# ---- block 1 ----
<file path="src/rtl/mem_access_ctrl.sv">
// Memory-stage load/store sequencer: one access in flight, SRAM-like split
// address/data handshake, store lane steering and alignment exceptions.
module mem_access_ctrl (
  input  logic        clk,
  input  logic        resetn,
  input  logic        in_valid,
  output logic        in_ready,
  input  logic [5:0]  in_opcode,
  input  logic [31:0] in_addr,
  input  logic [31:0] in_rtdata,
  input  logic [4:0]  in_dest,
  output logic        data_req,
  output logic        data_wr,
  output logic [1:0]  data_size,
  output logic [31:0] data_addr,
  output logic [3:0]  data_wstrb,
  output logic [31:0] data_wdata,
  input  logic        data_addr_ok,
  input  logic [31:0] data_rdata,
  input  logic        data_data_ok,
  output logic        out_valid,
  input  logic        out_ready,
  output logic [5:0]  out_opcode,
  output logic [1:0]  out_ea,
  output logic [31:0] out_regdata,
  output logic [31:0] out_loadin,
  output logic [4:0]  out_dest,
  output logic        out_is_load,
  output logic [1:0]  out_exc
);

  typedef enum logic [1:0] {
    IDLE = 2'd0,
    ADDR = 2'd1,
    DATA = 2'd2,
    RESP = 2'd3
  } state_e;

  localparam logic [5:0] OP_LB  = 6'd32;
  localparam logic [5:0] OP_LH  = 6'd33;
  localparam logic [5:0] OP_LWL = 6'd34;
  localparam logic [5:0] OP_LW  = 6'd35;
  localparam logic [5:0] OP_LBU = 6'd36;
  localparam logic [5:0] OP_LHU = 6'd37;
  localparam logic [5:0] OP_LWR = 6'd38;
  localparam logic [5:0] OP_SB  = 6'd40;
  localparam logic [5:0] OP_SH  = 6'd41;
  localparam logic [5:0] OP_SWL = 6'd42;
  localparam logic [5:0] OP_SW  = 6'd43;
  localparam logic [5:0] OP_SWR = 6'd46;

  function automatic logic is_load_op(input logic [5:0] op);
    case (op)
      OP_LB, OP_LH, OP_LWL, OP_LW, OP_LBU, OP_LHU, OP_LWR: is_load_op = 1'b1;
      default:                                             is_load_op = 1'b0;
    endcase
  endfunction

  function automatic logic is_store_op(input logic [5:0] op);
    case (op)
      OP_SB, OP_SH, OP_SWL, OP_SW, OP_SWR: is_store_op = 1'b1;
      default:                             is_store_op = 1'b0;
    endcase
  endfunction

  function automatic logic [1:0] size_of(input logic [5:0] op);
    case (op)
      OP_LB, OP_LBU, OP_SB: size_of = 2'd0;
      OP_LH, OP_LHU, OP_SH: size_of = 2'd1;
      default:              size_of = 2'd2;
    endcase
  endfunction

  // lwl/lwr/swl/swr are unaligned by design and never trap
  function automatic logic misaligned(input logic [5:0] op, input logic [1:0] ea);
    case (op)
      OP_LH, OP_LHU, OP_SH: misaligned = ea[0];
      OP_LW, OP_SW:         misaligned = (ea != 2'd0);
      default:              misaligned = 1'b0;
    endcase
  endfunction

  state_e      state_q, state_d;
  logic [5:0]  opcode_q, opcode_d;
  logic [31:0] addr_q, addr_d;
  logic [31:0] rt_q, rt_d;
  logic [4:0]  dest_q, dest_d;
  logic [31:0] loadin_q, loadin_d;
  logic [1:0]  exc_q, exc_d;

  logic [3:0]  strobe_s;
  logic [31:0] lane_data_s;

  // State and latched-field registers
  always_ff @(posedge clk) begin
    if (!resetn) begin
      state_q  <= IDLE;
      opcode_q <= 6'd0;
      addr_q   <= 32'd0;
      rt_q     <= 32'd0;
      dest_q   <= 5'd0;
      loadin_q <= 32'd0;
      exc_q    <= 2'd0;
    end else begin
      state_q  <= state_d;
      opcode_q <= opcode_d;
      addr_q   <= addr_d;
      rt_q     <= rt_d;
      dest_q   <= dest_d;
      loadin_q <= loadin_d;
      exc_q    <= exc_d;
    end
  end

  // Next-state and capture logic
  always_comb begin
    state_d  = state_q;
    opcode_d = opcode_q;
    addr_d   = addr_q;
    rt_d     = rt_q;
    dest_d   = dest_q;
    loadin_d = loadin_q;
    exc_d    = exc_q;
    case (state_q)
      IDLE: begin
        if (in_valid && (is_load_op(in_opcode) || is_store_op(in_opcode))) begin
          opcode_d = in_opcode;
          addr_d   = in_addr;
          rt_d     = in_rtdata;
          dest_d   = in_dest;
          loadin_d = 32'd0;
          if (misaligned(in_opcode, in_addr[1:0])) begin
            state_d = RESP;
            exc_d   = is_load_op(in_opcode) ? 2'd1 : 2'd2;
          end else begin
            state_d = ADDR;
            exc_d   = 2'd0;
          end
        end else begin
          state_d = IDLE;
        end
      end
      ADDR: begin
        if (data_addr_ok) begin
          state_d = DATA;
        end else begin
          state_d = ADDR;
        end
      end
      DATA: begin
        if (data_data_ok) begin
          state_d  = RESP;
          loadin_d = is_load_op(opcode_q) ? data_rdata : 32'd0;
        end else begin
          state_d = DATA;
        end
      end
      RESP: begin
        if (out_ready) begin
          state_d = IDLE;
        end else begin
          state_d = RESP;
        end
      end
      default: state_d = IDLE;
    endcase
  end

  // Store byte-lane steering from the latched opcode, ea and rt
  always_comb begin
    strobe_s    = 4'b0000;
    lane_data_s = 32'd0;
    case (opcode_q)
      OP_SB: begin
        strobe_s    = 4'b0001 << addr_q[1:0];
        lane_data_s = {4{rt_q[7:0]}};
      end
      OP_SH: begin
        strobe_s    = addr_q[1] ? 4'b1100 : 4'b0011;
        lane_data_s = {2{rt_q[15:0]}};
      end
      OP_SW: begin
        strobe_s    = 4'b1111;
        lane_data_s = rt_q;
      end
      OP_SWL: begin
        case (addr_q[1:0])
          2'd0:    begin strobe_s = 4'b0001; lane_data_s = {24'd0, rt_q[31:24]}; end
          2'd1:    begin strobe_s = 4'b0011; lane_data_s = {16'd0, rt_q[31:16]}; end
          2'd2:    begin strobe_s = 4'b0111; lane_data_s = {8'd0, rt_q[31:8]};   end
          default: begin strobe_s = 4'b1111; lane_data_s = rt_q;                 end
        endcase
      end
      OP_SWR: begin
        case (addr_q[1:0])
          2'd0:    begin strobe_s = 4'b1111; lane_data_s = rt_q;                 end
          2'd1:    begin strobe_s = 4'b1110; lane_data_s = {rt_q[23:0], 8'd0};   end
          2'd2:    begin strobe_s = 4'b1100; lane_data_s = {rt_q[15:0], 16'd0};  end
          default: begin strobe_s = 4'b1000; lane_data_s = {rt_q[7:0], 24'd0};   end
        endcase
      end
      default: begin
        strobe_s    = 4'b0000;
        lane_data_s = 32'd0;
      end
    endcase
  end

  // Bus and result outputs decoded from the registered state
  always_comb begin
    in_ready  = (state_q == IDLE) & resetn;
    data_req  = (state_q == ADDR);
    data_addr = {addr_q[31:2], 2'b00};
    if (state_q == ADDR) begin
      data_wr    = is_store_op(opcode_q);
      data_size  = size_of(opcode_q);
      data_wstrb = strobe_s;
      data_wdata = lane_data_s;
    end else begin
      data_wr    = 1'b0;
      data_size  = 2'd0;
      data_wstrb = 4'b0000;
      data_wdata = 32'd0;
    end
    out_valid   = (state_q == RESP);
    out_opcode  = opcode_q;
    out_ea      = addr_q[1:0];
    out_regdata = rt_q;
    out_loadin  = loadin_q;
    out_dest    = dest_q;
    out_is_load = is_load_op(opcode_q);
    out_exc     = exc_q;
  end

endmodule

</file>
<file path="config.mk">
export PLATFORM = sky130hd
export DESIGN_NAME = mem_access_ctrl
export DESIGN_NICKNAME = d
export VERILOG_FILES = /design/src/rtl/mem_access_ctrl.sv
export SDC_FILE = /design/constraint.sdc
export NUM_CORES = 1
export LEC_CHECK = 0
export ABC_AREA = 1
export CORE_ASPECT_RATIO = 1.1
export CORE_MARGIN = 2
export CORE_UTILIZATION = 38
export DETAILED_ROUTE_END_ITERATION = 8
export PLACE_DENSITY = 0.88
export SYNTH_ARGS = -nofsm -noshare
export SYNTH_HDL_FRONTEND = slang
export SYNTH_SLANG_ARGS = --single-unit
</file>
<file path="constraint.sdc">
create_clock -name clk -period 1.5 [get_ports clk]
set_input_delay 0.3 -clock clk [delete_from_list [all_inputs] [get_ports clk]]
set_output_delay 0.3 -clock clk [all_outputs]
set_load 0.01 [all_outputs]
</file>
# ---- block 2 ----
[src/rtl/display_pkg.sv]
// Shared types and the active-low hex glyph table for the 7-segment scan driver.
package display_pkg;

    typedef enum logic [1:0] {
        IDLE  = 2'd0,
        BLANK = 2'd1,
        SHOW  = 2'd2
    } scan_state_t;

    localparam logic [6:0] SEG_BLANK = 7'h7F;

    // Segment order {g,f,e,d,c,b,a}, 0 = lit; 'b' and 'd' are lowercase glyphs
    localparam logic [6:0] SEG_TABLE [16] = '{
        7'h40, 7'h79, 7'h24, 7'h30, 7'h19, 7'h12, 7'h02, 7'h78,
        7'h00, 7'h10, 7'h08, 7'h03, 7'h46, 7'h21, 7'h06, 7'h0E
    };

endpackage

[src/rtl/hex_to_7seg.sv]
// Combinational nibble-to-glyph lookup; the caller registers the result.
module hex_to_7seg
    import display_pkg::*;
(
    input  logic [3:0] nib_i,
    output logic [6:0] seg_o
);

    assign seg_o = SEG_TABLE[nib_i];

endmodule

[src/rtl/display_scan_driver.sv]
// Time-multiplexed common-anode 7-segment driver with a blanking gap between digits.
// Optional leading-zero suppression is enabled by defining SCAN_LZ_BLANK_EN.
module display_scan_driver
    import display_pkg::*;
#(
    parameter int N_DIGITS     = 4,
    parameter int BLANK_CYCLES = 4
) (
    input  logic                    clk,
    input  logic                    rst,
    input  logic                    tick_i,
    input  logic                    en_i,
    input  logic [4*N_DIGITS-1:0]   value_i,
    input  logic [N_DIGITS-1:0]     dp_i,
    output logic [N_DIGITS-1:0]     an_o,
    output logic [6:0]              seg_o,
    output logic                    dp_o,
    output logic                    frame_o
);

    localparam int IW = $clog2(N_DIGITS);
    localparam int BW = (BLANK_CYCLES > 1) ? $clog2(BLANK_CYCLES) : 1;

    scan_state_t             state_q;
    logic [IW-1:0]           idx_q;
    logic [BW-1:0]           bcnt_q;
    logic [4*N_DIGITS-1:0]   snap_val_q;
    logic [N_DIGITS-1:0]     snap_dp_q;
    logic [N_DIGITS-1:0]     an_q;
    logic [6:0]              seg_q;
    logic                    dp_q;
    logic                    frame_q;

    logic [3:0]              nib_d;
    logic [6:0]              glyph_d;
    logic [6:0]              seg_d;
    logic [N_DIGITS-1:0]     an_d;
    logic                    dp_d;
    logic                    suppress_d;

    // Select the current digit's nibble, decimal point and anode pattern
    always_comb begin
        nib_d = 4'h0;
        dp_d  = 1'b1;
        an_d  = '1;
        for (int i = 0; i < N_DIGITS; i++) begin
            if (IW'(i) == idx_q) begin
                nib_d   = snap_val_q[i*4 +: 4];
                dp_d    = ~snap_dp_q[i];
                an_d[i] = 1'b0;
            end else begin
                an_d[i] = 1'b1;
            end
        end
    end

    hex_to_7seg u_dec (
        .nib_i (nib_d),
        .seg_o (glyph_d)
    );

`ifdef SCAN_LZ_BLANK_EN
    logic hi_zero_s;

    // A digit is dark when it and every higher nibble are zero; digit 0 always shows
    always_comb begin
        hi_zero_s  = 1'b1;
        suppress_d = 1'b0;
        for (int i = N_DIGITS - 1; i >= 0; i--) begin
            hi_zero_s  = hi_zero_s & (snap_val_q[i*4 +: 4] == 4'h0);
            suppress_d = ((IW'(i) == idx_q) && (i != 0)) ? hi_zero_s : suppress_d;
        end
    end
`else
    assign suppress_d = 1'b0;
`endif

    assign seg_d = suppress_d ? SEG_BLANK : glyph_d;

    // Scan FSM; all pin values are registered alongside the state
    always_ff @(posedge clk or posedge rst) begin
        if (rst) begin
            state_q    <= IDLE;
            idx_q      <= '0;
            bcnt_q     <= '0;
            snap_val_q <= '0;
            snap_dp_q  <= '0;
            an_q       <= '1;
            seg_q      <= SEG_BLANK;
            dp_q       <= 1'b1;
            frame_q    <= 1'b0;
        end else begin
            frame_q <= 1'b0;
            if (!en_i) begin
                state_q <= IDLE;
                idx_q   <= '0;
                bcnt_q  <= '0;
                an_q    <= '1;
                seg_q   <= SEG_BLANK;
                dp_q    <= 1'b1;
            end else begin
                case (state_q)
                    IDLE: begin
                        state_q    <= BLANK;
                        idx_q      <= '0;
                        bcnt_q     <= '0;
                        snap_val_q <= value_i;
                        snap_dp_q  <= dp_i;
                        an_q       <= '1;
                        seg_q      <= SEG_BLANK;
                        dp_q       <= 1'b1;
                    end
                    BLANK: begin
                        if (bcnt_q == BW'(BLANK_CYCLES - 1)) begin
                            state_q <= SHOW;
                            an_q    <= an_d;
                            seg_q   <= seg_d;
                            dp_q    <= dp_d;
                        end else begin
                            bcnt_q  <= bcnt_q + 1'b1;
                        end
                    end
                    SHOW: begin
                        if (tick_i) begin
                            state_q <= BLANK;
                            bcnt_q  <= '0;
                            an_q    <= '1;
                            seg_q   <= SEG_BLANK;
                            dp_q    <= 1'b1;
                            // Latch the next frame only at the wrap so a frame never mixes data
                            if (idx_q == IW'(N_DIGITS - 1)) begin
                                idx_q      <= '0;
                                frame_q    <= 1'b1;
                                snap_val_q <= value_i;
                                snap_dp_q  <= dp_i;
                            end else begin
                                idx_q      <= idx_q + 1'b1;
                            end
                        end else begin
                            state_q <= SHOW;
                        end
                    end
                    default: begin
                        state_q <= IDLE;
                        an_q    <= '1;
                        seg_q   <= SEG_BLANK;
                        dp_q    <= 1'b1;
                    end
                endcase
            end
        end
    end

    assign an_o    = an_q;
    assign seg_o   = seg_q;
    assign dp_o    = dp_q;
    assign frame_o = frame_q;

endmodule

[config.mk]
export PLATFORM = sky130hd
export DESIGN_NAME = display_scan_driver
export DESIGN_NICKNAME = d
export VERILOG_FILES = /design/src/rtl/display_pkg.sv /design/src/rtl/hex_to_7seg.sv /design/src/rtl/display_scan_driver.sv
export SDC_FILE = /design/constraint.sdc
export NUM_CORES = 1
export LEC_CHECK = 0
export CAP_MARGIN = 10
export CORE_ASPECT_RATIO = 0.5
export CORE_MARGIN = 2
export CORE_UTILIZATION = 25
export CTS_CLUSTER_SIZE = 24
export DETAILED_ROUTE_END_ITERATION = 8
export PLACE_DENSITY = 0.47
export SYNTH_ARGS = -nofsm -noshare
export SYNTH_HDL_FRONTEND = slang
export SYNTH_SLANG_ARGS = --single-unit
[constraint.sdc]
create_clock -name clk -period 2.8 [get_ports clk]
set_input_delay 0.56 -clock clk [delete_from_list [all_inputs] [get_ports clk]]
set_output_delay 0.56 -clock clk [all_outputs]
set_load 0.01 [all_outputs]
# ---- block 3 ----
`config.mk`:
```
export PLATFORM = sky130hd
export DESIGN_NAME = data_mem_ctrl
export DESIGN_NICKNAME = d
export VERILOG_FILES = /design/src/rtl/data_mem_ctrl.sv
export SDC_FILE = /design/constraint.sdc
export NUM_CORES = 2
export LEC_CHECK = 0
export ABC_CLOCK_PERIOD_IN_PS = 4440
export CORE_MARGIN = 10
export CORE_UTILIZATION = 45
export CTS_CLUSTER_DIAMETER = 200
export CTS_CLUSTER_SIZE = 25
export DETAILED_ROUTE_END_ITERATION = 16
export GPL_ROUTABILITY_DRIVEN = 0
export PLACE_DENSITY = 0.6
export SLEW_MARGIN = 20
export SYNTH_ARGS = -nofsm -noshare
export SYNTH_HDL_FRONTEND = slang
export SYNTH_SLANG_ARGS = --single-unit
```
`constraint.sdc`:
```
create_clock -name clk -period 4.44 [get_ports clk]
set_input_delay 0.888 -clock clk [delete_from_list [all_inputs] [get_ports clk]]
set_output_delay 0.888 -clock clk [all_outputs]
set_load 0.005 [all_outputs]
```
`src/rtl/data_mem_ctrl.sv`:
```
// data_mem_ctrl: multi-cycle data memory for a simple core.
// Each aligned load or store holds the core with Stall for LATENCY+1 cycles,
// then takes one DONE cycle with Stall low. An unaligned request raises
// MisAlign, does not stall, and leaves the RAM alone.
//
// Ports:
//   clk        rising-edge clock
//   reset      asynchronous reset, active low
//   MemWrite   store request (wins if MemRead is also high)
//   MemRead    load request
//   Adr        byte address; word index is Adr[log2(DEPTH)+1:2], upper bits wrap
//   WriteData  store data
//   ReadData   load result; valid in DONE, held until the next load completes
//   Stall      hold PC / suppress RegWrite
//   MisAlign   unaligned request seen in IDLE
//
// state | meaning
// IDLE  | waiting for a request; an aligned request is captured here
// WAIT  | counting down wait cycles; the RAM access happens on the exit edge
// DONE  | one-cycle completion; requests are ignored here
module data_mem_ctrl #(
   parameter int DEPTH   = 64,
   parameter int LATENCY = 2
) (
   input  logic        clk,
   input  logic        reset,
   input  logic        MemWrite,
   input  logic        MemRead,
   input  logic [31:0] Adr,
   input  logic [31:0] WriteData,
   output logic [31:0] ReadData,
   output logic        Stall,
   output logic        MisAlign
);

   localparam int IW = (DEPTH > 1) ? $clog2(DEPTH) : 1;

   typedef enum logic [1:0] {
      IDLE = 2'd0,
      WAIT = 2'd1,
      DONE = 2'd2
   } state_t;

   state_t        r_state, w_state_nxt;
   logic [3:0]    r_cnt, w_cnt_nxt;
   logic [IW-1:0] r_idx;
   logic [31:0]   r_wdata;
   logic          r_is_wr;
   logic [31:0]   r_mem [DEPTH];

   logic          w_req, w_aligned, w_start, w_commit;
   logic          w_unused;

   assign w_req     = MemWrite | MemRead;
   assign w_aligned = (Adr[1:0] == 2'b00);
   // Address bits above the word index are discarded: accesses wrap modulo DEPTH.
   assign w_unused  = ^Adr[31:IW+2];

   always_comb begin
      w_state_nxt = r_state;
      w_cnt_nxt   = r_cnt;
      w_start     = 1'b0;
      w_commit    = 1'b0;
      Stall       = 1'b0;
      MisAlign    = 1'b0;
      case (r_state)
         IDLE: begin
            if (w_req) begin
               if (w_aligned) begin
                  w_start     = 1'b1;
                  Stall       = 1'b1;
                  w_cnt_nxt   = 4'(LATENCY - 1);
                  w_state_nxt = WAIT;
               end else begin
                  MisAlign = 1'b1;
               end
            end
         end
         WAIT: begin
            Stall = 1'b1;
            if (r_cnt == 4'd0) begin
               w_commit    = 1'b1;
               w_state_nxt = DONE;
            end else begin
               w_cnt_nxt = r_cnt - 4'd1;
            end
         end
         DONE: w_state_nxt = IDLE;
         default: w_state_nxt = IDLE;
      endcase
      // Outputs are quiet for the whole time reset is held, whatever the inputs do.
      if (!reset) begin
         Stall    = 1'b0;
         MisAlign = 1'b0;
      end
   end

   always_ff @(posedge clk or negedge reset) begin
      if (!reset) begin
         r_state  <= IDLE;
         r_cnt    <= 4'd0;
         r_idx    <= '0;
         r_wdata  <= 32'h0;
         r_is_wr  <= 1'b0;
         ReadData <= 32'h0;
      end else begin
         r_state <= w_state_nxt;
         r_cnt   <= w_cnt_nxt;
         if (w_start) begin
            r_idx   <= Adr[IW+1:2];
            r_wdata <= WriteData;
            r_is_wr <= MemWrite;
         end
         if (w_commit && !r_is_wr) begin
            ReadData <= r_mem[r_idx];
         end
      end
   end

   // RAM is not reset. A reset during WAIT moves the FSM to IDLE, so the
   // pending commit never fires.
   always_ff @(posedge clk) begin
      if (w_commit && r_is_wr) begin
         r_mem[r_idx] <= r_wdata;
      end
   end

endmodule

```
# ---- block 4 ----
--- config.mk ---
export PLATFORM = sky130hd
export DESIGN_NAME = cpu_run_ctrl
export DESIGN_NICKNAME = d
export VERILOG_FILES = /design/src/rtl/cpu_run_pkg.sv /design/src/rtl/run_watchdog.sv /design/src/rtl/cpu_run_ctrl.sv
export SDC_FILE = /design/constraint.sdc
export NUM_CORES = 1
export LEC_CHECK = 0
export CAP_MARGIN = 40
export CORE_UTILIZATION = 47
export CTS_CLUSTER_DIAMETER = 120
export DETAILED_ROUTE_END_ITERATION = 6
export PLACE_DENSITY_LB_ADDON = 0.08
export SYNTH_ARGS = -nofsm -noshare
export SYNTH_HDL_FRONTEND = slang
export SYNTH_SLANG_ARGS = --single-unit
--- constraint.sdc ---
create_clock -name clk -period 3.5 [get_ports clk]
set_clock_uncertainty 0.2 [all_clocks]
set_input_delay 0.525 -clock clk [delete_from_list [all_inputs] [get_ports clk]]
set_output_delay 0.525 -clock clk [all_outputs]
set_load 0.05 [all_outputs]
--- src/rtl/cpu_run_pkg.sv ---
// Shared types and default data-memory widths for the CPU run controller.
package cpu_run_pkg;
  localparam int DMEM_AW = 8;
  localparam int DMEM_DW = 8;

  typedef enum logic [2:0] {IDLE, LOAD, CPU_RST, RUN, DRAIN, FINISH} state_t;
endpackage

--- src/rtl/run_watchdog.sv ---
// Cycle counter for the RUN phase; expires on the limit-th enabled cycle (limit 0 disables).
module run_watchdog #(
  parameter int TW = 16
) (
  input  logic          clk,
  input  logic          reset,
  input  logic          clear,
  input  logic          enable,
  input  logic [TW-1:0] limit,
  output logic          expire
);
  logic [TW-1:0] count;

  // NOTE: sequential state uses non-blocking assignments so every flop samples pre-edge values.
  always_ff @(posedge clk or negedge reset) begin
    if (!reset)      count <= '0;
    else if (clear)  count <= '0;
    else if (enable) count <= count + TW'(1);
  end

  assign expire = enable && (limit != '0) && (count == limit - TW'(1));
endmodule

--- src/rtl/cpu_run_ctrl.sv ---
// Job sequencer: preload dmem from host, run the core under a watchdog, stream results back.
module cpu_run_ctrl
  import cpu_run_pkg::*;
#(
  parameter int AW      = DMEM_AW,
  parameter int DW      = DMEM_DW,
  parameter int TW      = 16,
  parameter int RST_CYC = 2
) (
  input  logic          clk,
  input  logic          reset,
  input  logic          start,
  input  logic [AW-1:0] in_base,
  input  logic [AW:0]   in_len,
  input  logic [AW-1:0] out_base,
  input  logic [AW:0]   out_len,
  input  logic [TW-1:0] timeout_lim,
  input  logic          in_valid,
  input  logic [DW-1:0] in_data,
  output logic          in_ready,
  output logic          mem_own,
  output logic          mem_wr_en,
  output logic [AW-1:0] mem_addr,
  output logic [DW-1:0] mem_wr_data,
  input  logic [DW-1:0] mem_rd_data,
  output logic          cpu_reset,
  output logic          cpu_req,
  input  logic          cpu_done,
  output logic          out_valid,
  output logic [DW-1:0] out_data,
  input  logic          out_ready,
  output logic          busy,
  output logic          job_done,
  output logic          err_timeout
);
  localparam int CW = AW + 1;
  localparam int RW = $clog2(RST_CYC + 1);

  state_t        state, state_nx;
  logic [CW-1:0] cnt, cnt_nx;
  logic [RW-1:0] rst_cnt, rst_cnt_nx;
  logic          err_nx;
  logic          wd_expire;

  logic [AW-1:0] in_base_q, out_base_q;
  logic [CW-1:0] in_len_q, out_len_q;
  logic [TW-1:0] lim_q;

  always_ff @(posedge clk or negedge reset) begin
    if (!reset) begin
      state       <= IDLE;
      cnt         <= '0;
      rst_cnt     <= '0;
      err_timeout <= 1'b0;
    end else begin
      state       <= state_nx;
      cnt         <= cnt_nx;
      rst_cnt     <= rst_cnt_nx;
      err_timeout <= err_nx;
    end
  end

  // Job configuration is frozen at the accepted start; later input changes are ignored.
  always_ff @(posedge clk or negedge reset) begin
    if (!reset) begin
      in_base_q  <= '0;
      in_len_q   <= '0;
      out_base_q <= '0;
      out_len_q  <= '0;
      lim_q      <= '0;
    end else if (state == IDLE && start) begin
      in_base_q  <= in_base;
      in_len_q   <= in_len;
      out_base_q <= out_base;
      out_len_q  <= out_len;
      lim_q      <= timeout_lim;
    end
  end

  run_watchdog #(.TW(TW)) u_watchdog (
    .clk    (clk),
    .reset  (reset),
    .clear  (state != RUN),
    .enable (state == RUN),
    .limit  (lim_q),
    .expire (wd_expire)
  );

  // NOTE: every signal driven here gets a default first, so no path can infer a latch.
  always_comb begin
    state_nx    = state;
    cnt_nx      = cnt;
    rst_cnt_nx  = rst_cnt;
    err_nx      = err_timeout;
    in_ready    = 1'b0;
    mem_own     = 1'b1;
    mem_wr_en   = 1'b0;
    mem_addr    = '0;
    mem_wr_data = '0;
    cpu_reset   = 1'b1;
    cpu_req     = 1'b0;
    out_valid   = 1'b0;
    out_data    = '0;
    job_done    = 1'b0;

    unique case (state)
      IDLE: begin
        if (start) begin
          err_nx     = 1'b0;
          cnt_nx     = '0;
          rst_cnt_nx = '0;
          state_nx   = (in_len == '0) ? CPU_RST : LOAD;
        end
      end
      LOAD: begin
        in_ready    = 1'b1;
        mem_addr    = in_base_q + cnt[AW-1:0];
        mem_wr_data = in_data;
        mem_wr_en   = in_valid;
        if (in_valid) begin
          if (cnt == in_len_q - CW'(1)) begin
            cnt_nx   = '0;
            state_nx = CPU_RST;
          end else begin
            cnt_nx = cnt + CW'(1);
          end
        end
      end
      CPU_RST: begin
        if (rst_cnt == RW'(RST_CYC - 1)) begin
          rst_cnt_nx = '0;
          state_nx   = RUN;
        end else begin
          rst_cnt_nx = rst_cnt + RW'(1);
        end
      end
      RUN: begin
        cpu_reset = 1'b0;
        cpu_req   = 1'b1;
        mem_own   = 1'b0;
        // A done arriving on the expiry cycle still counts as a clean finish.
        if (cpu_done) begin
          cnt_nx   = '0;
          state_nx = (out_len_q == '0) ? FINISH : DRAIN;
        end else if (wd_expire) begin
          err_nx   = 1'b1;
          state_nx = FINISH;
        end
      end
      DRAIN: begin
        mem_addr  = out_base_q + cnt[AW-1:0];
        out_data  = mem_rd_data;
        out_valid = 1'b1;
        if (out_ready) begin
          if (cnt == out_len_q - CW'(1)) begin
            cnt_nx   = '0;
            state_nx = FINISH;
          end else begin
            cnt_nx = cnt + CW'(1);
          end
        end
      end
      FINISH: begin
        job_done = 1'b1;
        state_nx = IDLE;
      end
      default: state_nx = IDLE;
    endcase
  end

  assign busy = (state != IDLE);
endmodule

### Signal wires on met4, block 4

Scale bar: 20 um.
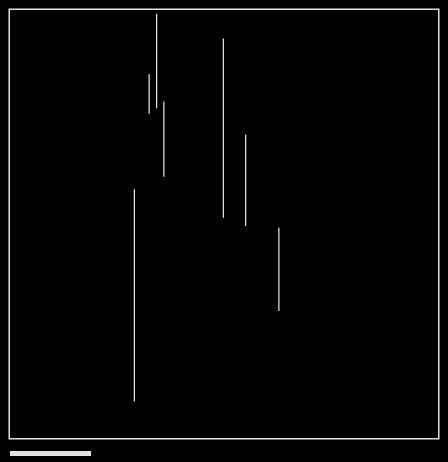
nets with wire on the layer: 5
main direction: vertical
wire length on this layer: 190 um
WL final: 13400 um
via count: 4484

==> GITHUB_STEP_SUMMARY, block 4 <==
## Synthesis and layout report

| Metric | Value |
|---|---|
| Highest metal used | `met4` |
| Cell taking the most area after synthesis | `dfrtp_1` |
| Post-Layout Cell Count | `798` |
| Largest area class, layout | `multi-input combinational cells` |
| Placed Instances | `770` |
| Setup violation total in the final timing report | `4` |
| Final WS setup | `-0.3317 ns` |
| Failing checks | `setup timing` |
| CP endpoint kind | `output port` |
| Non-clk buf share | `0.1945` |
| Data required time of the worst path | `2.77 ns` |
| Clk power | `724 uW` |
| Most instantiated logic cell after routing | `clkdlybuf4s50_1` |
| Clock share of power | `0.121` |
| Leak | `2.902 nW` |
| Critical R2R Capture | `cnt[0]` |
| Routability congestion estimate | `0.8613` |
| Global route overflow | `0` |
| Clock Pin Slew Worst Setup and Hold Paths | `0.09 ns` |
| Synth mux share | `0.1051` |
| Synthesis-to-layout area growth | `35.27%` |
| Count leader, synth | `dfrtp_1` |
| Share of cells above drive strength 1 | `0.2009` |
| Status | `finished with violations` |
| Setup TNS | `-0.7417 ns` |
| Met2 Wirelength | `6378 um` |
| Number of global-route vias before repair | `4621` |
| Global-route wire length before repair | `22400 um` |
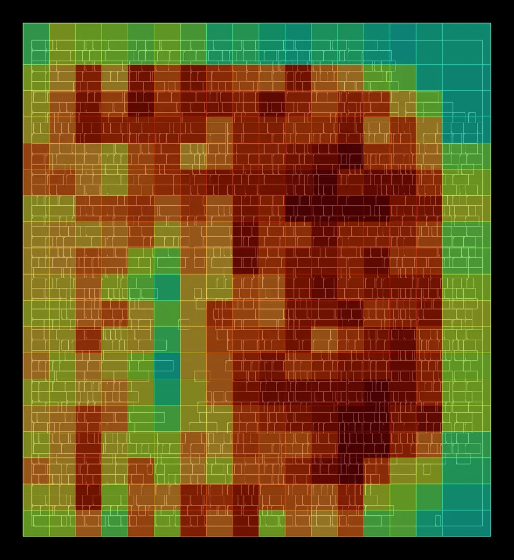
*Routing congestion map, block 1*
final core utilization: 0.8055
gr busiest metal: met2
wire per inst: 22.80 um
grt met2 use: 0.5852
met1 Resource Use GR: 0.3625

==> GITHUB_STEP_SUMMARY, block 1 <==
## Synthesis and layout report

| Metric | Value |
|---|---|
| Status | `finished with violations` |
| Asr flop ratio synth | `0` |
| WL final | `35320 um` |
| Non-clk buf share | `0.3896` |
| Failing checks | `setup timing` |
| MI comb cells | `669` |
| Worst min path class | `input pin to flip-flop` |
| Invs w/o clock | `69` |
| CTS H-Tree Depth | `3` |
| Highest metal used | `met4` |
| Drt first pass iters | `8` |
| Share of cells above drive strength 1 | `0.4430` |
| Largest net degree at the start of global routing | `84` |
| Final WS setup | `-0.8632 ns` |
| Leak | `5.416 nW` |
| Post-Layout Cell Count | `1549` |
| Critical Path AT | `2.06 ns` |
| Setup violation total in the final timing report | `111` |
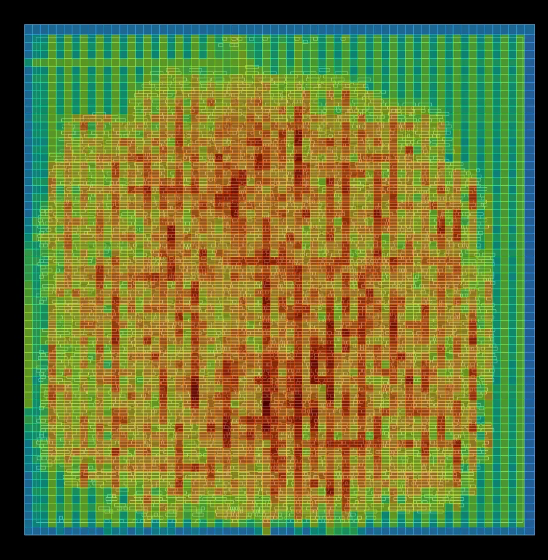
*Routing congestion map, block 3*
met3 Use GR: 0.04626
grt met2 use: 0.3688
final core utilization: 0.4999
wire per inst: 35.22 um

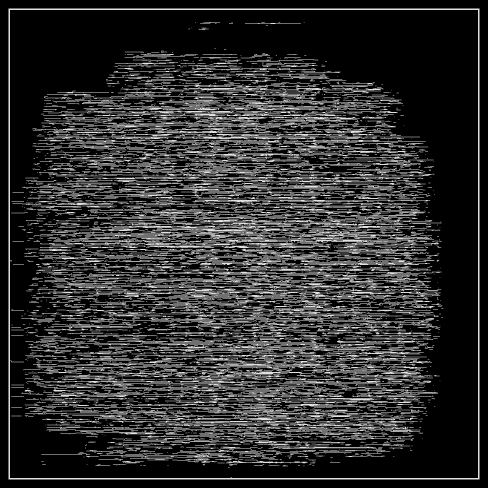
*Metal 1, block 3*
share of all routed wire: 40%
longest straight run: 147 um
nets with wire on the layer: 4173
wire length on this layer: 94.7 mm
via count: 43150
WL final: 235900 um
met1 Resource Use GR: 0.3280

==> GITHUB_STEP_SUMMARY, block 3 <==
## Synthesis and layout report

| Metric | Value |
|---|---|
| Status | `finished, final reports clean` |
| Clkbuf count | `155` |
| Largest Register | `r_mem` |
| Design Area, Final | `89200 sq um` |
| Nonclk buf count | `362` |
| Synthesis-to-layout area growth | `10.49%` |
| FF-to-FF Start | `r_idx[2]` |
| Tcrit/Tclk final | `0.8524` |
| Ant diodes | `1` |
| Ys Warns | `0` |
| Seq pwr | `26.5 mW` |
| Max Root-Sink Buffers | `3` |
| Max Slew Vio Count | `0` |
| HP Start | `r_wdata[15]` |
| Gr busiest metal | `met2` |
| Seq cells | `2125` |
| Power density over cell area | `633.8 nW/um^2` |
| Logic pwr share | `0.351` |
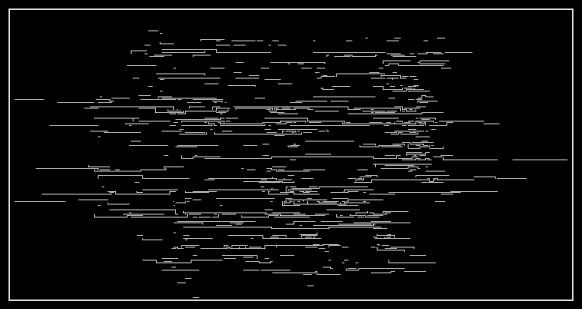
*Metal 1, block 2*
longest straight run: 27.1 um
main direction: horizontal
share of all routed wire: 51%
nets with wire on the layer: 238
met1 Resource Use GR: 0.1505
via count: 1513
WL final: 4685 um

==> GITHUB_STEP_SUMMARY, block 2 <==
## Synthesis and layout report

| Metric | Value |
|---|---|
| Worst Path Buf+Inv | `3` |
| Final ANT Viol Nets | `0` |
| Post-synthesis register bit count | `39` |
| Chip Area | `9166 sq um` |
| Clock latency on the worst-skew pair | `0.28 ns` |
| Crit start category | `flip-flop` |
| Die width | `133.4 um` |
| Asr flop ratio synth | `1.000` |
| CP dominant cell by count | `inv_1` |
| Placed Instances | `334` |
| Wire per inst | `13.70 um` |
| Hold Crit Endpoint | `snap_val_q[8]` |
| Clk power | `663 uW` |
| Pint | `1.181 mW` |
| Post-Layout Cell Count | `342` |
| Switching power | `360.6 uW` |
| Met3 routed WL | `131 um` |
| IO Count | `37` |
| Cell taking the most area after synthesis | `dfrtp_1` |
| Synth cell types | `48` |
| Violation count after the first detailed-route iteration | `103` |
| Peak VDD IR | `0.2512 mV` |
| HP Start | `snap_val_q[8]` |
| Clk_skew | `0.003813 ns` |
| CP max stage cell | `o311ai_1` |
| Final core utilization | `0.3458` |
| Critical Path AT | `2.68 ns` |
| GR Util All Layers | `0.1126` |
| Status | `finished, final reports clean` |

==> screenshots <==
Met2 routing.
panel A
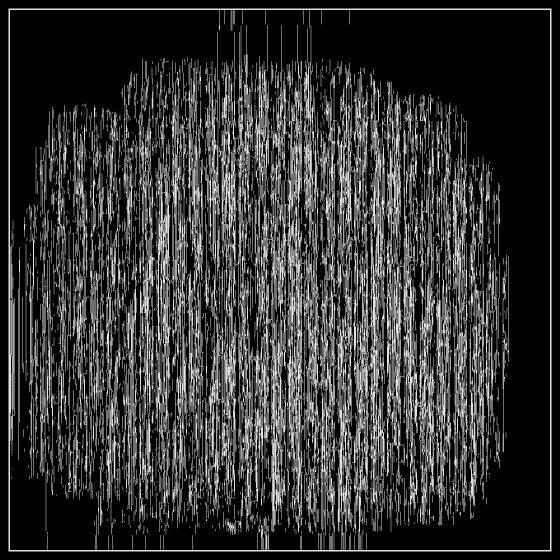
panel B
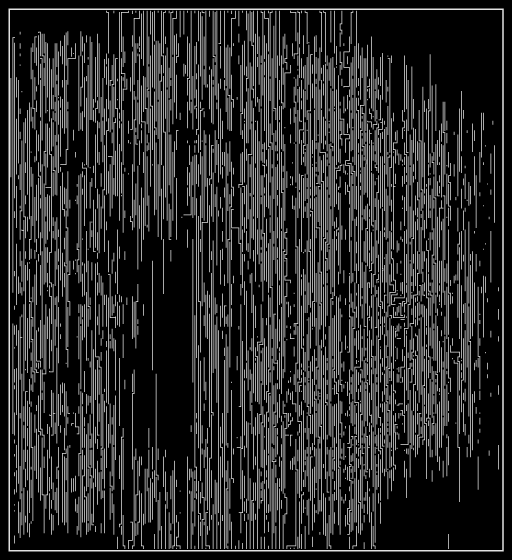
panel C
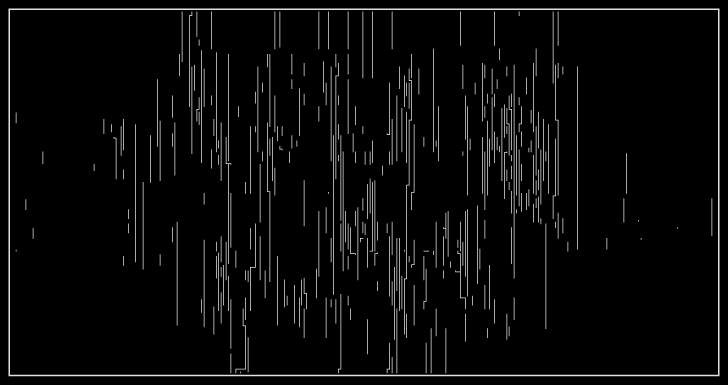
panel D
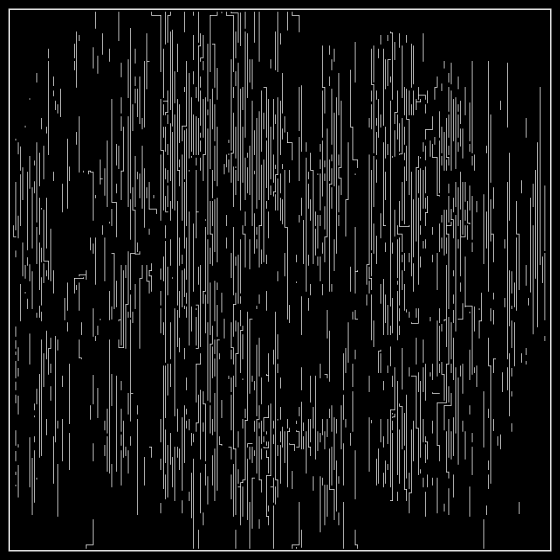
For block 1, see panel B.
For block 2, see panel C.
For block 4, see panel D.
For block 3, see panel A.


# ---- block 5 ----
### Met2 routing, block 5

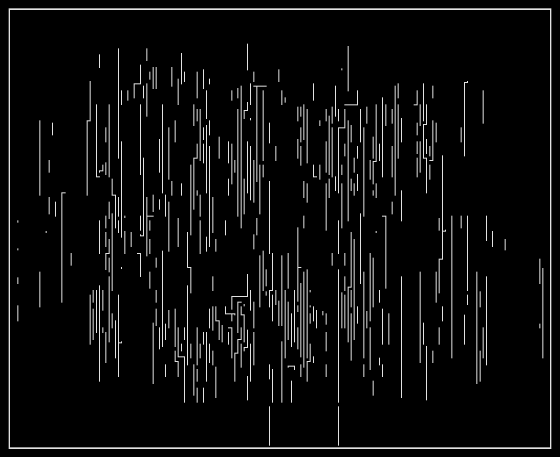

## src/rtl/btn_cmd_arbiter_if.sv

```systemverilog
// Command handshake between the button arbiter (master) and its consumer (slave).
interface btn_cmd_arbiter_if #(
  parameter int unsigned IDW = 2
) ();
  logic           cmd_valid;
  logic           cmd_ready;
  logic [IDW-1:0] cmd_id;

  modport master (output cmd_valid, output cmd_id, input cmd_ready);
  modport slave  (input cmd_valid, input cmd_id, output cmd_ready);
endinterface

```

## src/rtl/btn_cmd_arbiter.sv

```systemverilog
// Latches per-channel button pulses, grants them round-robin as valid/ready
// commands and paces the consumer with a fixed hold-off after each handshake.
module btn_cmd_arbiter #(
  parameter int unsigned N    = 4,
  parameter int unsigned IDW  = 2,
  parameter int unsigned HOLD = 8
) (
  input  logic                     clk,
  input  logic                     rst,
  input  logic [N-1:0]             req_pulse,
  input  logic                     ovf_clr,
  output logic [N-1:0]             ovf,
  output logic                     busy,
  btn_cmd_arbiter_if.master        cmd
);

  localparam int unsigned  CW       = 16;
  localparam logic [CW-1:0] HOLD_CNT = CW'(HOLD);

  typedef enum logic [1:0] {S_IDLE, S_OFFER, S_HOLD} state_t;

  state_t         state_q, state_d;
  logic [N-1:0]   pending_q, pending_d;
  logic [N-1:0]   ovf_q, ovf_d;
  logic [N-1:0]   clr_mask;
  logic [CW-1:0]  cnt_q, cnt_d;
  logic [IDW-1:0] last_q, last_d;
  logic [IDW-1:0] id_q, id_d;
  logic [IDW-1:0] winner, cand;
  logic           valid_q, valid_d;
  logic           busy_q, busy_d;
  logic           found;

  // Round-robin search starting just after the last granted channel
  always_comb begin
    found  = 1'b0;
    winner = '0;
    cand   = '0;
    for (int unsigned k = 1; k <= N; k++) begin
      cand = IDW'((32'(last_q) + k) % N);
      if (!found && pending_q[cand]) begin
        found  = 1'b1;
        winner = cand;
      end
    end
  end

  always_comb begin
    state_d  = state_q;
    valid_d  = valid_q;
    id_d     = id_q;
    cnt_d    = cnt_q;
    last_d   = last_q;
    clr_mask = '0;

    unique case (state_q)
      S_IDLE: begin
        if (found) begin
          state_d          = S_OFFER;
          valid_d          = 1'b1;
          id_d             = winner;
          last_d           = winner;
          clr_mask[winner] = 1'b1;
        end
      end
      S_OFFER: begin
        if (cmd.cmd_ready) begin
          valid_d = 1'b0;
          if (HOLD > 0) begin
            state_d = S_HOLD;
            cnt_d   = HOLD_CNT;
          end else begin
            state_d = S_IDLE;
          end
        end
      end
      S_HOLD: begin
        if (cnt_q <= CW'(1)) begin
          state_d = S_IDLE;
          cnt_d   = '0;
        end else begin
          cnt_d = cnt_q - CW'(1);
        end
      end
      default: state_d = S_IDLE;
    endcase

    // A pulse on a channel still pending (and not just granted) is dropped
    pending_d = (pending_q & ~clr_mask) | req_pulse;
    ovf_d     = (ovf_q & ~{N{ovf_clr}}) | (req_pulse & pending_q & ~clr_mask);
    busy_d    = (state_d != S_IDLE);
  end

  always_ff @(posedge clk or negedge rst) begin
    if (!rst) begin
      state_q   <= S_IDLE;
      pending_q <= '0;
      ovf_q     <= '0;
      cnt_q     <= '0;
      last_q    <= IDW'(N - 1);
      id_q      <= '0;
      valid_q   <= 1'b0;
      busy_q    <= 1'b0;
    end else begin
      state_q   <= state_d;
      pending_q <= pending_d;
      ovf_q     <= ovf_d;
      cnt_q     <= cnt_d;
      last_q    <= last_d;
      id_q      <= id_d;
      valid_q   <= valid_d;
      busy_q    <= busy_d;
    end
  end

  assign cmd.cmd_valid = valid_q;
  assign cmd.cmd_id    = id_q;
  assign ovf           = ovf_q;
  assign busy          = busy_q;

endmodule
```

## src/flat_wrapper.sv

```systemverilog
// flat-port wrapper written by rule: the top's interface ports become plain ports
module btn_cmd_arbiter_flat 
#(
  parameter int unsigned N    = 4,
  parameter int unsigned IDW  = 2,
  parameter int unsigned HOLD = 8
)
  (clk, rst, req_pulse, ovf_clr, ovf, busy, cmd_cmd_valid, cmd_cmd_id, cmd_cmd_ready);
  btn_cmd_arbiter_if #(.IDW(IDW)) cmd_i ();
  input  logic clk;
  input  logic rst;
  input  logic [N-1:0] req_pulse;
  input  logic ovf_clr;
  output logic [N-1:0] ovf;
  output logic busy;
  output wire logic [$bits(cmd_i.cmd_valid)-1:0] cmd_cmd_valid;
  output wire logic [$bits(cmd_i.cmd_id)-1:0] cmd_cmd_id;
  input wire logic [$bits(cmd_i.cmd_ready)-1:0] cmd_cmd_ready;
  assign cmd_cmd_valid = cmd_i.cmd_valid;
  assign cmd_cmd_id = cmd_i.cmd_id;
  assign cmd_i.cmd_ready = cmd_cmd_ready;
  btn_cmd_arbiter #(.N(N), .IDW(IDW), .HOLD(HOLD)) u_core (.clk(clk), .rst(rst), .req_pulse(req_pulse), .ovf_clr(ovf_clr), .ovf(ovf), .busy(busy), .cmd(cmd_i));
endmodule
```

## config.mk

```make
export PLATFORM = sky130hd
export DESIGN_NAME = btn_cmd_arbiter_flat
export DESIGN_NICKNAME = d
export VERILOG_FILES = /design/src/rtl/btn_cmd_arbiter_if.sv /design/src/rtl/btn_cmd_arbiter.sv /design/src/flat_wrapper.sv
export SDC_FILE = /design/constraint.sdc
export NUM_CORES = 1
export LEC_CHECK = 0
export ABC_AREA = 1
export CORE_AREA = 4 4 75 60
export DETAILED_ROUTE_END_ITERATION = 6
export DIE_AREA = 0 0 79 64
export PLACE_DENSITY = 0.72
export SLEW_MARGIN = 20
export SYNTH_ARGS = -nofsm -noshare
export SYNTH_HDL_FRONTEND = slang
export SYNTH_SLANG_ARGS = --single-unit
export TNS_END_PERCENT = 20
```

## constraint.sdc

```tcl
create_clock -name clk -period 1.59 [get_ports clk]
set_input_delay 0.318 -clock clk [delete_from_list [all_inputs] [get_ports clk]]
set_output_delay 0.318 -clock clk [all_outputs]
set_load 0.01 [all_outputs]
```

# ---- block 6 ----
[src/rtl/moving_average_pkg.sv]
// Shared types and default sizing for the moving_average block.
package moving_average_pkg;

  // Window fill state: FILL while fewer than DEPTH samples are held, RUN afterwards.
  typedef enum logic {
    FILL = 1'b0,
    RUN  = 1'b1
  } ma_state_e;

  localparam int unsigned MA_WIDTH_DEFAULT      = 8;
  localparam int unsigned MA_LOG2_DEPTH_DEFAULT = 3;

endpackage

[src/rtl/moving_average_sample_ring.sv]
// sample_ring: DEPTH-entry circular sample store, one write port and one
// combinational read port sharing a single pointer. Contents are never reset;
// the consumer masks stale entries while the window is filling.
module sample_ring
  import moving_average_pkg::*;
#(
  parameter int unsigned WIDTH      = MA_WIDTH_DEFAULT,
  parameter int unsigned LOG2_DEPTH = MA_LOG2_DEPTH_DEFAULT
) (
  input  logic                  clk,
  input  logic                  wr_en,
  input  logic [LOG2_DEPTH-1:0] ptr,
  input  logic [WIDTH-1:0]      wr_data,
  output logic [WIDTH-1:0]      rd_data
);

  localparam int unsigned DEPTH = 1 << LOG2_DEPTH;

  logic [WIDTH-1:0] mem_q [DEPTH];

  // Store the accepted sample at the slot the pointer currently addresses.
  always_ff @(posedge clk) begin
    if (wr_en) begin
      mem_q[ptr] <= wr_data;
    end
  end

  // The slot about to be overwritten is the oldest sample in the window.
  assign rd_data = mem_q[ptr];

endmodule

[src/rtl/moving_average.sv]
// moving_average: running-sum moving average over a 2^LOG2_DEPTH window.
// Optional build macro MOVING_AVERAGE_ROUND_EN selects round-half-up instead
// of truncation for the average.
module moving_average
  import moving_average_pkg::*;
#(
  parameter int unsigned WIDTH      = MA_WIDTH_DEFAULT,
  parameter int unsigned LOG2_DEPTH = MA_LOG2_DEPTH_DEFAULT
) (
  input  logic             clk,
  input  logic             rst_n,
  input  logic             clear,
  input  logic             in_valid,
  input  logic [WIDTH-1:0] sample_in,
  output logic             out_valid,
  output logic [WIDTH-1:0] average_out,
  output logic             full
);

  localparam int unsigned DEPTH = 1 << LOG2_DEPTH;
  localparam int unsigned SUM_W = WIDTH + LOG2_DEPTH;
  localparam logic [LOG2_DEPTH:0] DEPTH_CNT = (LOG2_DEPTH+1)'(DEPTH);
  localparam logic [LOG2_DEPTH:0] LAST_FILL = (LOG2_DEPTH+1)'(DEPTH - 1);

  ma_state_e              state_q, state_d;
  logic [SUM_W-1:0]       sum_q, sum_d;
  logic [LOG2_DEPTH-1:0]  ptr_q, ptr_d;
  logic [LOG2_DEPTH:0]    fill_cnt_q, fill_cnt_d;
  logic                   acc_q, acc_d;
  logic [WIDTH-1:0]       avg_q, avg_d;
  logic                   out_valid_q, out_valid_d;

  logic [WIDTH-1:0]       ring_rd_s;
  logic [WIDTH-1:0]       oldest_s;
  logic                   accept_s;
  logic [WIDTH-1:0]       avg_calc_s;

  assign accept_s = in_valid & ~clear;

  sample_ring #(
    .WIDTH      (WIDTH),
    .LOG2_DEPTH (LOG2_DEPTH)
  ) u_ring (
    .clk     (clk),
    .wr_en   (accept_s),
    .ptr     (ptr_q),
    .wr_data (sample_in),
    .rd_data (ring_rd_s)
  );

  // While filling, the slot being replaced holds no real sample: treat it as zero.
  always_comb begin
    if (state_q == RUN) begin
      oldest_s = ring_rd_s;
    end else begin
      oldest_s = {WIDTH{1'b0}};
    end
  end

`ifdef MOVING_AVERAGE_ROUND_EN
  localparam logic [SUM_W:0] ROUND_HALF = (SUM_W+1)'(1) << (LOG2_DEPTH - 1);
  logic [SUM_W:0] rounded_s;
  // Round half up; the sum's maximum plus the half step still fits below bit SUM_W.
  assign rounded_s  = {1'b0, sum_q} + ROUND_HALF;
  assign avg_calc_s = rounded_s[SUM_W-1:LOG2_DEPTH];
`else
  // Truncating divide by the window depth.
  assign avg_calc_s = sum_q[SUM_W-1:LOG2_DEPTH];
`endif

  // FSM state register.
  always_ff @(posedge clk or negedge rst_n) begin
    if (!rst_n) begin
      state_q <= FILL;
    end else begin
      state_q <= state_d;
    end
  end

  // FSM next state: leave FILL on the edge accepting the DEPTH-th sample.
  always_comb begin
    state_d = state_q;
    case (state_q)
      FILL: begin
        if (clear) begin
          state_d = FILL;
        end else if (accept_s && (fill_cnt_q == LAST_FILL)) begin
          state_d = RUN;
        end else begin
          state_d = FILL;
        end
      end
      RUN: begin
        if (clear) begin
          state_d = FILL;
        end else begin
          state_d = RUN;
        end
      end
      default: state_d = FILL;
    endcase
  end

  // FSM output: window is full exactly while in RUN.
  always_comb begin
    full = (state_q == RUN);
  end

  // Datapath next state: running sum, pointer, fill count and the output stage.
  always_comb begin
    sum_d       = sum_q;
    ptr_d       = ptr_q;
    fill_cnt_d  = fill_cnt_q;
    acc_d       = 1'b0;
    avg_d       = avg_q;
    out_valid_d = 1'b0;
    if (clear) begin
      sum_d      = {SUM_W{1'b0}};
      ptr_d      = {LOG2_DEPTH{1'b0}};
      fill_cnt_d = {(LOG2_DEPTH+1){1'b0}};
    end else begin
      // Publish the sum produced by the previous accepting edge.
      if (acc_q) begin
        avg_d       = avg_calc_s;
        out_valid_d = 1'b1;
      end else begin
        out_valid_d = 1'b0;
      end
      if (in_valid) begin
        sum_d = sum_q + {{LOG2_DEPTH{1'b0}}, sample_in} - {{LOG2_DEPTH{1'b0}}, oldest_s};
        ptr_d = ptr_q + LOG2_DEPTH'(1);
        acc_d = 1'b1;
        if (fill_cnt_q != DEPTH_CNT) begin
          fill_cnt_d = fill_cnt_q + (LOG2_DEPTH+1)'(1);
        end else begin
          fill_cnt_d = fill_cnt_q;
        end
      end else begin
        acc_d = 1'b0;
      end
    end
  end

  // Datapath registers.
  always_ff @(posedge clk or negedge rst_n) begin
    if (!rst_n) begin
      sum_q       <= {SUM_W{1'b0}};
      ptr_q       <= {LOG2_DEPTH{1'b0}};
      fill_cnt_q  <= {(LOG2_DEPTH+1){1'b0}};
      acc_q       <= 1'b0;
      avg_q       <= {WIDTH{1'b0}};
      out_valid_q <= 1'b0;
    end else begin
      sum_q       <= sum_d;
      ptr_q       <= ptr_d;
      fill_cnt_q  <= fill_cnt_d;
      acc_q       <= acc_d;
      avg_q       <= avg_d;
      out_valid_q <= out_valid_d;
    end
  end

  assign average_out = avg_q;
  assign out_valid   = out_valid_q;

endmodule

[config.mk]
export PLATFORM = sky130hd
export DESIGN_NAME = moving_average
export DESIGN_NICKNAME = d
export VERILOG_FILES = /design/src/rtl/moving_average_pkg.sv /design/src/rtl/moving_average_sample_ring.sv /design/src/rtl/moving_average.sv
export SDC_FILE = /design/constraint.sdc
export NUM_CORES = 1
export LEC_CHECK = 0
export ABC_AREA = 1
export CAP_MARGIN = 15
export CORE_ASPECT_RATIO = 0.5
export CORE_MARGIN = 4
export CORE_UTILIZATION = 60
export DETAILED_ROUTE_END_ITERATION = 6
export GPL_TIMING_DRIVEN = 0
export PLACE_DENSITY = 0.81
export RECOVER_POWER = 100
export SLEW_MARGIN = 20
export SYNTH_ARGS = -nofsm -noshare
export SYNTH_HDL_FRONTEND = slang
export SYNTH_SLANG_ARGS = --single-unit
[constraint.sdc]
create_clock -name clk -period 6.25 [get_ports clk]
set_input_delay 0.625 -clock clk [delete_from_list [all_inputs] [get_ports clk]]
set_output_delay 0.625 -clock clk [all_outputs]
set_load 0.05 [all_outputs]
# ---- block 7 ----
--- src/rtl/uart_rx_pkg.sv ---
// Shared types and constants for the 8N1 UART receiver.
// Holds the receive FSM encoding, the CPU-visible addresses and the status word layout.
// Imported by the receiver top, its FIFO and the CPU-side decode.
package uart_rx_pkg;

    // Receive FSM states, 2-bit encoding.
    typedef enum logic [1:0] {
        ST_IDLE  = 2'b00,
        ST_START = 2'b01,
        ST_DATA  = 2'b10,
        ST_STOP  = 2'b11
    } rx_state_t;

    localparam int UART_DATA_W = 8;

    // CPU load addresses. The memory-access stage pops the FIFO when it loads
    // from UART_RX_ADDR (uart_rd = load && alu_result == UART_RX_ADDR).
    localparam logic [31:0] UART_RX_ADDR   = 32'h0000_4000;
    localparam logic [31:0] UART_STAT_ADDR = 32'h0000_4004;

    // Status word as seen at UART_STAT_ADDR, bits [3:0].
    typedef struct packed {
        logic busy;
        logic ovf;
        logic ferr;
        logic valid;
    } uart_stat_t;

    function automatic logic [31:0] uart_stat_word(input uart_stat_t s);
        return {28'd0, s};
    endfunction

endpackage

--- src/rtl/uart_rx_if.sv ---
// CPU-side bus of the UART receiver: pop/clear strobes in, head byte and flags out.
// Latency: none of its own (plain wires).
// Backpressure: none; the receiver side reports overrun instead of stalling the line.
interface uart_rx_if;
    import uart_rx_pkg::*;

    logic                   uart_rd;     // pop strobe, one pop per high cycle
    logic                   uart_clr;    // clears both sticky flags
    logic [UART_DATA_W-1:0] uart_dat;    // FIFO head (show-ahead), 0 when empty
    logic                   uart_valid;  // FIFO not empty
    logic                   uart_ferr;   // sticky framing error
    logic                   uart_ovf;    // sticky overrun
    logic                   uart_busy;   // receive FSM not idle

    // CPU / memory-access stage side.
    modport master (
        output uart_rd,
        output uart_clr,
        input  uart_dat,
        input  uart_valid,
        input  uart_ferr,
        input  uart_ovf,
        input  uart_busy
    );

    // Receiver side.
    modport slave (
        input  uart_rd,
        input  uart_clr,
        output uart_dat,
        output uart_valid,
        output uart_ferr,
        output uart_ovf,
        output uart_busy
    );

endinterface

--- src/rtl/uart_rx_fifo.sv ---
// Small show-ahead FIFO for received bytes.
// Latency: a pushed word is on dout the cycle after the push edge; dout is 0 while empty.
// Backpressure: push is refused when full unless a pop happens in the same cycle; pop while empty is ignored.
// Ports: clk, rst_n (async active-low), push, pop, din -> dout, empty, full.
module uart_rx_fifo #(
    parameter int DEPTH = 4,       // power of 2, >= 2
    parameter int WIDTH = 8
) (
    input  logic             clk,
    input  logic             rst_n,
    input  logic             push,
    input  logic             pop,
    input  logic [WIDTH-1:0] din,
    output logic [WIDTH-1:0] dout,
    output logic             empty,
    output logic             full
);

    localparam int AW = $clog2(DEPTH);

    // One extra pointer bit distinguishes full from empty when the indices match.
    logic [AW:0]      wr_ptr;
    logic [AW:0]      rd_ptr;
    logic [WIDTH-1:0] mem [DEPTH];
    logic             do_push;
    logic             do_pop;

    assign empty = (wr_ptr == rd_ptr);
    assign full  = (wr_ptr[AW] != rd_ptr[AW]) && (wr_ptr[AW-1:0] == rd_ptr[AW-1:0]);

    assign do_pop  = pop & ~empty;
    // A simultaneous pop frees the head slot, so a push into a full FIFO still fits.
    assign do_push = push & (~full | do_pop);

    always_ff @(posedge clk or negedge rst_n) begin
        if (!rst_n) begin
            wr_ptr <= '0;
            rd_ptr <= '0;
        end else begin
            if (do_push) wr_ptr <= wr_ptr + 1'b1;
            if (do_pop)  rd_ptr <= rd_ptr + 1'b1;
        end
    end

    // Storage needs no reset: nothing is visible until the write pointer moves past it.
    always_ff @(posedge clk) begin
        if (do_push) mem[wr_ptr[AW-1:0]] <= din;
    end

    assign dout = empty ? '0 : mem[rd_ptr[AW-1:0]];

endmodule

--- src/rtl/uart_rx.sv ---
// 8N1 UART receiver: synchronizes the RX pin, assembles bytes LSB-first into a FIFO, reports sticky framing/overrun errors.
// Latency: a byte is on uart_dat with uart_valid=1 the cycle after its stop-bit sample.
// Backpressure: none toward the line; a byte arriving at a full FIFO (no same-cycle pop) is dropped and sets uart_ovf.
// Ports: sys_clk_i, sys_rstn_i (async active-low), uart_rx_i (async pin, idles high),
//        bus (slave): uart_rd, uart_clr in; uart_dat, uart_valid, uart_ferr, uart_ovf, uart_busy out.
module uart_rx
    import uart_rx_pkg::*;
#(
    parameter int CLK_HZ     = 125_000_000,
    parameter int BAUD       = 115200,      // CLK_HZ/BAUD must be >= 4
    parameter int FIFO_DEPTH = 4            // power of 2, >= 2
) (
    input  logic     sys_clk_i,
    input  logic     sys_rstn_i,
    input  logic     uart_rx_i,
    uart_rx_if.slave bus
);

    localparam int CLKS_PER_BIT = CLK_HZ / BAUD;
    localparam int CNT_W        = $clog2(CLKS_PER_BIT);

    localparam logic [CNT_W-1:0] CNT_FULL = CNT_W'(CLKS_PER_BIT - 1);
    localparam logic [CNT_W-1:0] CNT_HALF = CNT_W'(CLKS_PER_BIT / 2 - 1);

    // ------------------------------------------------------------------
    // Synchronizer and falling-edge detect
    // ------------------------------------------------------------------
    logic rx_m;     // first synchronizer flop (metastability catcher)
    logic rx_s;     // synchronized line
    logic rx_d;     // rx_s delayed by one cycle
    logic fall;

    // Reset to 1 so a line that idles high produces no edge after release.
    always_ff @(posedge sys_clk_i or negedge sys_rstn_i) begin
        if (!sys_rstn_i) begin
            rx_m <= 1'b1;
            rx_s <= 1'b1;
            rx_d <= 1'b1;
        end else begin
            rx_m <= uart_rx_i;
            rx_s <= rx_m;
            rx_d <= rx_s;
        end
    end

    // Edge rather than level: a line stuck low cannot retrigger reception.
    assign fall = rx_d & ~rx_s;

    // ------------------------------------------------------------------
    // Receive FSM
    // ------------------------------------------------------------------
    rx_state_t        state;
    rx_state_t        state_nxt;
    logic [CNT_W-1:0] cnt;
    logic [2:0]       bit_idx;
    logic [7:0]       shift;
    logic             tick;
    logic             push;
    logic             ferr_set;
    logic             busy;

    assign tick = (cnt == '0);

    always_ff @(posedge sys_clk_i or negedge sys_rstn_i) begin
        if (!sys_rstn_i) state <= ST_IDLE;
        else             state <= state_nxt;
    end

    always_comb begin
        state_nxt = state;
        case (state)
            ST_IDLE:  if (fall) state_nxt = ST_START;
            // Line back high at mid start bit means it was a glitch.
            ST_START: if (tick) state_nxt = rx_s ? ST_IDLE : ST_DATA;
            ST_DATA:  if (tick && bit_idx == 3'd7) state_nxt = ST_STOP;
            ST_STOP:  if (tick) state_nxt = ST_IDLE;
            default:  state_nxt = ST_IDLE;
        endcase
    end

    always_comb begin
        busy     = (state != ST_IDLE);
        push     = 1'b0;
        ferr_set = 1'b0;
        if (state == ST_STOP && tick) begin
            push     = rx_s;
            ferr_set = ~rx_s;
        end
    end

    // Baud counter, bit index and shift register. The half-bit first load
    // puts every later sample in the middle of its bit.
    always_ff @(posedge sys_clk_i or negedge sys_rstn_i) begin
        if (!sys_rstn_i) begin
            cnt     <= '0;
            bit_idx <= '0;
            shift   <= '0;
        end else begin
            case (state)
                ST_IDLE: begin
                    if (fall) cnt <= CNT_HALF;
                end
                ST_START: begin
                    if (tick) begin
                        cnt     <= CNT_FULL;
                        bit_idx <= '0;
                    end else begin
                        cnt <= cnt - 1'b1;
                    end
                end
                ST_DATA: begin
                    if (tick) begin
                        shift   <= {rx_s, shift[7:1]};
                        cnt     <= CNT_FULL;
                        bit_idx <= bit_idx + 3'd1;
                    end else begin
                        cnt <= cnt - 1'b1;
                    end
                end
                ST_STOP: begin
                    if (!tick) cnt <= cnt - 1'b1;
                end
                default: cnt <= '0;
            endcase
        end
    end

    // ------------------------------------------------------------------
    // Receive FIFO
    // ------------------------------------------------------------------
    logic [7:0] fifo_dout;
    logic       fifo_empty;
    logic       fifo_full;

    uart_rx_fifo #(
        .DEPTH (FIFO_DEPTH),
        .WIDTH (UART_DATA_W)
    ) u_fifo (
        .clk   (sys_clk_i),
        .rst_n (sys_rstn_i),
        .push  (push),
        .pop   (bus.uart_rd),
        .din   (shift),
        .dout  (fifo_dout),
        .empty (fifo_empty),
        .full  (fifo_full)
    );

    // ------------------------------------------------------------------
    // Sticky flags
    // ------------------------------------------------------------------
    logic ovf_set;
    logic ferr_q;
    logic ovf_q;

    // A pop in the same cycle makes room, so that case is not an overrun.
    assign ovf_set = push & fifo_full & ~bus.uart_rd;

    // Set has priority over clear so an error in the clearing cycle is kept.
    always_ff @(posedge sys_clk_i or negedge sys_rstn_i) begin
        if (!sys_rstn_i) begin
            ferr_q <= 1'b0;
            ovf_q  <= 1'b0;
        end else begin
            ferr_q <= ferr_set | (ferr_q & ~bus.uart_clr);
            ovf_q  <= ovf_set  | (ovf_q  & ~bus.uart_clr);
        end
    end

    assign bus.uart_dat   = fifo_dout;
    assign bus.uart_valid = ~fifo_empty;
    assign bus.uart_ferr  = ferr_q;
    assign bus.uart_ovf   = ovf_q;
    assign bus.uart_busy  = busy;

endmodule

--- src/flat_wrapper.sv ---
// flat-port wrapper written by rule: the top's interface ports become plain ports
module uart_rx_flat import uart_rx_pkg::*;
#(
    parameter int CLK_HZ     = 125_000_000,
    parameter int BAUD       = 115200,                                 
    parameter int FIFO_DEPTH = 4                               
)
  (sys_clk_i, sys_rstn_i, uart_rx_i, bus_uart_rd, bus_uart_clr, bus_uart_dat, bus_uart_valid, bus_uart_ferr, bus_uart_ovf, bus_uart_busy);
  uart_rx_if bus_i ();
  input  logic sys_clk_i;
  input  logic sys_rstn_i;
  input  logic uart_rx_i;
  input wire logic [$bits(bus_i.uart_rd)-1:0] bus_uart_rd;
  input wire logic [$bits(bus_i.uart_clr)-1:0] bus_uart_clr;
  output wire logic [$bits(bus_i.uart_dat)-1:0] bus_uart_dat;
  output wire logic [$bits(bus_i.uart_valid)-1:0] bus_uart_valid;
  output wire logic [$bits(bus_i.uart_ferr)-1:0] bus_uart_ferr;
  output wire logic [$bits(bus_i.uart_ovf)-1:0] bus_uart_ovf;
  output wire logic [$bits(bus_i.uart_busy)-1:0] bus_uart_busy;
  assign bus_i.uart_rd = bus_uart_rd;
  assign bus_i.uart_clr = bus_uart_clr;
  assign bus_uart_dat = bus_i.uart_dat;
  assign bus_uart_valid = bus_i.uart_valid;
  assign bus_uart_ferr = bus_i.uart_ferr;
  assign bus_uart_ovf = bus_i.uart_ovf;
  assign bus_uart_busy = bus_i.uart_busy;
  uart_rx #(.CLK_HZ(CLK_HZ), .BAUD(BAUD), .FIFO_DEPTH(FIFO_DEPTH)) u_core (.sys_clk_i(sys_clk_i), .sys_rstn_i(sys_rstn_i), .uart_rx_i(uart_rx_i), .bus(bus_i));
endmodule
--- config.mk ---
export PLATFORM = sky130hd
export DESIGN_NAME = uart_rx_flat
export DESIGN_NICKNAME = d
export VERILOG_FILES = /design/src/rtl/uart_rx_pkg.sv /design/src/rtl/uart_rx_if.sv /design/src/rtl/uart_rx_fifo.sv /design/src/rtl/uart_rx.sv /design/src/flat_wrapper.sv
export SDC_FILE = /design/constraint.sdc
export NUM_CORES = 1
export LEC_CHECK = 0
export CAP_MARGIN = 20
export CORE_ASPECT_RATIO = 1.75
export CORE_MARGIN = 1.5
export CORE_UTILIZATION = 50
export DETAILED_ROUTE_END_ITERATION = 7
export PLACE_DENSITY = 0.71
export SYNTH_ARGS = -nofsm -noshare
export SYNTH_HDL_FRONTEND = slang
export SYNTH_SLANG_ARGS = --single-unit
--- constraint.sdc ---
create_clock -name sys_clk_i -period 2.5 [get_ports sys_clk_i]
set_input_delay 0.5 -clock sys_clk_i [delete_from_list [all_inputs] [get_ports sys_clk_i]]
set_output_delay 0.5 -clock sys_clk_i [all_outputs]
set_load 0.01 [all_outputs]
# ---- block 8 ----
### src/rtl/key_draw_pkg.sv
// Shared definitions for the key box drawer: FSM state codes, screen size,
// key colours and the (x, y, on) request tuple.
package key_draw_pkg;

    localparam logic [1:0] ST_IDLE = 2'd0;
    localparam logic [1:0] ST_LOAD = 2'd1;
    localparam logic [1:0] ST_DRAW = 2'd2;
    localparam logic [1:0] ST_DONE = 2'd3;

    localparam int SCREEN_W = 160;
    localparam int SCREEN_H = 120;

    localparam logic [2:0] COLOUR_ON  = 3'b010;
    localparam logic [2:0] COLOUR_OFF = 3'b000;

    typedef struct packed {
        logic [7:0] x;
        logic [6:0] y;
        logic       on;
    } key_req_t;

endpackage

### src/rtl/box_scan_counter.sv
// Row-major scan counter over a BOX_W x BOX_H box; flags the last pixel.
module box_scan_counter #(
    parameter int BOX_W = 8,
    parameter int BOX_H = 8
) (
    input  logic       clock,
    input  logic       reset,
    input  logic       clear,
    input  logic       enable,
    output logic [3:0] cx,
    output logic [3:0] cy,
    output logic       last
);

    localparam logic [3:0] CX_MAX = 4'(BOX_W - 1);
    localparam logic [3:0] CY_MAX = 4'(BOX_H - 1);

    always_ff @(posedge clock or posedge reset) begin
        if (reset) begin
            cx <= '0;
            cy <= '0;
        end else if (clear) begin
            cx <= '0;
            cy <= '0;
        end else if (enable) begin
            if (cx == CX_MAX) begin
                cx <= '0;
                cy <= (cy == CY_MAX) ? 4'd0 : cy + 4'd1;
            end else begin
                cx <= cx + 4'd1;
            end
        end
    end

    assign last = (cx == CX_MAX) && (cy == CY_MAX);

endmodule

### src/rtl/key_box_drawer.sv
// Rasterises one key box per accepted request into the 160x120 VGA frame buffer.
// Define KEY_BOX_OUTLINE_EN to plot only the box perimeter (same scan timing).
module key_box_drawer #(
    parameter int         BOX_W      = 8,
    parameter int         BOX_H      = 8,
    parameter logic [2:0] ON_COLOUR  = key_draw_pkg::COLOUR_ON,
    parameter logic [2:0] OFF_COLOUR = key_draw_pkg::COLOUR_OFF,
    parameter int         SCREEN_W   = key_draw_pkg::SCREEN_W,
    parameter int         SCREEN_H   = key_draw_pkg::SCREEN_H
) (
    input  logic       clock,
    input  logic       reset,
    input  logic [7:0] key_x,
    input  logic [6:0] key_y,
    input  logic       key_valid,
    input  logic       key_on,
    output logic [7:0] vga_x,
    output logic [6:0] vga_y,
    output logic [2:0] vga_colour,
    output logic       vga_plot,
    output logic       busy,
    output logic       done
);
    import key_draw_pkg::*;

    localparam logic [3:0] CX_MAX = 4'(BOX_W - 1);
    localparam logic [3:0] CY_MAX = 4'(BOX_H - 1);
    localparam logic [8:0] LIM_X  = 9'(SCREEN_W);
    localparam logic [7:0] LIM_Y  = 8'(SCREEN_H);

    logic [1:0] state;
    key_req_t   live, last_q, pend_q, take;
    logic       last_valid, pend_valid;
    logic       live_req, accept;
    logic [7:0] base_x;
    logic [6:0] base_y;
    logic [2:0] colour_q;
    logic [3:0] cx, cy;
    logic       scan_last;
    logic [8:0] sum_x;
    logic [7:0] sum_y;
    logic       on_screen, perimeter;

    assign live     = {key_x, key_y, key_on};
    // Comparing against the last-accepted tuple both suppresses held keys
    // and keeps the box currently being drawn out of the pending slot.
    assign live_req = key_valid && (!last_valid || (live != last_q));
    assign accept   = (state == ST_IDLE) && (pend_valid || live_req);
    assign take     = pend_valid ? pend_q : live;
    assign busy     = (state == ST_LOAD) || (state == ST_DRAW);

    always_ff @(posedge clock or posedge reset) begin
        if (reset) begin
            state      <= ST_IDLE;
            last_q     <= '0;
            last_valid <= 1'b0;
            pend_q     <= '0;
            pend_valid <= 1'b0;
            base_x     <= '0;
            base_y     <= '0;
            colour_q   <= '0;
        end else begin
            case (state)
                ST_IDLE: if (accept) begin
                    base_x     <= take.x;
                    base_y     <= take.y;
                    colour_q   <= take.on ? ON_COLOUR : OFF_COLOUR;
                    last_q     <= take;
                    last_valid <= 1'b1;
                    pend_valid <= 1'b0;
                    state      <= ST_LOAD;
                end
                ST_LOAD: state <= ST_DRAW;
                ST_DRAW: if (scan_last) state <= ST_DONE;
                default: state <= ST_IDLE;
            endcase
            if ((state != ST_IDLE) && live_req) begin
                pend_q     <= live;
                pend_valid <= 1'b1;
            end
        end
    end

    box_scan_counter #(
        .BOX_W(BOX_W),
        .BOX_H(BOX_H)
    ) u_scan (
        .clock (clock),
        .reset (reset),
        .clear (state == ST_LOAD),
        .enable(state == ST_DRAW),
        .cx    (cx),
        .cy    (cy),
        .last  (scan_last)
    );

    // Sums are one bit wider than the ports so wrapped pixels stay clipped.
    assign sum_x     = {1'b0, base_x} + {5'd0, cx};
    assign sum_y     = {1'b0, base_y} + {4'd0, cy};
    assign on_screen = (sum_x < LIM_X) && (sum_y < LIM_Y);
`ifdef KEY_BOX_OUTLINE_EN
    assign perimeter = (cx == 4'd0) || (cx == CX_MAX) || (cy == 4'd0) || (cy == CY_MAX);
`else
    assign perimeter = 1'b1;
`endif

    always_ff @(posedge clock or posedge reset) begin
        if (reset) begin
            vga_x      <= '0;
            vga_y      <= '0;
            vga_colour <= '0;
            vga_plot   <= 1'b0;
            done       <= 1'b0;
        end else begin
            done <= (state == ST_DONE);
            if (state == ST_DRAW) begin
                vga_x      <= sum_x[7:0];
                vga_y      <= sum_y[6:0];
                vga_colour <= colour_q;
                vga_plot   <= on_screen && perimeter;
            end else begin
                vga_plot   <= 1'b0;
            end
        end
    end

endmodule

### config.mk
export PLATFORM = sky130hd
export DESIGN_NAME = key_box_drawer
export DESIGN_NICKNAME = d
export VERILOG_FILES = /design/src/rtl/key_draw_pkg.sv /design/src/rtl/box_scan_counter.sv /design/src/rtl/key_box_drawer.sv
export SDC_FILE = /design/constraint.sdc
export NUM_CORES = 1
export LEC_CHECK = 0
export CORE_UTILIZATION = 60
export DETAILED_ROUTE_END_ITERATION = 8
export PLACE_DENSITY = 0.88
export REMOVE_ABC_BUFFERS = 1
export SLEW_MARGIN = 20
export SYNTH_ARGS = -nofsm -noshare
export SYNTH_HDL_FRONTEND = slang
export SYNTH_HIERARCHICAL = 1
export SYNTH_SLANG_ARGS = --single-unit
### constraint.sdc
create_clock -name clock -period 6.94 [get_ports clock]
set_clock_uncertainty 0.2 [all_clocks]
set_input_delay 1.041 -clock clock [delete_from_list [all_inputs] [get_ports clock]]
set_output_delay 1.041 -clock clock [all_outputs]
set_load 0.02 [all_outputs]
### Signal wires on met4, block 7

Scale bar: 20 um.
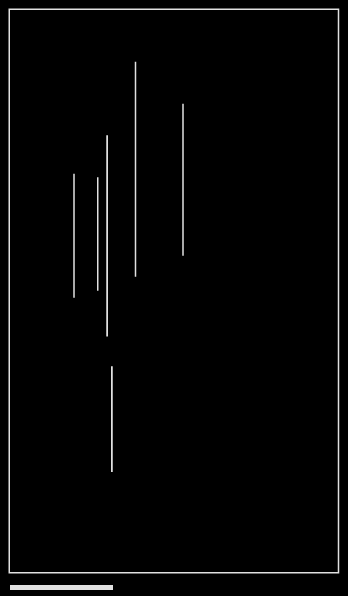
longest straight run: 41.5 um
share of all routed wire: 3.0%
nets with wire on the layer: 5
WL final: 5812 um
via count: 1931

==> GITHUB_STEP_SUMMARY, block 7 <==
## Synthesis and layout report

| Metric | Value |
|---|---|
| MI comb cells | `141` |
| Clock Pin Slew Worst Setup and Hold Paths | `0.07 ns` |
| Status | `finished, final reports clean` |
| Top cells by count, synth | `32 x dfrtp_1, 32 x edfxtp_1, 14 x ha_1` |
| Logic cell area | `1284 sq um` |
| Gr busiest metal | `met2` |
| Yosys Instances | `228` |
| Final hold slack | `0.2449 ns` |
| CP Class | `flip-flop to output port` |
| DR vias/cell | `5.646` |
| Ys Warns | `0` |
| CP max FO | `11` |
| Clk power | `972 uW` |
| FP Rows | `38` |
| Post-CTS Setup Inserts | `1` |
| Fp_density | `0.5167` |
| Chip Area | `6945 sq um` |
| Layout clock area frac | `0.05825` |
| Final core utilization | `0.5966` |
| Switching power | `1.392 mW` |
| Most common logic cells in the final layout | `32 x edfxtp_1, 31 x dfrtp_1, 14 x ha_1` |
| Number of enable flip-flop cells | `32` |
| Most common reg cell | `edfxtp_1` |
| Data required time of the worst path | `2.00 ns` |
| Seq pwr | `1.48 mW` |
| CP Launch Point | `u_core.u_fifo.wr_ptr[0]` |
| Worst min path class | `input pin to async pin` |
| Instance area at placement | `3500 sq um` |
| Number of global-route vias before repair | `2045` |
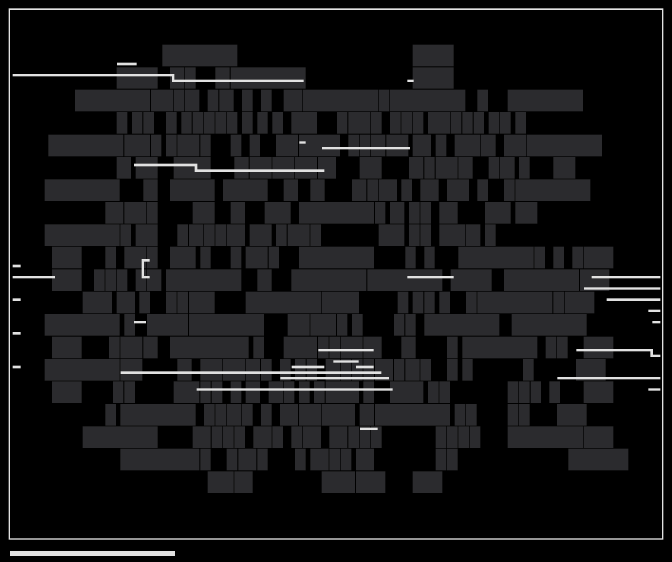
*Metal 3, block 5*
Scale bar: 20 um. Cells faint in the background.
main direction: horizontal
longest straight run: 31.3 um
via count: 1708
WL final: 3951 um
met3 Use GR: 0.05352

Notes on 'Met2 routing' of block 5 above:
share of all routed wire: 42%
nets with wire on the layer: 244
longest straight run: 20.7 um
grt met2 use: 0.2426

==> GITHUB_STEP_SUMMARY, block 5 <==
## Synthesis and layout report

| Metric | Value |
|---|---|
| I/O Buffers | `15` |
| Reg power frac | `0.263` |
| FF-to-FF Start | `u_core.last_q[0]` |
| Critical R2R Capture | `u_core.ovf[0]` |
| Slew @ Worst Pin | `0.2699 ns` |
| Worst min path class | `input pin to async pin` |
| Met1 Resource Use GR | `0.2673` |
| Largest net degree at the start of global routing | `33` |
| Wire per inst | `10.98 um` |
| IO Count | `16` |
| Tool warnings | `30` |
| Worst Path Buf+Inv | `1` |
| Final WS setup | `-0.1420 ns` |
| Setup violation total in the final timing report | `15` |
| CP Class | `flip-flop to flip-flop` |
| Largest area class, layout | `multi-input combinational cells` |
| Status | `finished with violations` |
| Failing checks | `setup timing` |
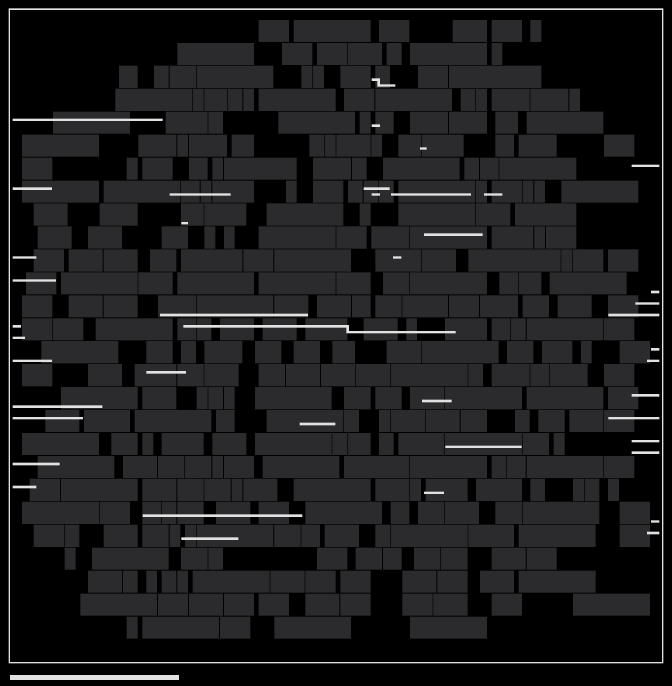
*Metal 3, block 8*
Scale bar: 20 um. Cells faint in the background.
main direction: horizontal
longest straight run: 19.3 um
via count: 2273
WL final: 6986 um
met3 Use GR: 0.04881

==> GITHUB_STEP_SUMMARY, block 8 <==
## Synthesis and layout report

| Metric | Value |
|---|---|
| Status | `finished, final reports clean` |
| Final ANT Viol Nets | `0` |
| Slew @ Worst Pin | `0.8856 ns` |
| Data required time of the worst path | `6.96 ns` |
| Max Root-Sink Buffers | `2` |
| Chip Area | `5973 sq um` |
| Layout clock area frac | `0.05353` |
| Top cells by count, synth | `62 x dfrtp_1, 46 x mux2_2, 20 x xor2_1` |
| IO Count | `40` |
| Ant diodes | `0` |
| Initial antenna violation count | `0` |
| Tool warnings | `29` |
| Clock Pin Slew Worst Setup and Hold Paths | `0.07 ns` |
| Leak | `1.851 nW` |
| Placed Instances | `384` |
| Non-clk buf share | `0.09773` |
| Met1 Resource Use GR | `0.3212` |
| Reg power frac | `0.470` |
| Sequential Area | `1551 sq um` |
| Final WS setup | `3.644 ns` |
| Global-route wire length before repair | `11740 um` |
| Post-synthesis register bit count | `62` |
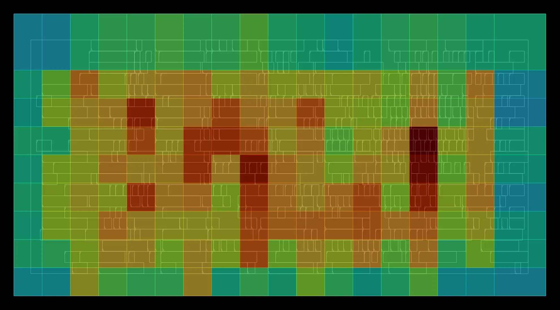
*Routing congestion map, block 6*
gr busiest metal: met2
grt met2 use: 0.3667
wire per inst: 15.75 um
met1 Resource Use GR: 0.3011
GR Util All Layers: 0.2294

==> GITHUB_STEP_SUMMARY, block 6 <==
## Synthesis and layout report

| Metric | Value |
|---|---|
| Total combinational power | `433 uW` |
| Power density over cell area | `335.5 nW/um^2` |
| Violation count after the first detailed-route iteration | `417` |
| Worst min path class | `flip-flop to flip-flop` |
| Ys Warns | `0` |
| Max Slew Vio Count | `30` |
| Status | `finished with violations` |
| Drt first pass iters | `5` |
| Clock Pin Slew Worst Setup and Hold Paths | `0.06 ns` |
| Most instantiated logic cell after routing | `nand2_1` |
| Comb area leader | `simple AND/OR/NAND/NOR gates` |
| Failing checks | `capacitance limit, slew limit` |
| Largest Register | `u_ring.mem_q` |
| CTS Root Cell | `clkbuf_16` |
| Mean Syn Cell Area | `9.863 sq um` |
| # Max-Cap Violations | `1` |

## Gallery

Met2 routing.
shot_01.png
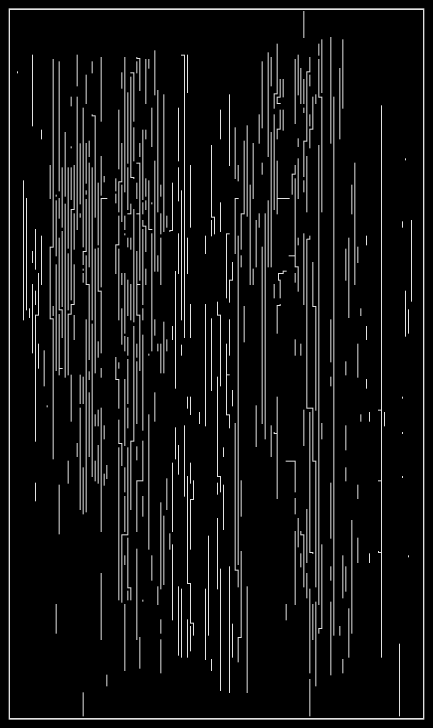
shot_02.png
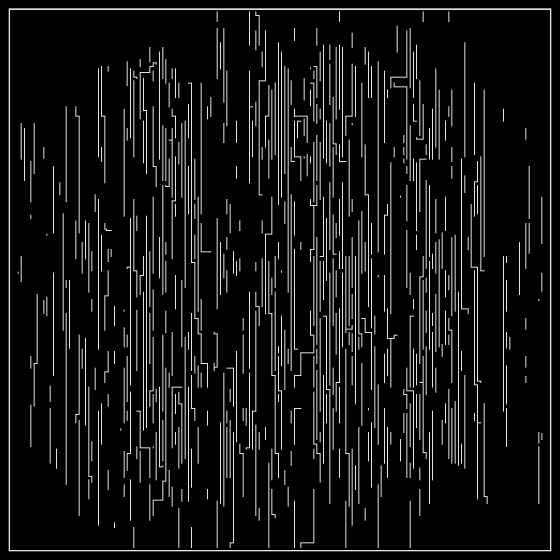
shot_03.png
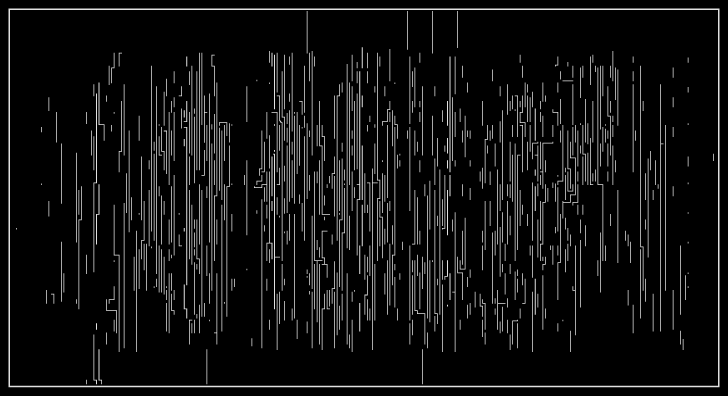
- shot_03.png = block 6
- shot_01.png = block 7
- shot_02.png = block 8

Key to shot_01.png:
wire length on this layer: 3220 um
nets with wire on the layer: 225
longest straight run: 85.0 um
share of all routed wire: 55%


# ---- block 9 ----
### Routing congestion map, block 9

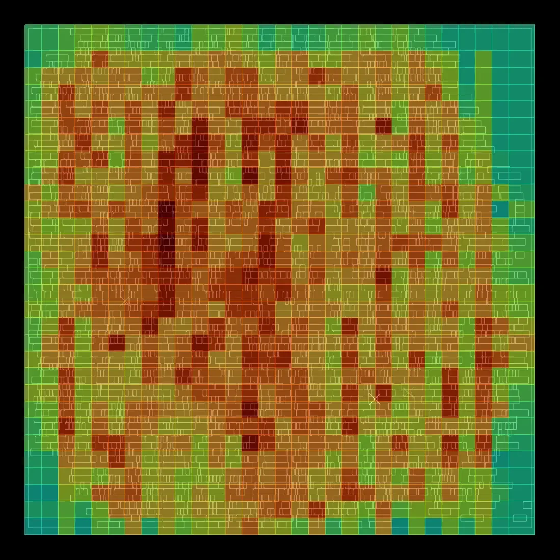

[src/rtl/ptp_bridge_dbg_pkg.sv]
// Shared constants for the PTP bridge debug counter bank: CSR map, CTRL bits
// and the decoded CTRL command type.
package ptp_bridge_dbg_pkg;

    localparam int CSR_DATA_W     = 32;

    localparam int CTRL_ADDR      = 0;
    localparam int OVF_ADDR       = 1;
    localparam int CNTR_BASE_ADDR = 2;

    localparam int SNAP_BIT       = 0;
    localparam int CLR_BIT        = 1;

    typedef struct packed {
        logic snap;
        logic clr;
    } ctrl_cmd_t;

endpackage

[src/rtl/ptp_bridge_dbg_cntr.sv]
// Shared combinational incrementer: each lane adds its enable bit to its count,
// wrapping naturally at 2^CNTR_WIDTH.
module ptp_bridge_dbg_cntr
    import ptp_bridge_dbg_pkg::*;
#(
    parameter int CNTR_WIDTH = 32,
    parameter int NUM_CNTR   = 8
) (
    input  logic [NUM_CNTR-1:0]                 enable,
    input  logic [NUM_CNTR-1:0][CNTR_WIDTH-1:0] cntr_i,
    output logic [NUM_CNTR-1:0][CNTR_WIDTH-1:0] cntr_o
);

    always_comb begin
        for (int n = 0; n < NUM_CNTR; n++) begin
            cntr_o[n] = cntr_i[n] + CNTR_WIDTH'(enable[n]);
        end
    end

endmodule

[src/rtl/ptp_bridge_dbg_cntr_bank.sv]
// Debug event counter bank: live counters with sticky overflow, atomic
// snapshot into shadows, and a 1-cycle-latency Avalon-MM CSR read path.
module ptp_bridge_dbg_cntr_bank
    import ptp_bridge_dbg_pkg::*;
#(
    parameter int CNTR_WIDTH = 32,
    parameter int NUM_CNTR   = 8,
    parameter int CSR_ADDR_W = 8
) (
    input  logic                  clk,
    input  logic                  rst_n,
    input  logic [NUM_CNTR-1:0]   event_i,
    input  logic [CSR_ADDR_W-1:0] csr_address,
    input  logic                  csr_write,
    input  logic [CSR_DATA_W-1:0] csr_writedata,
    input  logic                  csr_read,
    output logic [CSR_DATA_W-1:0] csr_readdata,
    output logic                  csr_readdatavalid
);

    logic [NUM_CNTR-1:0][CNTR_WIDTH-1:0] r_cnt;
    logic [NUM_CNTR-1:0][CNTR_WIDTH-1:0] r_shd_cnt;
    logic [NUM_CNTR-1:0][CNTR_WIDTH-1:0] w_cnt_inc;
    logic [NUM_CNTR-1:0]                 r_ovf;
    logic [NUM_CNTR-1:0]                 r_shd_ovf;
    logic [NUM_CNTR-1:0]                 w_ovf_set;
    ctrl_cmd_t                           w_ctrl;
    logic                                w_ctrl_wr;
    logic                                w_rd_en;
    logic [CSR_DATA_W-1:0]               w_rd_mux;
    logic [CSR_DATA_W-1:0]               r_rdata;
    logic                                r_rvalid;
    logic                                w_unused_wdata;

    ptp_bridge_dbg_cntr #(
        .CNTR_WIDTH (CNTR_WIDTH),
        .NUM_CNTR   (NUM_CNTR)
    ) u_cntr (
        .enable (event_i),
        .cntr_i (r_cnt),
        .cntr_o (w_cnt_inc)
    );

    assign w_ctrl_wr      = csr_write && (csr_address == CSR_ADDR_W'(CTRL_ADDR));
    assign w_ctrl.snap    = w_ctrl_wr && csr_writedata[SNAP_BIT];
    assign w_ctrl.clr     = w_ctrl_wr && csr_writedata[CLR_BIT];
    assign w_unused_wdata = ^csr_writedata[CSR_DATA_W-1:CLR_BIT+1];

    // A write wins over a simultaneous read, which then answers with zero.
    assign w_rd_en = csr_read && !csr_write;

    always_comb begin
        for (int n = 0; n < NUM_CNTR; n++) begin
            w_ovf_set[n] = event_i[n] && (&r_cnt[n]);
        end
    end

    // CLR reloads each counter with its same-cycle event so nothing is lost.
    always_ff @(posedge clk or negedge rst_n) begin
        if (!rst_n) begin
            r_cnt <= '0;
            r_ovf <= '0;
        end else if (w_ctrl.clr) begin
            // NOTE: non-blocking assignments keep every register sampling pre-edge values, which is what makes SNAP+CLR atomic.
            for (int n = 0; n < NUM_CNTR; n++) begin
                r_cnt[n] <= CNTR_WIDTH'(event_i[n]);
            end
            r_ovf <= '0;
        end else begin
            r_cnt <= w_cnt_inc;
            r_ovf <= r_ovf | w_ovf_set;
        end
    end

    always_ff @(posedge clk or negedge rst_n) begin
        if (!rst_n) begin
            // NOTE: shadows are real flops, not RAM, so they are reset and a post-reset read returns 0.
            r_shd_cnt <= '0;
            r_shd_ovf <= '0;
        end else if (w_ctrl.snap) begin
            r_shd_cnt <= r_cnt;
            r_shd_ovf <= r_ovf;
        end
    end

    always_comb begin
        // NOTE: default first so every path assigns w_rd_mux and no latch is inferred.
        w_rd_mux = '0;
        if (csr_address == CSR_ADDR_W'(OVF_ADDR)) begin
            w_rd_mux[NUM_CNTR-1:0] = r_shd_ovf;
        end
        for (int n = 0; n < NUM_CNTR; n++) begin
            if (csr_address == CSR_ADDR_W'(CNTR_BASE_ADDR + n)) begin
                w_rd_mux[CNTR_WIDTH-1:0] = r_shd_cnt[n];
            end
        end
    end

    always_ff @(posedge clk or negedge rst_n) begin
        if (!rst_n) begin
            r_rvalid <= 1'b0;
            r_rdata  <= '0;
        end else begin
            r_rvalid <= csr_read;
            r_rdata  <= w_rd_en ? w_rd_mux : '0;
        end
    end

    assign csr_readdata      = r_rdata;
    assign csr_readdatavalid = r_rvalid;

endmodule

[config.mk]
export PLATFORM = sky130hd
export DESIGN_NAME = ptp_bridge_dbg_cntr_bank
export DESIGN_NICKNAME = d
export VERILOG_FILES = /design/src/rtl/ptp_bridge_dbg_pkg.sv /design/src/rtl/ptp_bridge_dbg_cntr.sv /design/src/rtl/ptp_bridge_dbg_cntr_bank.sv
export SDC_FILE = /design/constraint.sdc
export NUM_CORES = 1
export LEC_CHECK = 0
export ABC_CLOCK_PERIOD_IN_PS = 5700
export CORE_MARGIN = 1
export CORE_UTILIZATION = 60
export CTS_CLUSTER_SIZE = 16
export DETAILED_ROUTE_END_ITERATION = 7
export PLACE_DENSITY = 0.75
export SLEW_MARGIN = 20
export SYNTH_ARGS = -nofsm -noshare
export SYNTH_HDL_FRONTEND = slang
export SYNTH_SLANG_ARGS = --single-unit
[constraint.sdc]
create_clock -name clk -period 5.7 [get_ports clk]
set_input_delay 0.57 -clock clk [delete_from_list [all_inputs] [get_ports clk]]
set_output_delay 0.57 -clock clk [all_outputs]
set_load 0.01 [all_outputs]
# ---- block 10 ----
$ cat src/rtl/piso_serializer.sv
// Parallel-in, serial-out transmitter.
// Accepts a WIDTH-bit word over a valid/ready handshake and shifts it out one
// bit per clock. frame_out marks valid bits and first_out marks the first bit
// of each word. An optional idle gap of GAP cycles follows every word; with
// GAP == 0, words stream back to back with no bubble.
module piso_serializer #(
  parameter int WIDTH     = 8,   // 2..32
  parameter bit MSB_FIRST = 1'b1,
  parameter int GAP       = 0    // 0..15
) (
  input  logic             clk,
  input  logic             reset,
  input  logic [WIDTH-1:0] data_in,
  input  logic             load_valid,
  output logic             load_ready,
  output logic             data_out,
  output logic             frame_out,
  output logic             first_out,
  output logic             busy
);

  localparam int CNT_W = $clog2(WIDTH);
  localparam logic [CNT_W-1:0] BIT_LAST = CNT_W'(WIDTH - 1);
  localparam logic [3:0]       GAP_LAST = (GAP > 0) ? 4'(GAP - 1) : 4'd0;

  typedef enum logic [1:0] {
    ST_IDLE  = 2'd0,
    ST_SHIFT = 2'd1,
    ST_GAP   = 2'd2
  } state_t;

  state_t           state;
  logic [WIDTH-1:0] shift_reg;
  logic [CNT_W-1:0] bit_cnt;
  logic [3:0]       gap_cnt;

  logic [WIDTH-1:0] shift_next;  // register after moving one bit toward the send end
  logic             next_bit;    // bit that reaches the send end after that move
  logic             load_bit;    // first bit of a freshly accepted word
  logic             accept;

  // Select the shift direction once at elaboration; only one branch exists in hardware.
  generate
    if (MSB_FIRST) begin : g_msb_first
      assign shift_next = {shift_reg[WIDTH-2:0], 1'b0};
      assign next_bit   = shift_reg[WIDTH-2];
      assign load_bit   = data_in[WIDTH-1];
    end else begin : g_lsb_first
      assign shift_next = {1'b0, shift_reg[WIDTH-1:1]};
      assign next_bit   = shift_reg[1];
      assign load_bit   = data_in[0];
    end
  endgenerate

  // Ready in IDLE, or on the last bit of a word when streaming without a gap.
  // Forced low while reset is asserted so a load in that cycle is ignored.
  assign load_ready = !reset &&
                      ((state == ST_IDLE) ||
                       ((GAP == 0) && (state == ST_SHIFT) && (bit_cnt == BIT_LAST)));

  assign accept = load_valid && load_ready;

  // Single FSM: state, shift register, counters and all serial outputs are registered.
  always_ff @(posedge clk) begin
    // NOTE: every register here uses <= so all of them update from the same pre-edge values.
    if (reset) begin
      state     <= ST_IDLE;
      shift_reg <= '0;
      bit_cnt   <= '0;
      gap_cnt   <= '0;
      data_out  <= 1'b0;
      frame_out <= 1'b0;
      first_out <= 1'b0;
      busy      <= 1'b0;
    end else begin
      case (state)
        ST_IDLE: begin
          if (accept) begin
            state     <= ST_SHIFT;
            shift_reg <= data_in;
            bit_cnt   <= '0;
            data_out  <= load_bit;
            frame_out <= 1'b1;
            first_out <= 1'b1;
            busy      <= 1'b1;
          end
        end

        ST_SHIFT: begin
          if (bit_cnt != BIT_LAST) begin
            shift_reg <= shift_next;
            bit_cnt   <= bit_cnt + CNT_W'(1);
            data_out  <= next_bit;
            first_out <= 1'b0;
          end else if (accept) begin
            // Back-to-back reload: next word's first bit follows immediately.
            shift_reg <= data_in;
            bit_cnt   <= '0;
            data_out  <= load_bit;
            first_out <= 1'b1;
          end else if (GAP == 0) begin
            state     <= ST_IDLE;
            bit_cnt   <= '0;
            data_out  <= 1'b0;
            frame_out <= 1'b0;
            first_out <= 1'b0;
            busy      <= 1'b0;
          end else begin
            state     <= ST_GAP;
            bit_cnt   <= '0;
            gap_cnt   <= '0;
            data_out  <= 1'b0;
            frame_out <= 1'b0;
            first_out <= 1'b0;
          end
        end

        ST_GAP: begin
          if (gap_cnt == GAP_LAST) begin
            state   <= ST_IDLE;
            gap_cnt <= '0;
            busy    <= 1'b0;
          end else begin
            gap_cnt <= gap_cnt + 4'd1;
          end
        end

        default: begin
          state     <= ST_IDLE;
          data_out  <= 1'b0;
          frame_out <= 1'b0;
          first_out <= 1'b0;
          busy      <= 1'b0;
        end
      endcase
    end
  end

endmodule

$ cat config.mk
export PLATFORM = sky130hd
export DESIGN_NAME = piso_serializer
export DESIGN_NICKNAME = d
export VERILOG_FILES = /design/src/rtl/piso_serializer.sv
export SDC_FILE = /design/constraint.sdc
export NUM_CORES = 1
export LEC_CHECK = 0
export CAP_MARGIN = 20
export CELL_PAD_IN_SITES_DETAIL_PLACEMENT = 0
export CELL_PAD_IN_SITES_GLOBAL_PLACEMENT = 1
export CORE_MARGIN = 4
export CORE_UTILIZATION = 33
export DETAILED_ROUTE_END_ITERATION = 7
export GPL_ROUTABILITY_DRIVEN = 0
export MAX_ROUTING_LAYER = met4
export PLACE_DENSITY = 0.82
export SYNTH_ARGS = -nofsm -noshare
export SYNTH_HDL_FRONTEND = slang
export SYNTH_SLANG_ARGS = --single-unit
$ cat constraint.sdc
create_clock -name clk -period 1.9 [get_ports clk]
set_input_delay 0.38 -clock clk [delete_from_list [all_inputs] [get_ports clk]]
set_output_delay 0.38 -clock clk [all_outputs]
set_load 0.01 [all_outputs]

==> gallery <==
Met2 routing.
(a)
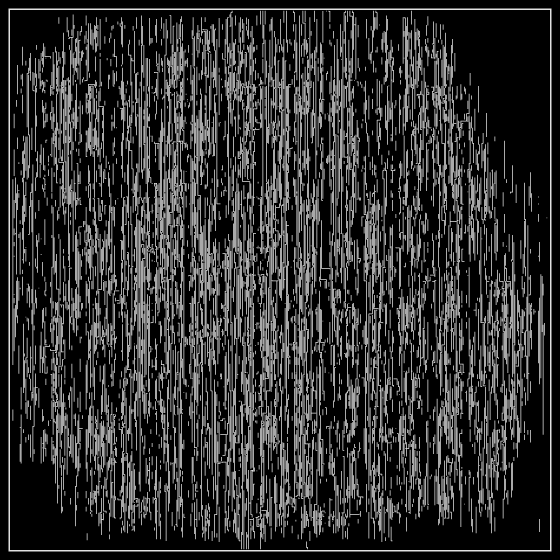
(b)
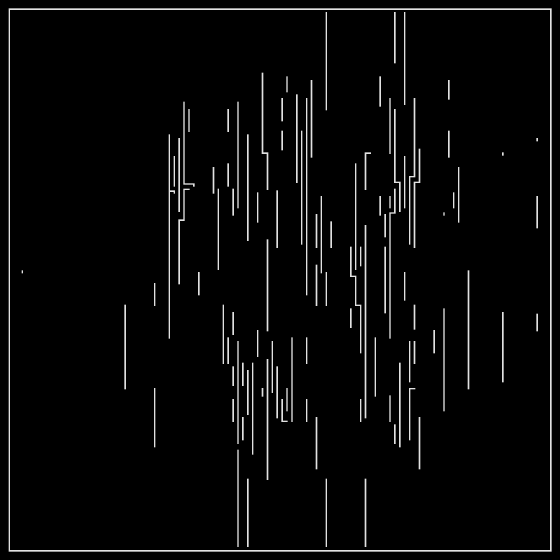
- (a) = block 9
- (b) = block 10

Key to (b):
wire length on this layer: 537 um
longest straight run: 19.0 um
nets with wire on the layer: 76

### Sequential cells coloured by netlist name, block 10

Scale bar: 20 um. Other sequential cells in the stronger grey, the rest of the logic in the fainter grey.
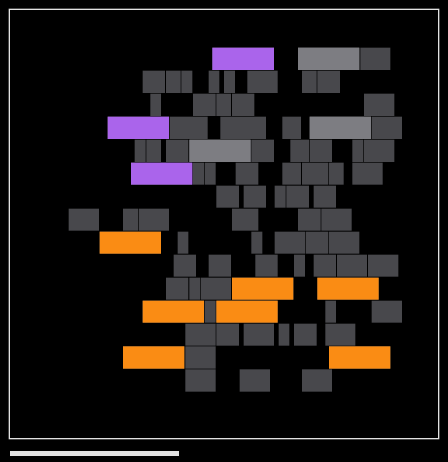
| name in the netlist | colour | placed flops |
|---|---|---|
| shift_reg | orange | 7 |
| bit_cnt | purple | 3 |
not coloured: 3

==> GITHUB_STEP_SUMMARY, block 10 <==
## Synthesis and layout report

| Metric | Value |
|---|---|
| Share of cells above drive strength 1 | `0.1529` |
| Cell taking the most area after synthesis | `dfxtp_1` |
| Well Taps | `25` |
| Most common reg cell | `dfxtp_1` |
| RSZ-0062 raised after global routing | `false` |
| Met3 routed WL | `60 um` |
| Status | `finished, final reports clean` |
| Seq cells | `13` |
| MI comb cells | `44` |
| Reg power frac | `0.521` |
| Syn Nets | `78` |
| Max Root-Sink Buffers | `2` |
| Via count | `493` |
| Met1 Resource Use GR | `0.1346` |
| CP endpoint kind | `output port` |
| Largest net degree at the start of global routing | `15` |
| Setup TNS | `0 ns` |
| Critical R2R Capture | `data_out` |
| Peak VDD IR | `0.2200 mV` |
| Comb/total area | `0.3587` |
| Asr flop ratio synth | `0` |
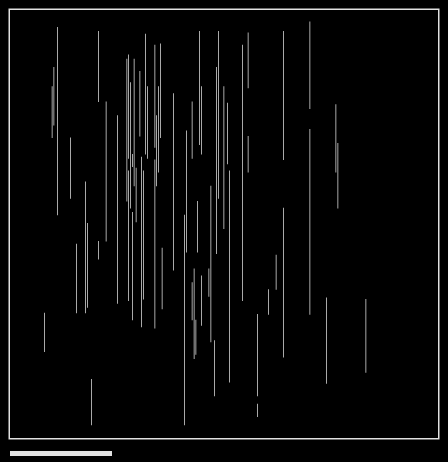
*Signal wires on met4, block 9*
Scale bar: 50 um.
longest straight run: 126 um
nets with wire on the layer: 52
share of all routed wire: 4.3%
wire length on this layer: 3170 um

About 'Routing congestion map' of block 9:
gr busiest metal: met1
wire per inst: 21.14 um
GR Util All Layers: 0.3366
met1 Resource Use GR: 0.4936
final core utilization: 0.6745

==> GITHUB_STEP_SUMMARY, block 9 <==
## Synthesis and layout report

| Metric | Value |
|---|---|
| Status | `finished with violations` |
| Failing checks | `DRC` |
| Cell taking the most area after synthesis | `dfrtp_1` |
| Residual DRC count | `5` |
| Global-route wire length before repair | `114700 um` |
| # Max-Cap Violations | `0` |
| Seq pwr | `4.47 mW` |
| Hold Crit Endpoint | `r_shd_cnt[32]` |
| Number of enable flip-flop cells | `0` |
| Clk power | `4.05 mW` |
| CP endpoint kind | `flip-flop` |
| DR vias/cell | `6.061` |
| Final WS setup | `2.320 ns` |
| Slack of the worst reg-to-reg path | `2.94 ns` |
| Invs w/o clock | `22` |
| Post-synth seq share | `0.5367` |
| Ys Warns | `0` |
| Tool warnings | `64` |
| Comb/total area | `0.3914` |
| Sequential Area | `14040 sq um` |
| Crit start category | `input pin` |
| Logic pwr share | `0.072` |

# ---- block 11 ----
### Metal 1, block 11

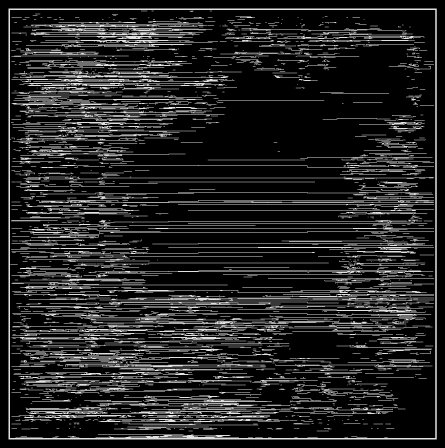

$ cat config.mk
export PLATFORM = sky130hd
export DESIGN_NAME = ysyx_041461_if2_buf_flat
export DESIGN_NICKNAME = d
export VERILOG_FILES = /design/src/rtl/ysyx_041461_if2_buf_pkg.sv /design/src/rtl/ysyx_041461_if2_buf_if.sv /design/src/rtl/ysyx_041461_if2_fifo.sv /design/src/rtl/ysyx_041461_if2_buf.sv /design/src/flat_wrapper.sv
export SDC_FILE = /design/constraint.sdc
export NUM_CORES = 1
export LEC_CHECK = 0
export ABC_AREA = 0
export CAP_MARGIN = 20
export CORE_AREA = 3 3 293 295
export DETAILED_ROUTE_END_ITERATION = 12
export DIE_AREA = 0 0 296 298
export PLACE_DENSITY_LB_ADDON = 0.15
export SYNTH_ARGS = -nofsm -noshare
export SYNTH_HDL_FRONTEND = slang
export SYNTH_SLANG_ARGS = --single-unit
$ cat constraint.sdc
create_clock -name clk -period 2.5 [get_ports clk]
set_clock_uncertainty 0.1 [all_clocks]
set_input_delay 0.5 -clock clk [delete_from_list [all_inputs] [get_ports clk]]
set_output_delay 0.5 -clock clk [all_outputs]
set_load 0.02 [all_outputs]
$ cat src/rtl/ysyx_041461_if2_buf_pkg.sv
// Shared constants and the fetch payload type for the IF2 buffer stage.
package ysyx_041461_if2_buf_pkg;

    localparam int unsigned PC_W   = 64;
    localparam int unsigned INST_W = 32;
    localparam int unsigned TRAP_W = 4;

    localparam logic [TRAP_W-1:0] TRAP_NOP         = 4'd0;
    localparam logic [TRAP_W-1:0] TRAP_IF_MULTIHIT = 4'd15;
    localparam logic [INST_W-1:0] INST_NOP         = 32'h0000_0013;

    // One queued fetch as presented to ID.
    typedef struct packed {
        logic [PC_W-1:0]   pc;
        logic [INST_W-1:0] inst;
        logic [TRAP_W-1:0] trap;
    } fetch_t;

    localparam int unsigned FETCH_W = $bits(fetch_t);

endpackage

$ cat src/rtl/ysyx_041461_if2_buf_if.sv
// IF1 -> IF2 -> ID handshake and data bundle for the IF2 buffer stage.
interface ysyx_041461_if2_buf_if #(
    parameter int unsigned NWAY  = 8,
    parameter int unsigned WAY_W = 64,
    parameter int unsigned AXI_W = 64
);
    import ysyx_041461_if2_buf_pkg::*;

    logic                    in_valid;
    logic                    in_ready;
    logic [PC_W-1:0]         in_pc;
    logic [NWAY-1:0]         in_hit;
    logic [TRAP_W-1:0]       in_trap;
    logic [NWAY*WAY_W-1:0]   sram_rdata;
    logic [AXI_W-1:0]        axi_rdata;
    logic                    flush;
    logic                    out_valid;
    logic                    out_ready;
    logic [PC_W-1:0]         out_pc;
    logic [INST_W-1:0]       out_inst;
    logic [TRAP_W-1:0]       out_trap;

    // Stage side
    modport slave (
        input  in_valid, in_pc, in_hit, in_trap, sram_rdata, axi_rdata, flush, out_ready,
        output in_ready, out_valid, out_pc, out_inst, out_trap
    );

    // IF1 / ID side
    modport master (
        output in_valid, in_pc, in_hit, in_trap, sram_rdata, axi_rdata, flush, out_ready,
        input  in_ready, out_valid, out_pc, out_inst, out_trap
    );

endinterface

$ cat src/rtl/ysyx_041461_if2_fifo.sv
// Generic synchronous FIFO with flush; storage cleared by async reset.
module ysyx_041461_if2_fifo #(
    parameter int unsigned DEPTH = 2,
    parameter int unsigned W     = 100
) (
    input  logic         clk,
    input  logic         rst_n,
    input  logic         flush_i,
    input  logic         push_i,
    input  logic [W-1:0] wdata_i,
    input  logic         pop_i,
    output logic [W-1:0] rdata_o,
    output logic         full_o,
    output logic         empty_o
);

    localparam int unsigned PTR_W = (DEPTH > 1) ? $clog2(DEPTH) : 1;
    localparam int unsigned CNT_W = PTR_W + 1;

    logic [DEPTH-1:0][W-1:0] mem_q;
    logic [PTR_W-1:0]        wr_ptr_q, wr_ptr_d;
    logic [PTR_W-1:0]        rd_ptr_q, rd_ptr_d;
    logic [CNT_W-1:0]        cnt_q, cnt_d;
    logic                    do_push;
    logic                    do_pop;

    assign full_o  = (cnt_q == CNT_W'(DEPTH));
    assign empty_o = (cnt_q == '0);
    assign rdata_o = mem_q[rd_ptr_q];

    // Pointer/count next state; flush wins over push and pop.
    always_comb begin
        do_push  = push_i & ~full_o & ~flush_i;
        do_pop   = pop_i & ~empty_o & ~flush_i;
        wr_ptr_d = wr_ptr_q;
        rd_ptr_d = rd_ptr_q;
        cnt_d    = cnt_q;
        if (flush_i) begin
            wr_ptr_d = '0;
            rd_ptr_d = '0;
            cnt_d    = '0;
        end else begin
            if (do_push) wr_ptr_d = wr_ptr_q + PTR_W'(1);
            if (do_pop)  rd_ptr_d = rd_ptr_q + PTR_W'(1);
            case ({do_push, do_pop})
                2'b10:   cnt_d = cnt_q + CNT_W'(1);
                2'b01:   cnt_d = cnt_q - CNT_W'(1);
                default: cnt_d = cnt_q;
            endcase
        end
    end

    // Control state registers.
    always_ff @(posedge clk or negedge rst_n) begin
        if (!rst_n) begin
            wr_ptr_q <= '0;
            rd_ptr_q <= '0;
            cnt_q    <= '0;
        end else begin
            wr_ptr_q <= wr_ptr_d;
            rd_ptr_q <= rd_ptr_d;
            cnt_q    <= cnt_d;
        end
    end

    // Entry storage, written at the tail on an accepted push.
    always_ff @(posedge clk or negedge rst_n) begin
        if (!rst_n) begin
            mem_q <= '0;
        end else if (do_push) begin
            mem_q[wr_ptr_q] <= wdata_i;
        end
    end

endmodule

$ cat src/rtl/ysyx_041461_if2_buf.sv
// IF2 stage: pick the fetched word from the hit way or AXI beat, merge traps, queue for ID.
module ysyx_041461_if2_buf
    import ysyx_041461_if2_buf_pkg::*;
#(
    parameter int unsigned NWAY  = 8,
    parameter int unsigned WAY_W = 64,
    parameter int unsigned AXI_W = 64,
    parameter int unsigned DEPTH = 2
) (
    input  logic                  clk,
    input  logic                  rst_n,
    ysyx_041461_if2_buf_if.slave  bus
);

    logic [WAY_W-1:0]  way_slice_c;
    logic [INST_W-1:0] way_word_c;
    logic [INST_W-1:0] axi_word_c;
    logic              miss_c;
    logic              multihit_c;
    fetch_t            wr_entry_c;
    fetch_t            head;
    logic              fifo_full;
    logic              fifo_empty;
    logic              push_c;
    logic              pop_c;

    // OR-reduce the one-hot selected way slice out of the SRAM read data.
    always_comb begin
        way_slice_c = '0;
        for (int w = 0; w < int'(NWAY); w++) begin
            if (bus.in_hit[w]) way_slice_c = way_slice_c | bus.sram_rdata[w*WAY_W +: WAY_W];
        end
    end

    if (WAY_W == 32) begin : g_way_one_word
        assign way_word_c = way_slice_c;
    end else begin : g_way_word_sel
        localparam int unsigned WIDX_W = $clog2(WAY_W / 32);
        logic [WIDX_W-1:0] widx;
        assign widx       = bus.in_pc[WIDX_W+1:2];
        assign way_word_c = way_slice_c[32*widx +: 32];
    end

    if (AXI_W == 32) begin : g_axi_one_word
        assign axi_word_c = bus.axi_rdata;
    end else begin : g_axi_word_sel
        localparam int unsigned AIDX_W = $clog2(AXI_W / 32);
        logic [AIDX_W-1:0] aidx;
        assign aidx       = bus.in_pc[AIDX_W+1:2];
        assign axi_word_c = bus.axi_rdata[32*aidx +: 32];
    end

    assign miss_c     = (bus.in_hit == '0);
    assign multihit_c = ((bus.in_hit & (bus.in_hit - NWAY'(1))) != '0);

    // Trap merge: IF1 trap first, then multi-way hit, else the extracted word.
    always_comb begin
        wr_entry_c.pc   = bus.in_pc;
        wr_entry_c.inst = miss_c ? axi_word_c : way_word_c;
        wr_entry_c.trap = TRAP_NOP;
        if (bus.in_trap != TRAP_NOP) begin
            wr_entry_c.inst = INST_NOP;
            wr_entry_c.trap = bus.in_trap;
        end else if (multihit_c) begin
            wr_entry_c.inst = INST_NOP;
            wr_entry_c.trap = TRAP_IF_MULTIHIT;
        end
    end

    // Handshakes: ready from registered fullness; flush masks output and drops input.
    assign bus.in_ready  = ~fifo_full | bus.flush;
    assign bus.out_valid = ~fifo_empty & ~bus.flush;
    assign push_c        = bus.in_valid & bus.in_ready;
    assign pop_c         = bus.out_valid & bus.out_ready;

    ysyx_041461_if2_fifo #(
        .DEPTH (DEPTH),
        .W     (FETCH_W)
    ) u_fifo (
        .clk     (clk),
        .rst_n   (rst_n),
        .flush_i (bus.flush),
        .push_i  (push_c),
        .wdata_i (wr_entry_c),
        .pop_i   (pop_c),
        .rdata_o (head),
        .full_o  (fifo_full),
        .empty_o (fifo_empty)
    );

    assign bus.out_pc   = head.pc;
    assign bus.out_inst = head.inst;
    assign bus.out_trap = head.trap;

endmodule

$ cat src/flat_wrapper.sv
// flat-port wrapper written by rule: the top's interface ports become plain ports
module ysyx_041461_if2_buf_flat import ysyx_041461_if2_buf_pkg::*;
#(
    parameter int unsigned NWAY  = 8,
    parameter int unsigned WAY_W = 64,
    parameter int unsigned AXI_W = 64,
    parameter int unsigned DEPTH = 2
)
  (clk, rst_n, bus_in_valid, bus_in_pc, bus_in_hit, bus_in_trap, bus_sram_rdata, bus_axi_rdata, bus_flush, bus_out_ready, bus_in_ready, bus_out_valid, bus_out_pc, bus_out_inst, bus_out_trap);
  ysyx_041461_if2_buf_if #(.NWAY(NWAY), .WAY_W(WAY_W), .AXI_W(AXI_W)) bus_i ();
  input  logic clk;
  input  logic rst_n;
  input wire logic [$bits(bus_i.in_valid)-1:0] bus_in_valid;
  input wire logic [$bits(bus_i.in_pc)-1:0] bus_in_pc;
  input wire logic [$bits(bus_i.in_hit)-1:0] bus_in_hit;
  input wire logic [$bits(bus_i.in_trap)-1:0] bus_in_trap;
  input wire logic [$bits(bus_i.sram_rdata)-1:0] bus_sram_rdata;
  input wire logic [$bits(bus_i.axi_rdata)-1:0] bus_axi_rdata;
  input wire logic [$bits(bus_i.flush)-1:0] bus_flush;
  input wire logic [$bits(bus_i.out_ready)-1:0] bus_out_ready;
  output wire logic [$bits(bus_i.in_ready)-1:0] bus_in_ready;
  output wire logic [$bits(bus_i.out_valid)-1:0] bus_out_valid;
  output wire logic [$bits(bus_i.out_pc)-1:0] bus_out_pc;
  output wire logic [$bits(bus_i.out_inst)-1:0] bus_out_inst;
  output wire logic [$bits(bus_i.out_trap)-1:0] bus_out_trap;
  assign bus_i.in_valid = bus_in_valid;
  assign bus_i.in_pc = bus_in_pc;
  assign bus_i.in_hit = bus_in_hit;
  assign bus_i.in_trap = bus_in_trap;
  assign bus_i.sram_rdata = bus_sram_rdata;
  assign bus_i.axi_rdata = bus_axi_rdata;
  assign bus_i.flush = bus_flush;
  assign bus_i.out_ready = bus_out_ready;
  assign bus_in_ready = bus_i.in_ready;
  assign bus_out_valid = bus_i.out_valid;
  assign bus_out_pc = bus_i.out_pc;
  assign bus_out_inst = bus_i.out_inst;
  assign bus_out_trap = bus_i.out_trap;
  ysyx_041461_if2_buf #(.NWAY(NWAY), .WAY_W(WAY_W), .AXI_W(AXI_W), .DEPTH(DEPTH)) u_core (.clk(clk), .rst_n(rst_n), .bus(bus_i));
endmodule
# ---- block 12 ----
## config.mk

```make
export PLATFORM = sky130hd
export DESIGN_NAME = mesh_pe_nic_arbiter
export DESIGN_NICKNAME = d
export VERILOG_FILES = /design/src/rtl/mesh_pe_nic_arbiter_pkg.sv /design/src/rtl/mesh_pe_nic_arbiter_rr.sv /design/src/rtl/mesh_pe_nic_arbiter.sv
export SDC_FILE = /design/constraint.sdc
export NUM_CORES = 1
export LEC_CHECK = 0
export ABC_AREA = 1
export CELL_PAD_IN_SITES_DETAIL_PLACEMENT = 0
export CELL_PAD_IN_SITES_GLOBAL_PLACEMENT = 1
export CORE_MARGIN = 2
export CORE_UTILIZATION = 25
export CTS_CLUSTER_DIAMETER = 120
export DETAILED_ROUTE_END_ITERATION = 12
export PLACE_DENSITY = 0.81
export SYNTH_ARGS = -nofsm -noshare
export SYNTH_HDL_FRONTEND = slang
export SYNTH_HIERARCHICAL = 1
export SYNTH_SLANG_ARGS = --single-unit
```

## constraint.sdc

```tcl
create_clock -name clk -period 5.9 [get_ports clk]
set_input_delay 0.885 -clock clk [delete_from_list [all_inputs] [get_ports clk]]
set_output_delay 0.885 -clock clk [all_outputs]
set_load 0.005 [all_outputs]
```

## src/rtl/mesh_pe_nic_arbiter_pkg.sv

```systemverilog
// mesh_pe_nic_arbiter_pkg: shared defaults and injection buffer state for the PE network interface
package mesh_pe_nic_arbiter_pkg;
  localparam int NREQ_DEF = 4;
  localparam int DATA_W_DEF = 64;
  localparam int CNT_W_DEF = 16;
  typedef enum logic {EMPTY, FULL} inj_state_t;
endpackage

```

## src/rtl/mesh_pe_nic_arbiter_rr.sv

```systemverilog
// rr_arbiter: round-robin one-hot grant starting at ptr, wrapping, with next pointer past the winner
module rr_arbiter #(
  parameter int N = 4,
  parameter int PW = (N > 1) ? $clog2(N) : 1
) (
  input  logic [N-1:0]  req,
  input  logic [PW-1:0] ptr,
  input  logic          en,
  output logic [N-1:0]  gnt,
  output logic [PW-1:0] nxt_ptr
);
  logic          found;
  logic [PW-1:0] idx;
  always_comb begin
    gnt = '0;
    nxt_ptr = ptr;
    found = 1'b0;
    idx = '0;
    for (int k = 0; k < N; k++) begin
      idx = PW'((int'(ptr) + k) % N);
      if (en && !found && req[idx]) begin
        gnt[idx] = 1'b1;
        nxt_ptr = PW'((int'(idx) + 1) % N);
        found = 1'b1;
      end
    end
  end
endmodule

```

## src/rtl/mesh_pe_nic_arbiter.sv

```systemverilog
// mesh_pe_nic_arbiter: RR injection of local requesters into a router PE port plus one-entry ejection buffer
module mesh_pe_nic_arbiter
  import mesh_pe_nic_arbiter_pkg::*;
#(
  parameter int NREQ = NREQ_DEF,
  parameter int DATA_W = DATA_W_DEF,
  parameter int CNT_W = CNT_W_DEF
) (
  input  logic                   clk,
  input  logic                   rst_n,
  input  logic [NREQ-1:0]        req,
  input  logic [NREQ*DATA_W-1:0] req_data,
  output logic [NREQ-1:0]        gnt,
  output logic                   pesi,
  input  logic                   pero,
  output logic [DATA_W-1:0]      pedi,
  input  logic                   peso,
  output logic                   peri,
  input  logic [DATA_W-1:0]      pedo,
  output logic                   ej_valid,
  input  logic                   ej_ready,
  output logic [DATA_W-1:0]      ej_data,
  output logic [CNT_W-1:0]       inj_cnt,
  output logic [CNT_W-1:0]       ej_cnt
);
  localparam int PW = (NREQ > 1) ? $clog2(NREQ) : 1;
  inj_state_t        state, state_nxt;
  logic [DATA_W-1:0] pkt_q, sel_data;
  logic [PW-1:0]     ptr, ptr_nxt;
  logic              accept, can_load, any_gnt, ej_fill, ej_drain;
  assign accept = (state == FULL) && pero;
  assign can_load = (state == EMPTY) || accept;
  assign any_gnt = |gnt;
  assign pesi = (state == FULL);
  assign pedi = pkt_q;
  assign peri = !ej_valid || ej_ready;
  assign ej_fill = peso && peri;
  assign ej_drain = ej_valid && ej_ready;
  // Gating with rst_n keeps gnt low for the whole reset, not just after the first edge
  rr_arbiter #(.N(NREQ), .PW(PW)) u_arb (
    .req     (req),
    .ptr     (ptr),
    .en      (can_load && rst_n),
    .gnt     (gnt),
    .nxt_ptr (ptr_nxt)
  );
  always_comb begin
    sel_data = '0;
    for (int i = 0; i < NREQ; i++)
      if (gnt[i]) sel_data = req_data[i*DATA_W +: DATA_W];
  end
  always_comb state_nxt = any_gnt ? FULL : accept ? EMPTY : state;
  always_ff @(posedge clk or negedge rst_n) begin
    if (!rst_n) begin
      state <= EMPTY;
      pkt_q <= '0;
      ptr <= '0;
      inj_cnt <= '0;
      ej_valid <= 1'b0;
      ej_data <= '0;
      ej_cnt <= '0;
    end else begin
      state <= state_nxt;
      if (any_gnt) begin
        pkt_q <= sel_data;
        ptr <= ptr_nxt;
      end
      if (accept) inj_cnt <= inj_cnt + 1'b1;
      if (ej_fill) ej_data <= pedo;
      ej_valid <= ej_fill ? 1'b1 : ej_drain ? 1'b0 : ej_valid;
      if (ej_drain) ej_cnt <= ej_cnt + 1'b1;
    end
  end
endmodule

```

### Metal 1, block 12

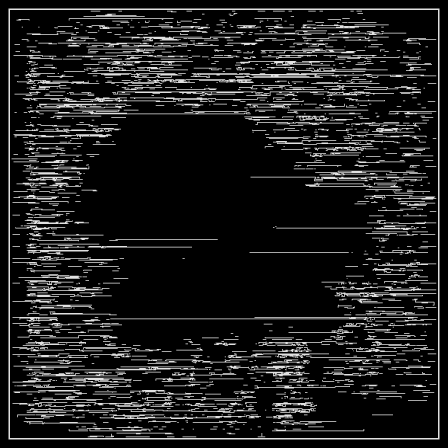
share of all routed wire: 38%
main direction: horizontal
longest straight run: 114 um
wire length on this layer: 14000 um
nets with wire on the layer: 1581

==> GITHUB_STEP_SUMMARY, block 12 <==
## Synthesis and layout report

| Metric | Value |
|---|---|
| Status | `finished, final reports clean` |
| Clock share of power | `0.203` |
| Reg power frac | `0.287` |
| Global route overflow | `0` |
| RSZ-0062 raised after global routing | `false` |
| Max Root-Sink Buffers | `2` |
| Cell taking the most area after synthesis | `dfrtp_1` |
| GR Util All Layers | `0.1948` |
| Largest area class, layout | `buffers` |
| Placement Setup Slack | `1.212 ns` |
| Met1 Resource Use GR | `0.2116` |
| Met1 Wirelength | `13970 um` |
| CP endpoint kind | `output port` |
| Gr busiest metal | `met2` |
| Adder-cell share of the synthesized area | `0.01430` |
| CTS H-Tree Depth | `4` |
| Die height | `191.1 um` |
| Most common reg cell | `dfrtp_1` |
| Layout Nets | `1806` |
| Slew @ Worst Pin | `1.135 ns` |
| Max-area cell share | `0.4691` |
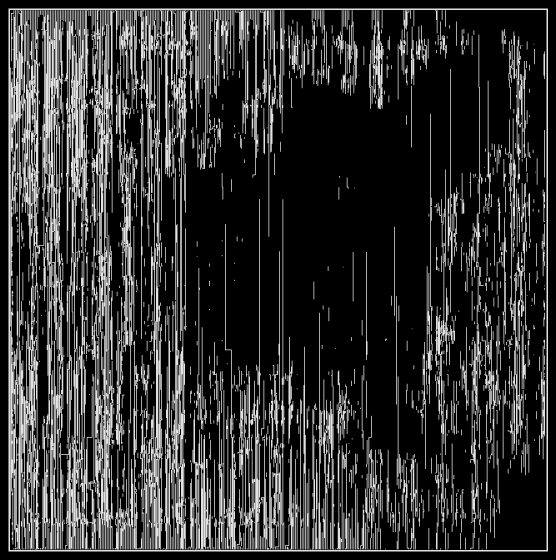
*Met2 routing, block 11*
main direction: vertical
share of all routed wire: 47%
wire length on this layer: 48.1 mm
longest straight run: 180 um
nets with wire on the layer: 2488

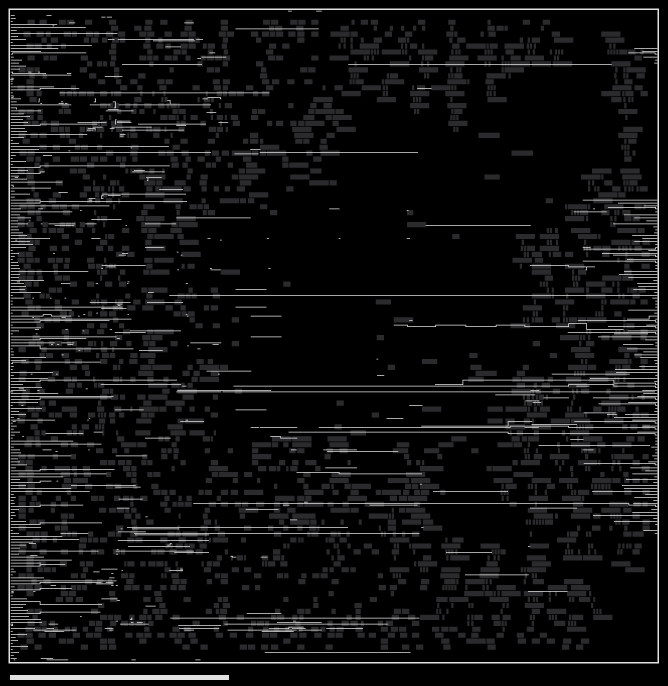
*Metal 3, block 11*
Scale bar: 100 um. Cells faint in the background.
share of all routed wire: 8.5%
longest straight run: 223 um
main direction: horizontal

About 'Metal 1' of block 11:
main direction: horizontal
wire length on this layer: 41.3 mm
share of all routed wire: 40%

==> GITHUB_STEP_SUMMARY, block 11 <==
## Synthesis and layout report

| Metric | Value |
|---|---|
| Post-CTS Setup Inserts | `8` |
| Status | `finished with violations` |
| Number of CTS-inserted buffers | `27` |
| Failing checks | `setup timing` |
| Asr flop ratio synth | `1.000` |
| CTS tree | `done` |
| Setup violation total in the final timing report | `9` |
| Final WS setup | `-0.02476 ns` |
| Worst Setup EP | `bus_out_inst[16]` |
| CP max stage cell | `dfrtp_4` |
| Die height | `298 um` |
| Final hold slack | `0.3670 ns` |
| Slack of the worst reg-to-reg path | `0.47 ns` |
| TritonCTS Sinks | `204` |
| Tot Pwr | `12.25 mW` |

==> layout pictures side by side <==
Signal wires on met4.
picture 1
Scale bar: 100 um.
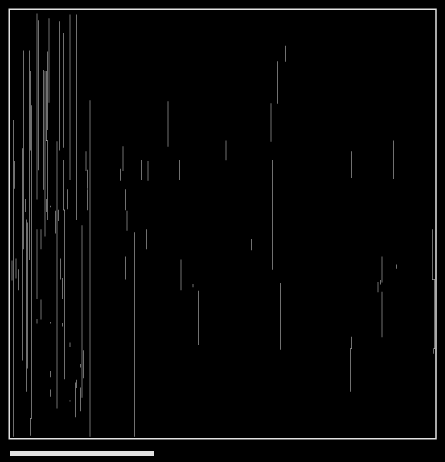
picture 2
Scale bar: 50 um.
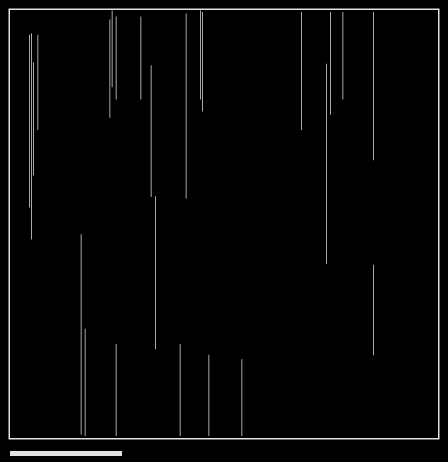
picture 1: block 11
picture 2: block 12



==> layout pictures side by side <==
Metal 3.
Plate I
Scale bar: 50 um. Cells faint in the background.
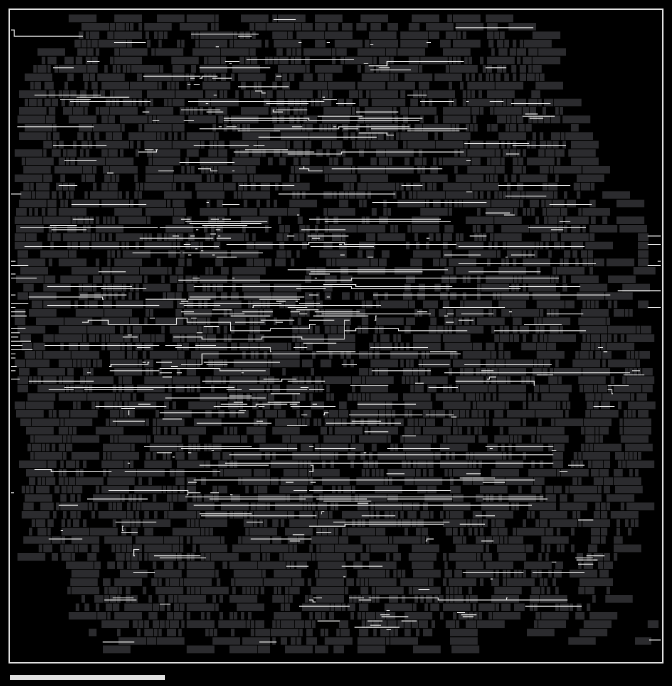
Plate II
Scale bar: 50 um. Cells faint in the background.
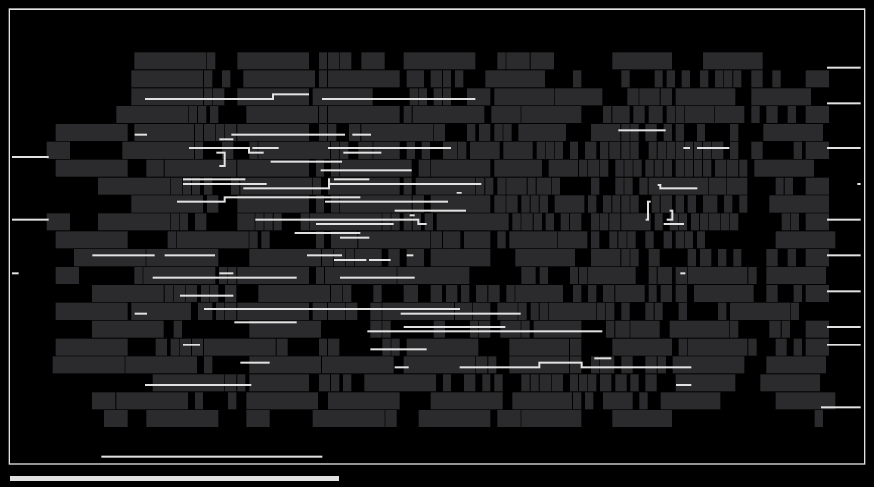
Plate III
Scale bar: 20 um. Cells faint in the background.
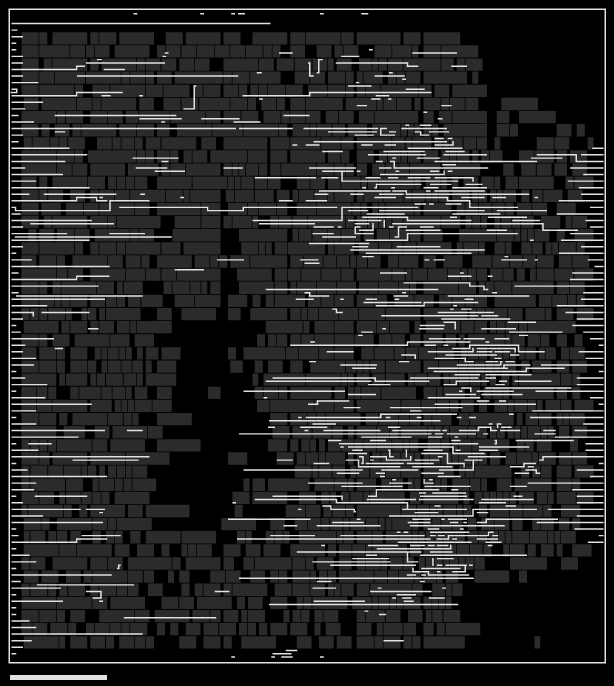
Plate IV
Scale bar: 100 um. Cells faint in the background.
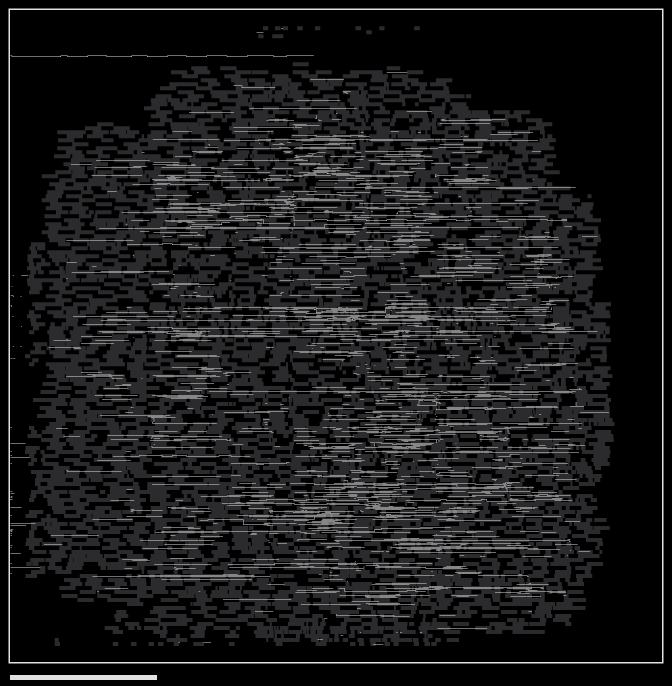
Plate V
Scale bar: 50 um. Cells faint in the background.
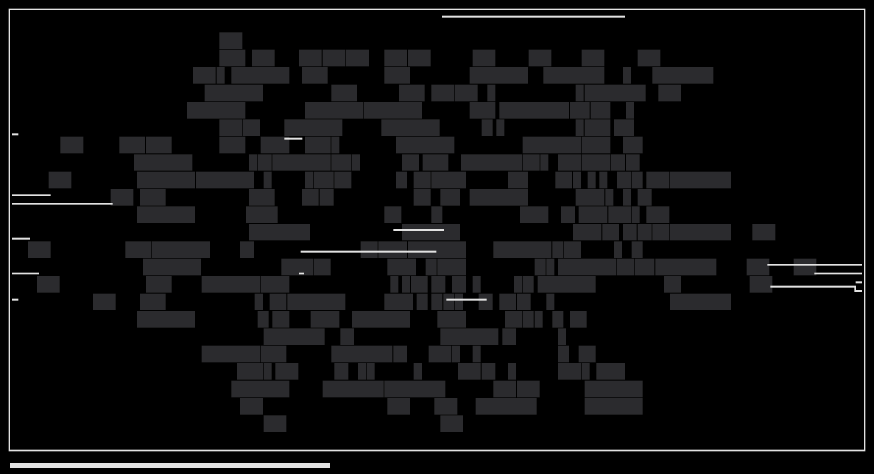
Plate VI
Scale bar: 20 um. Cells faint in the background.
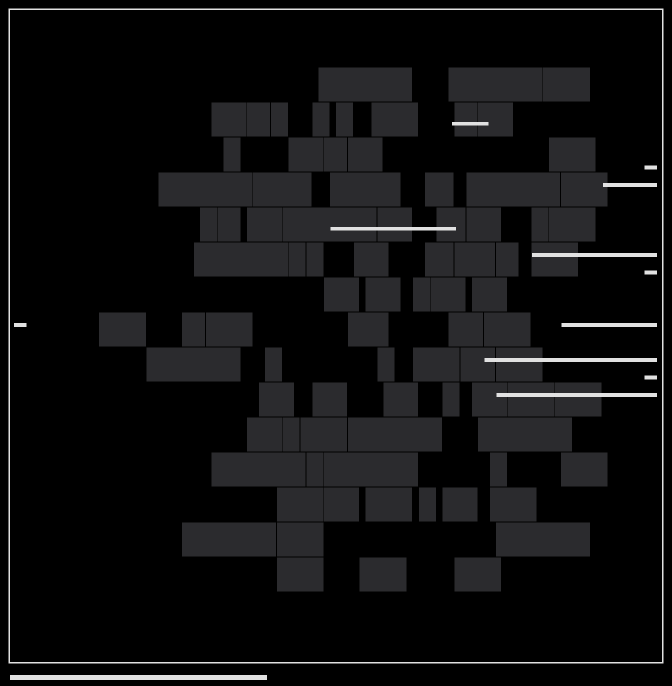
- block 2 = Plate V
- block 3 = Plate IV
- block 1 = Plate III
- block 9 = Plate I
- block 6 = Plate II
- block 10 = Plate VI
The one with the smallest die is Plate VI.
The one with the largest die is Plate IV.


## Gallery

Routing congestion map.
image #1
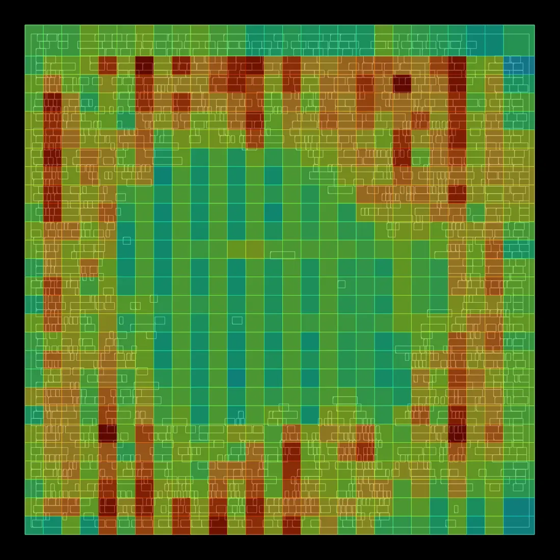
image #2
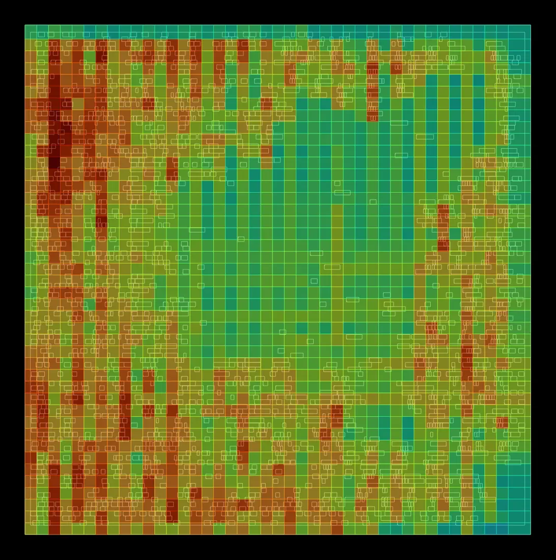
image #3
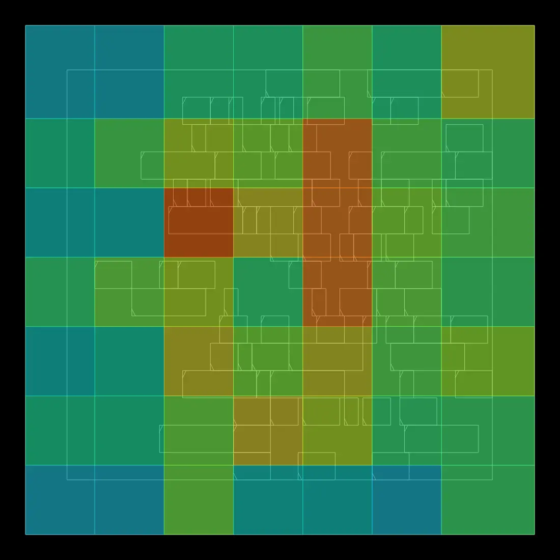
image #4
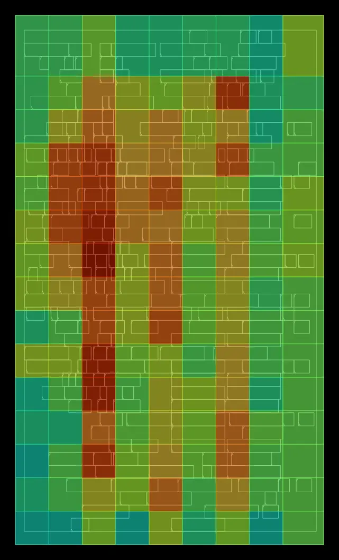
image #5
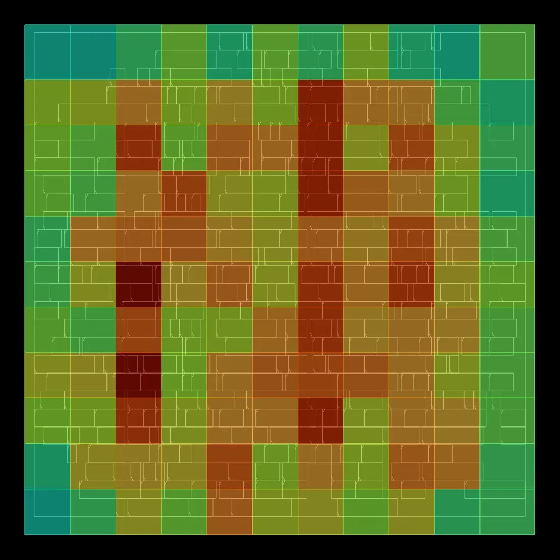
| picture | from |
|---|---|
| image #1 | block 12 |
| image #4 | block 7 |
| image #3 | block 10 |
| image #2 | block 11 |
| image #5 | block 8 |

No activity file was given, so power comes from the tool's default toggle rates.
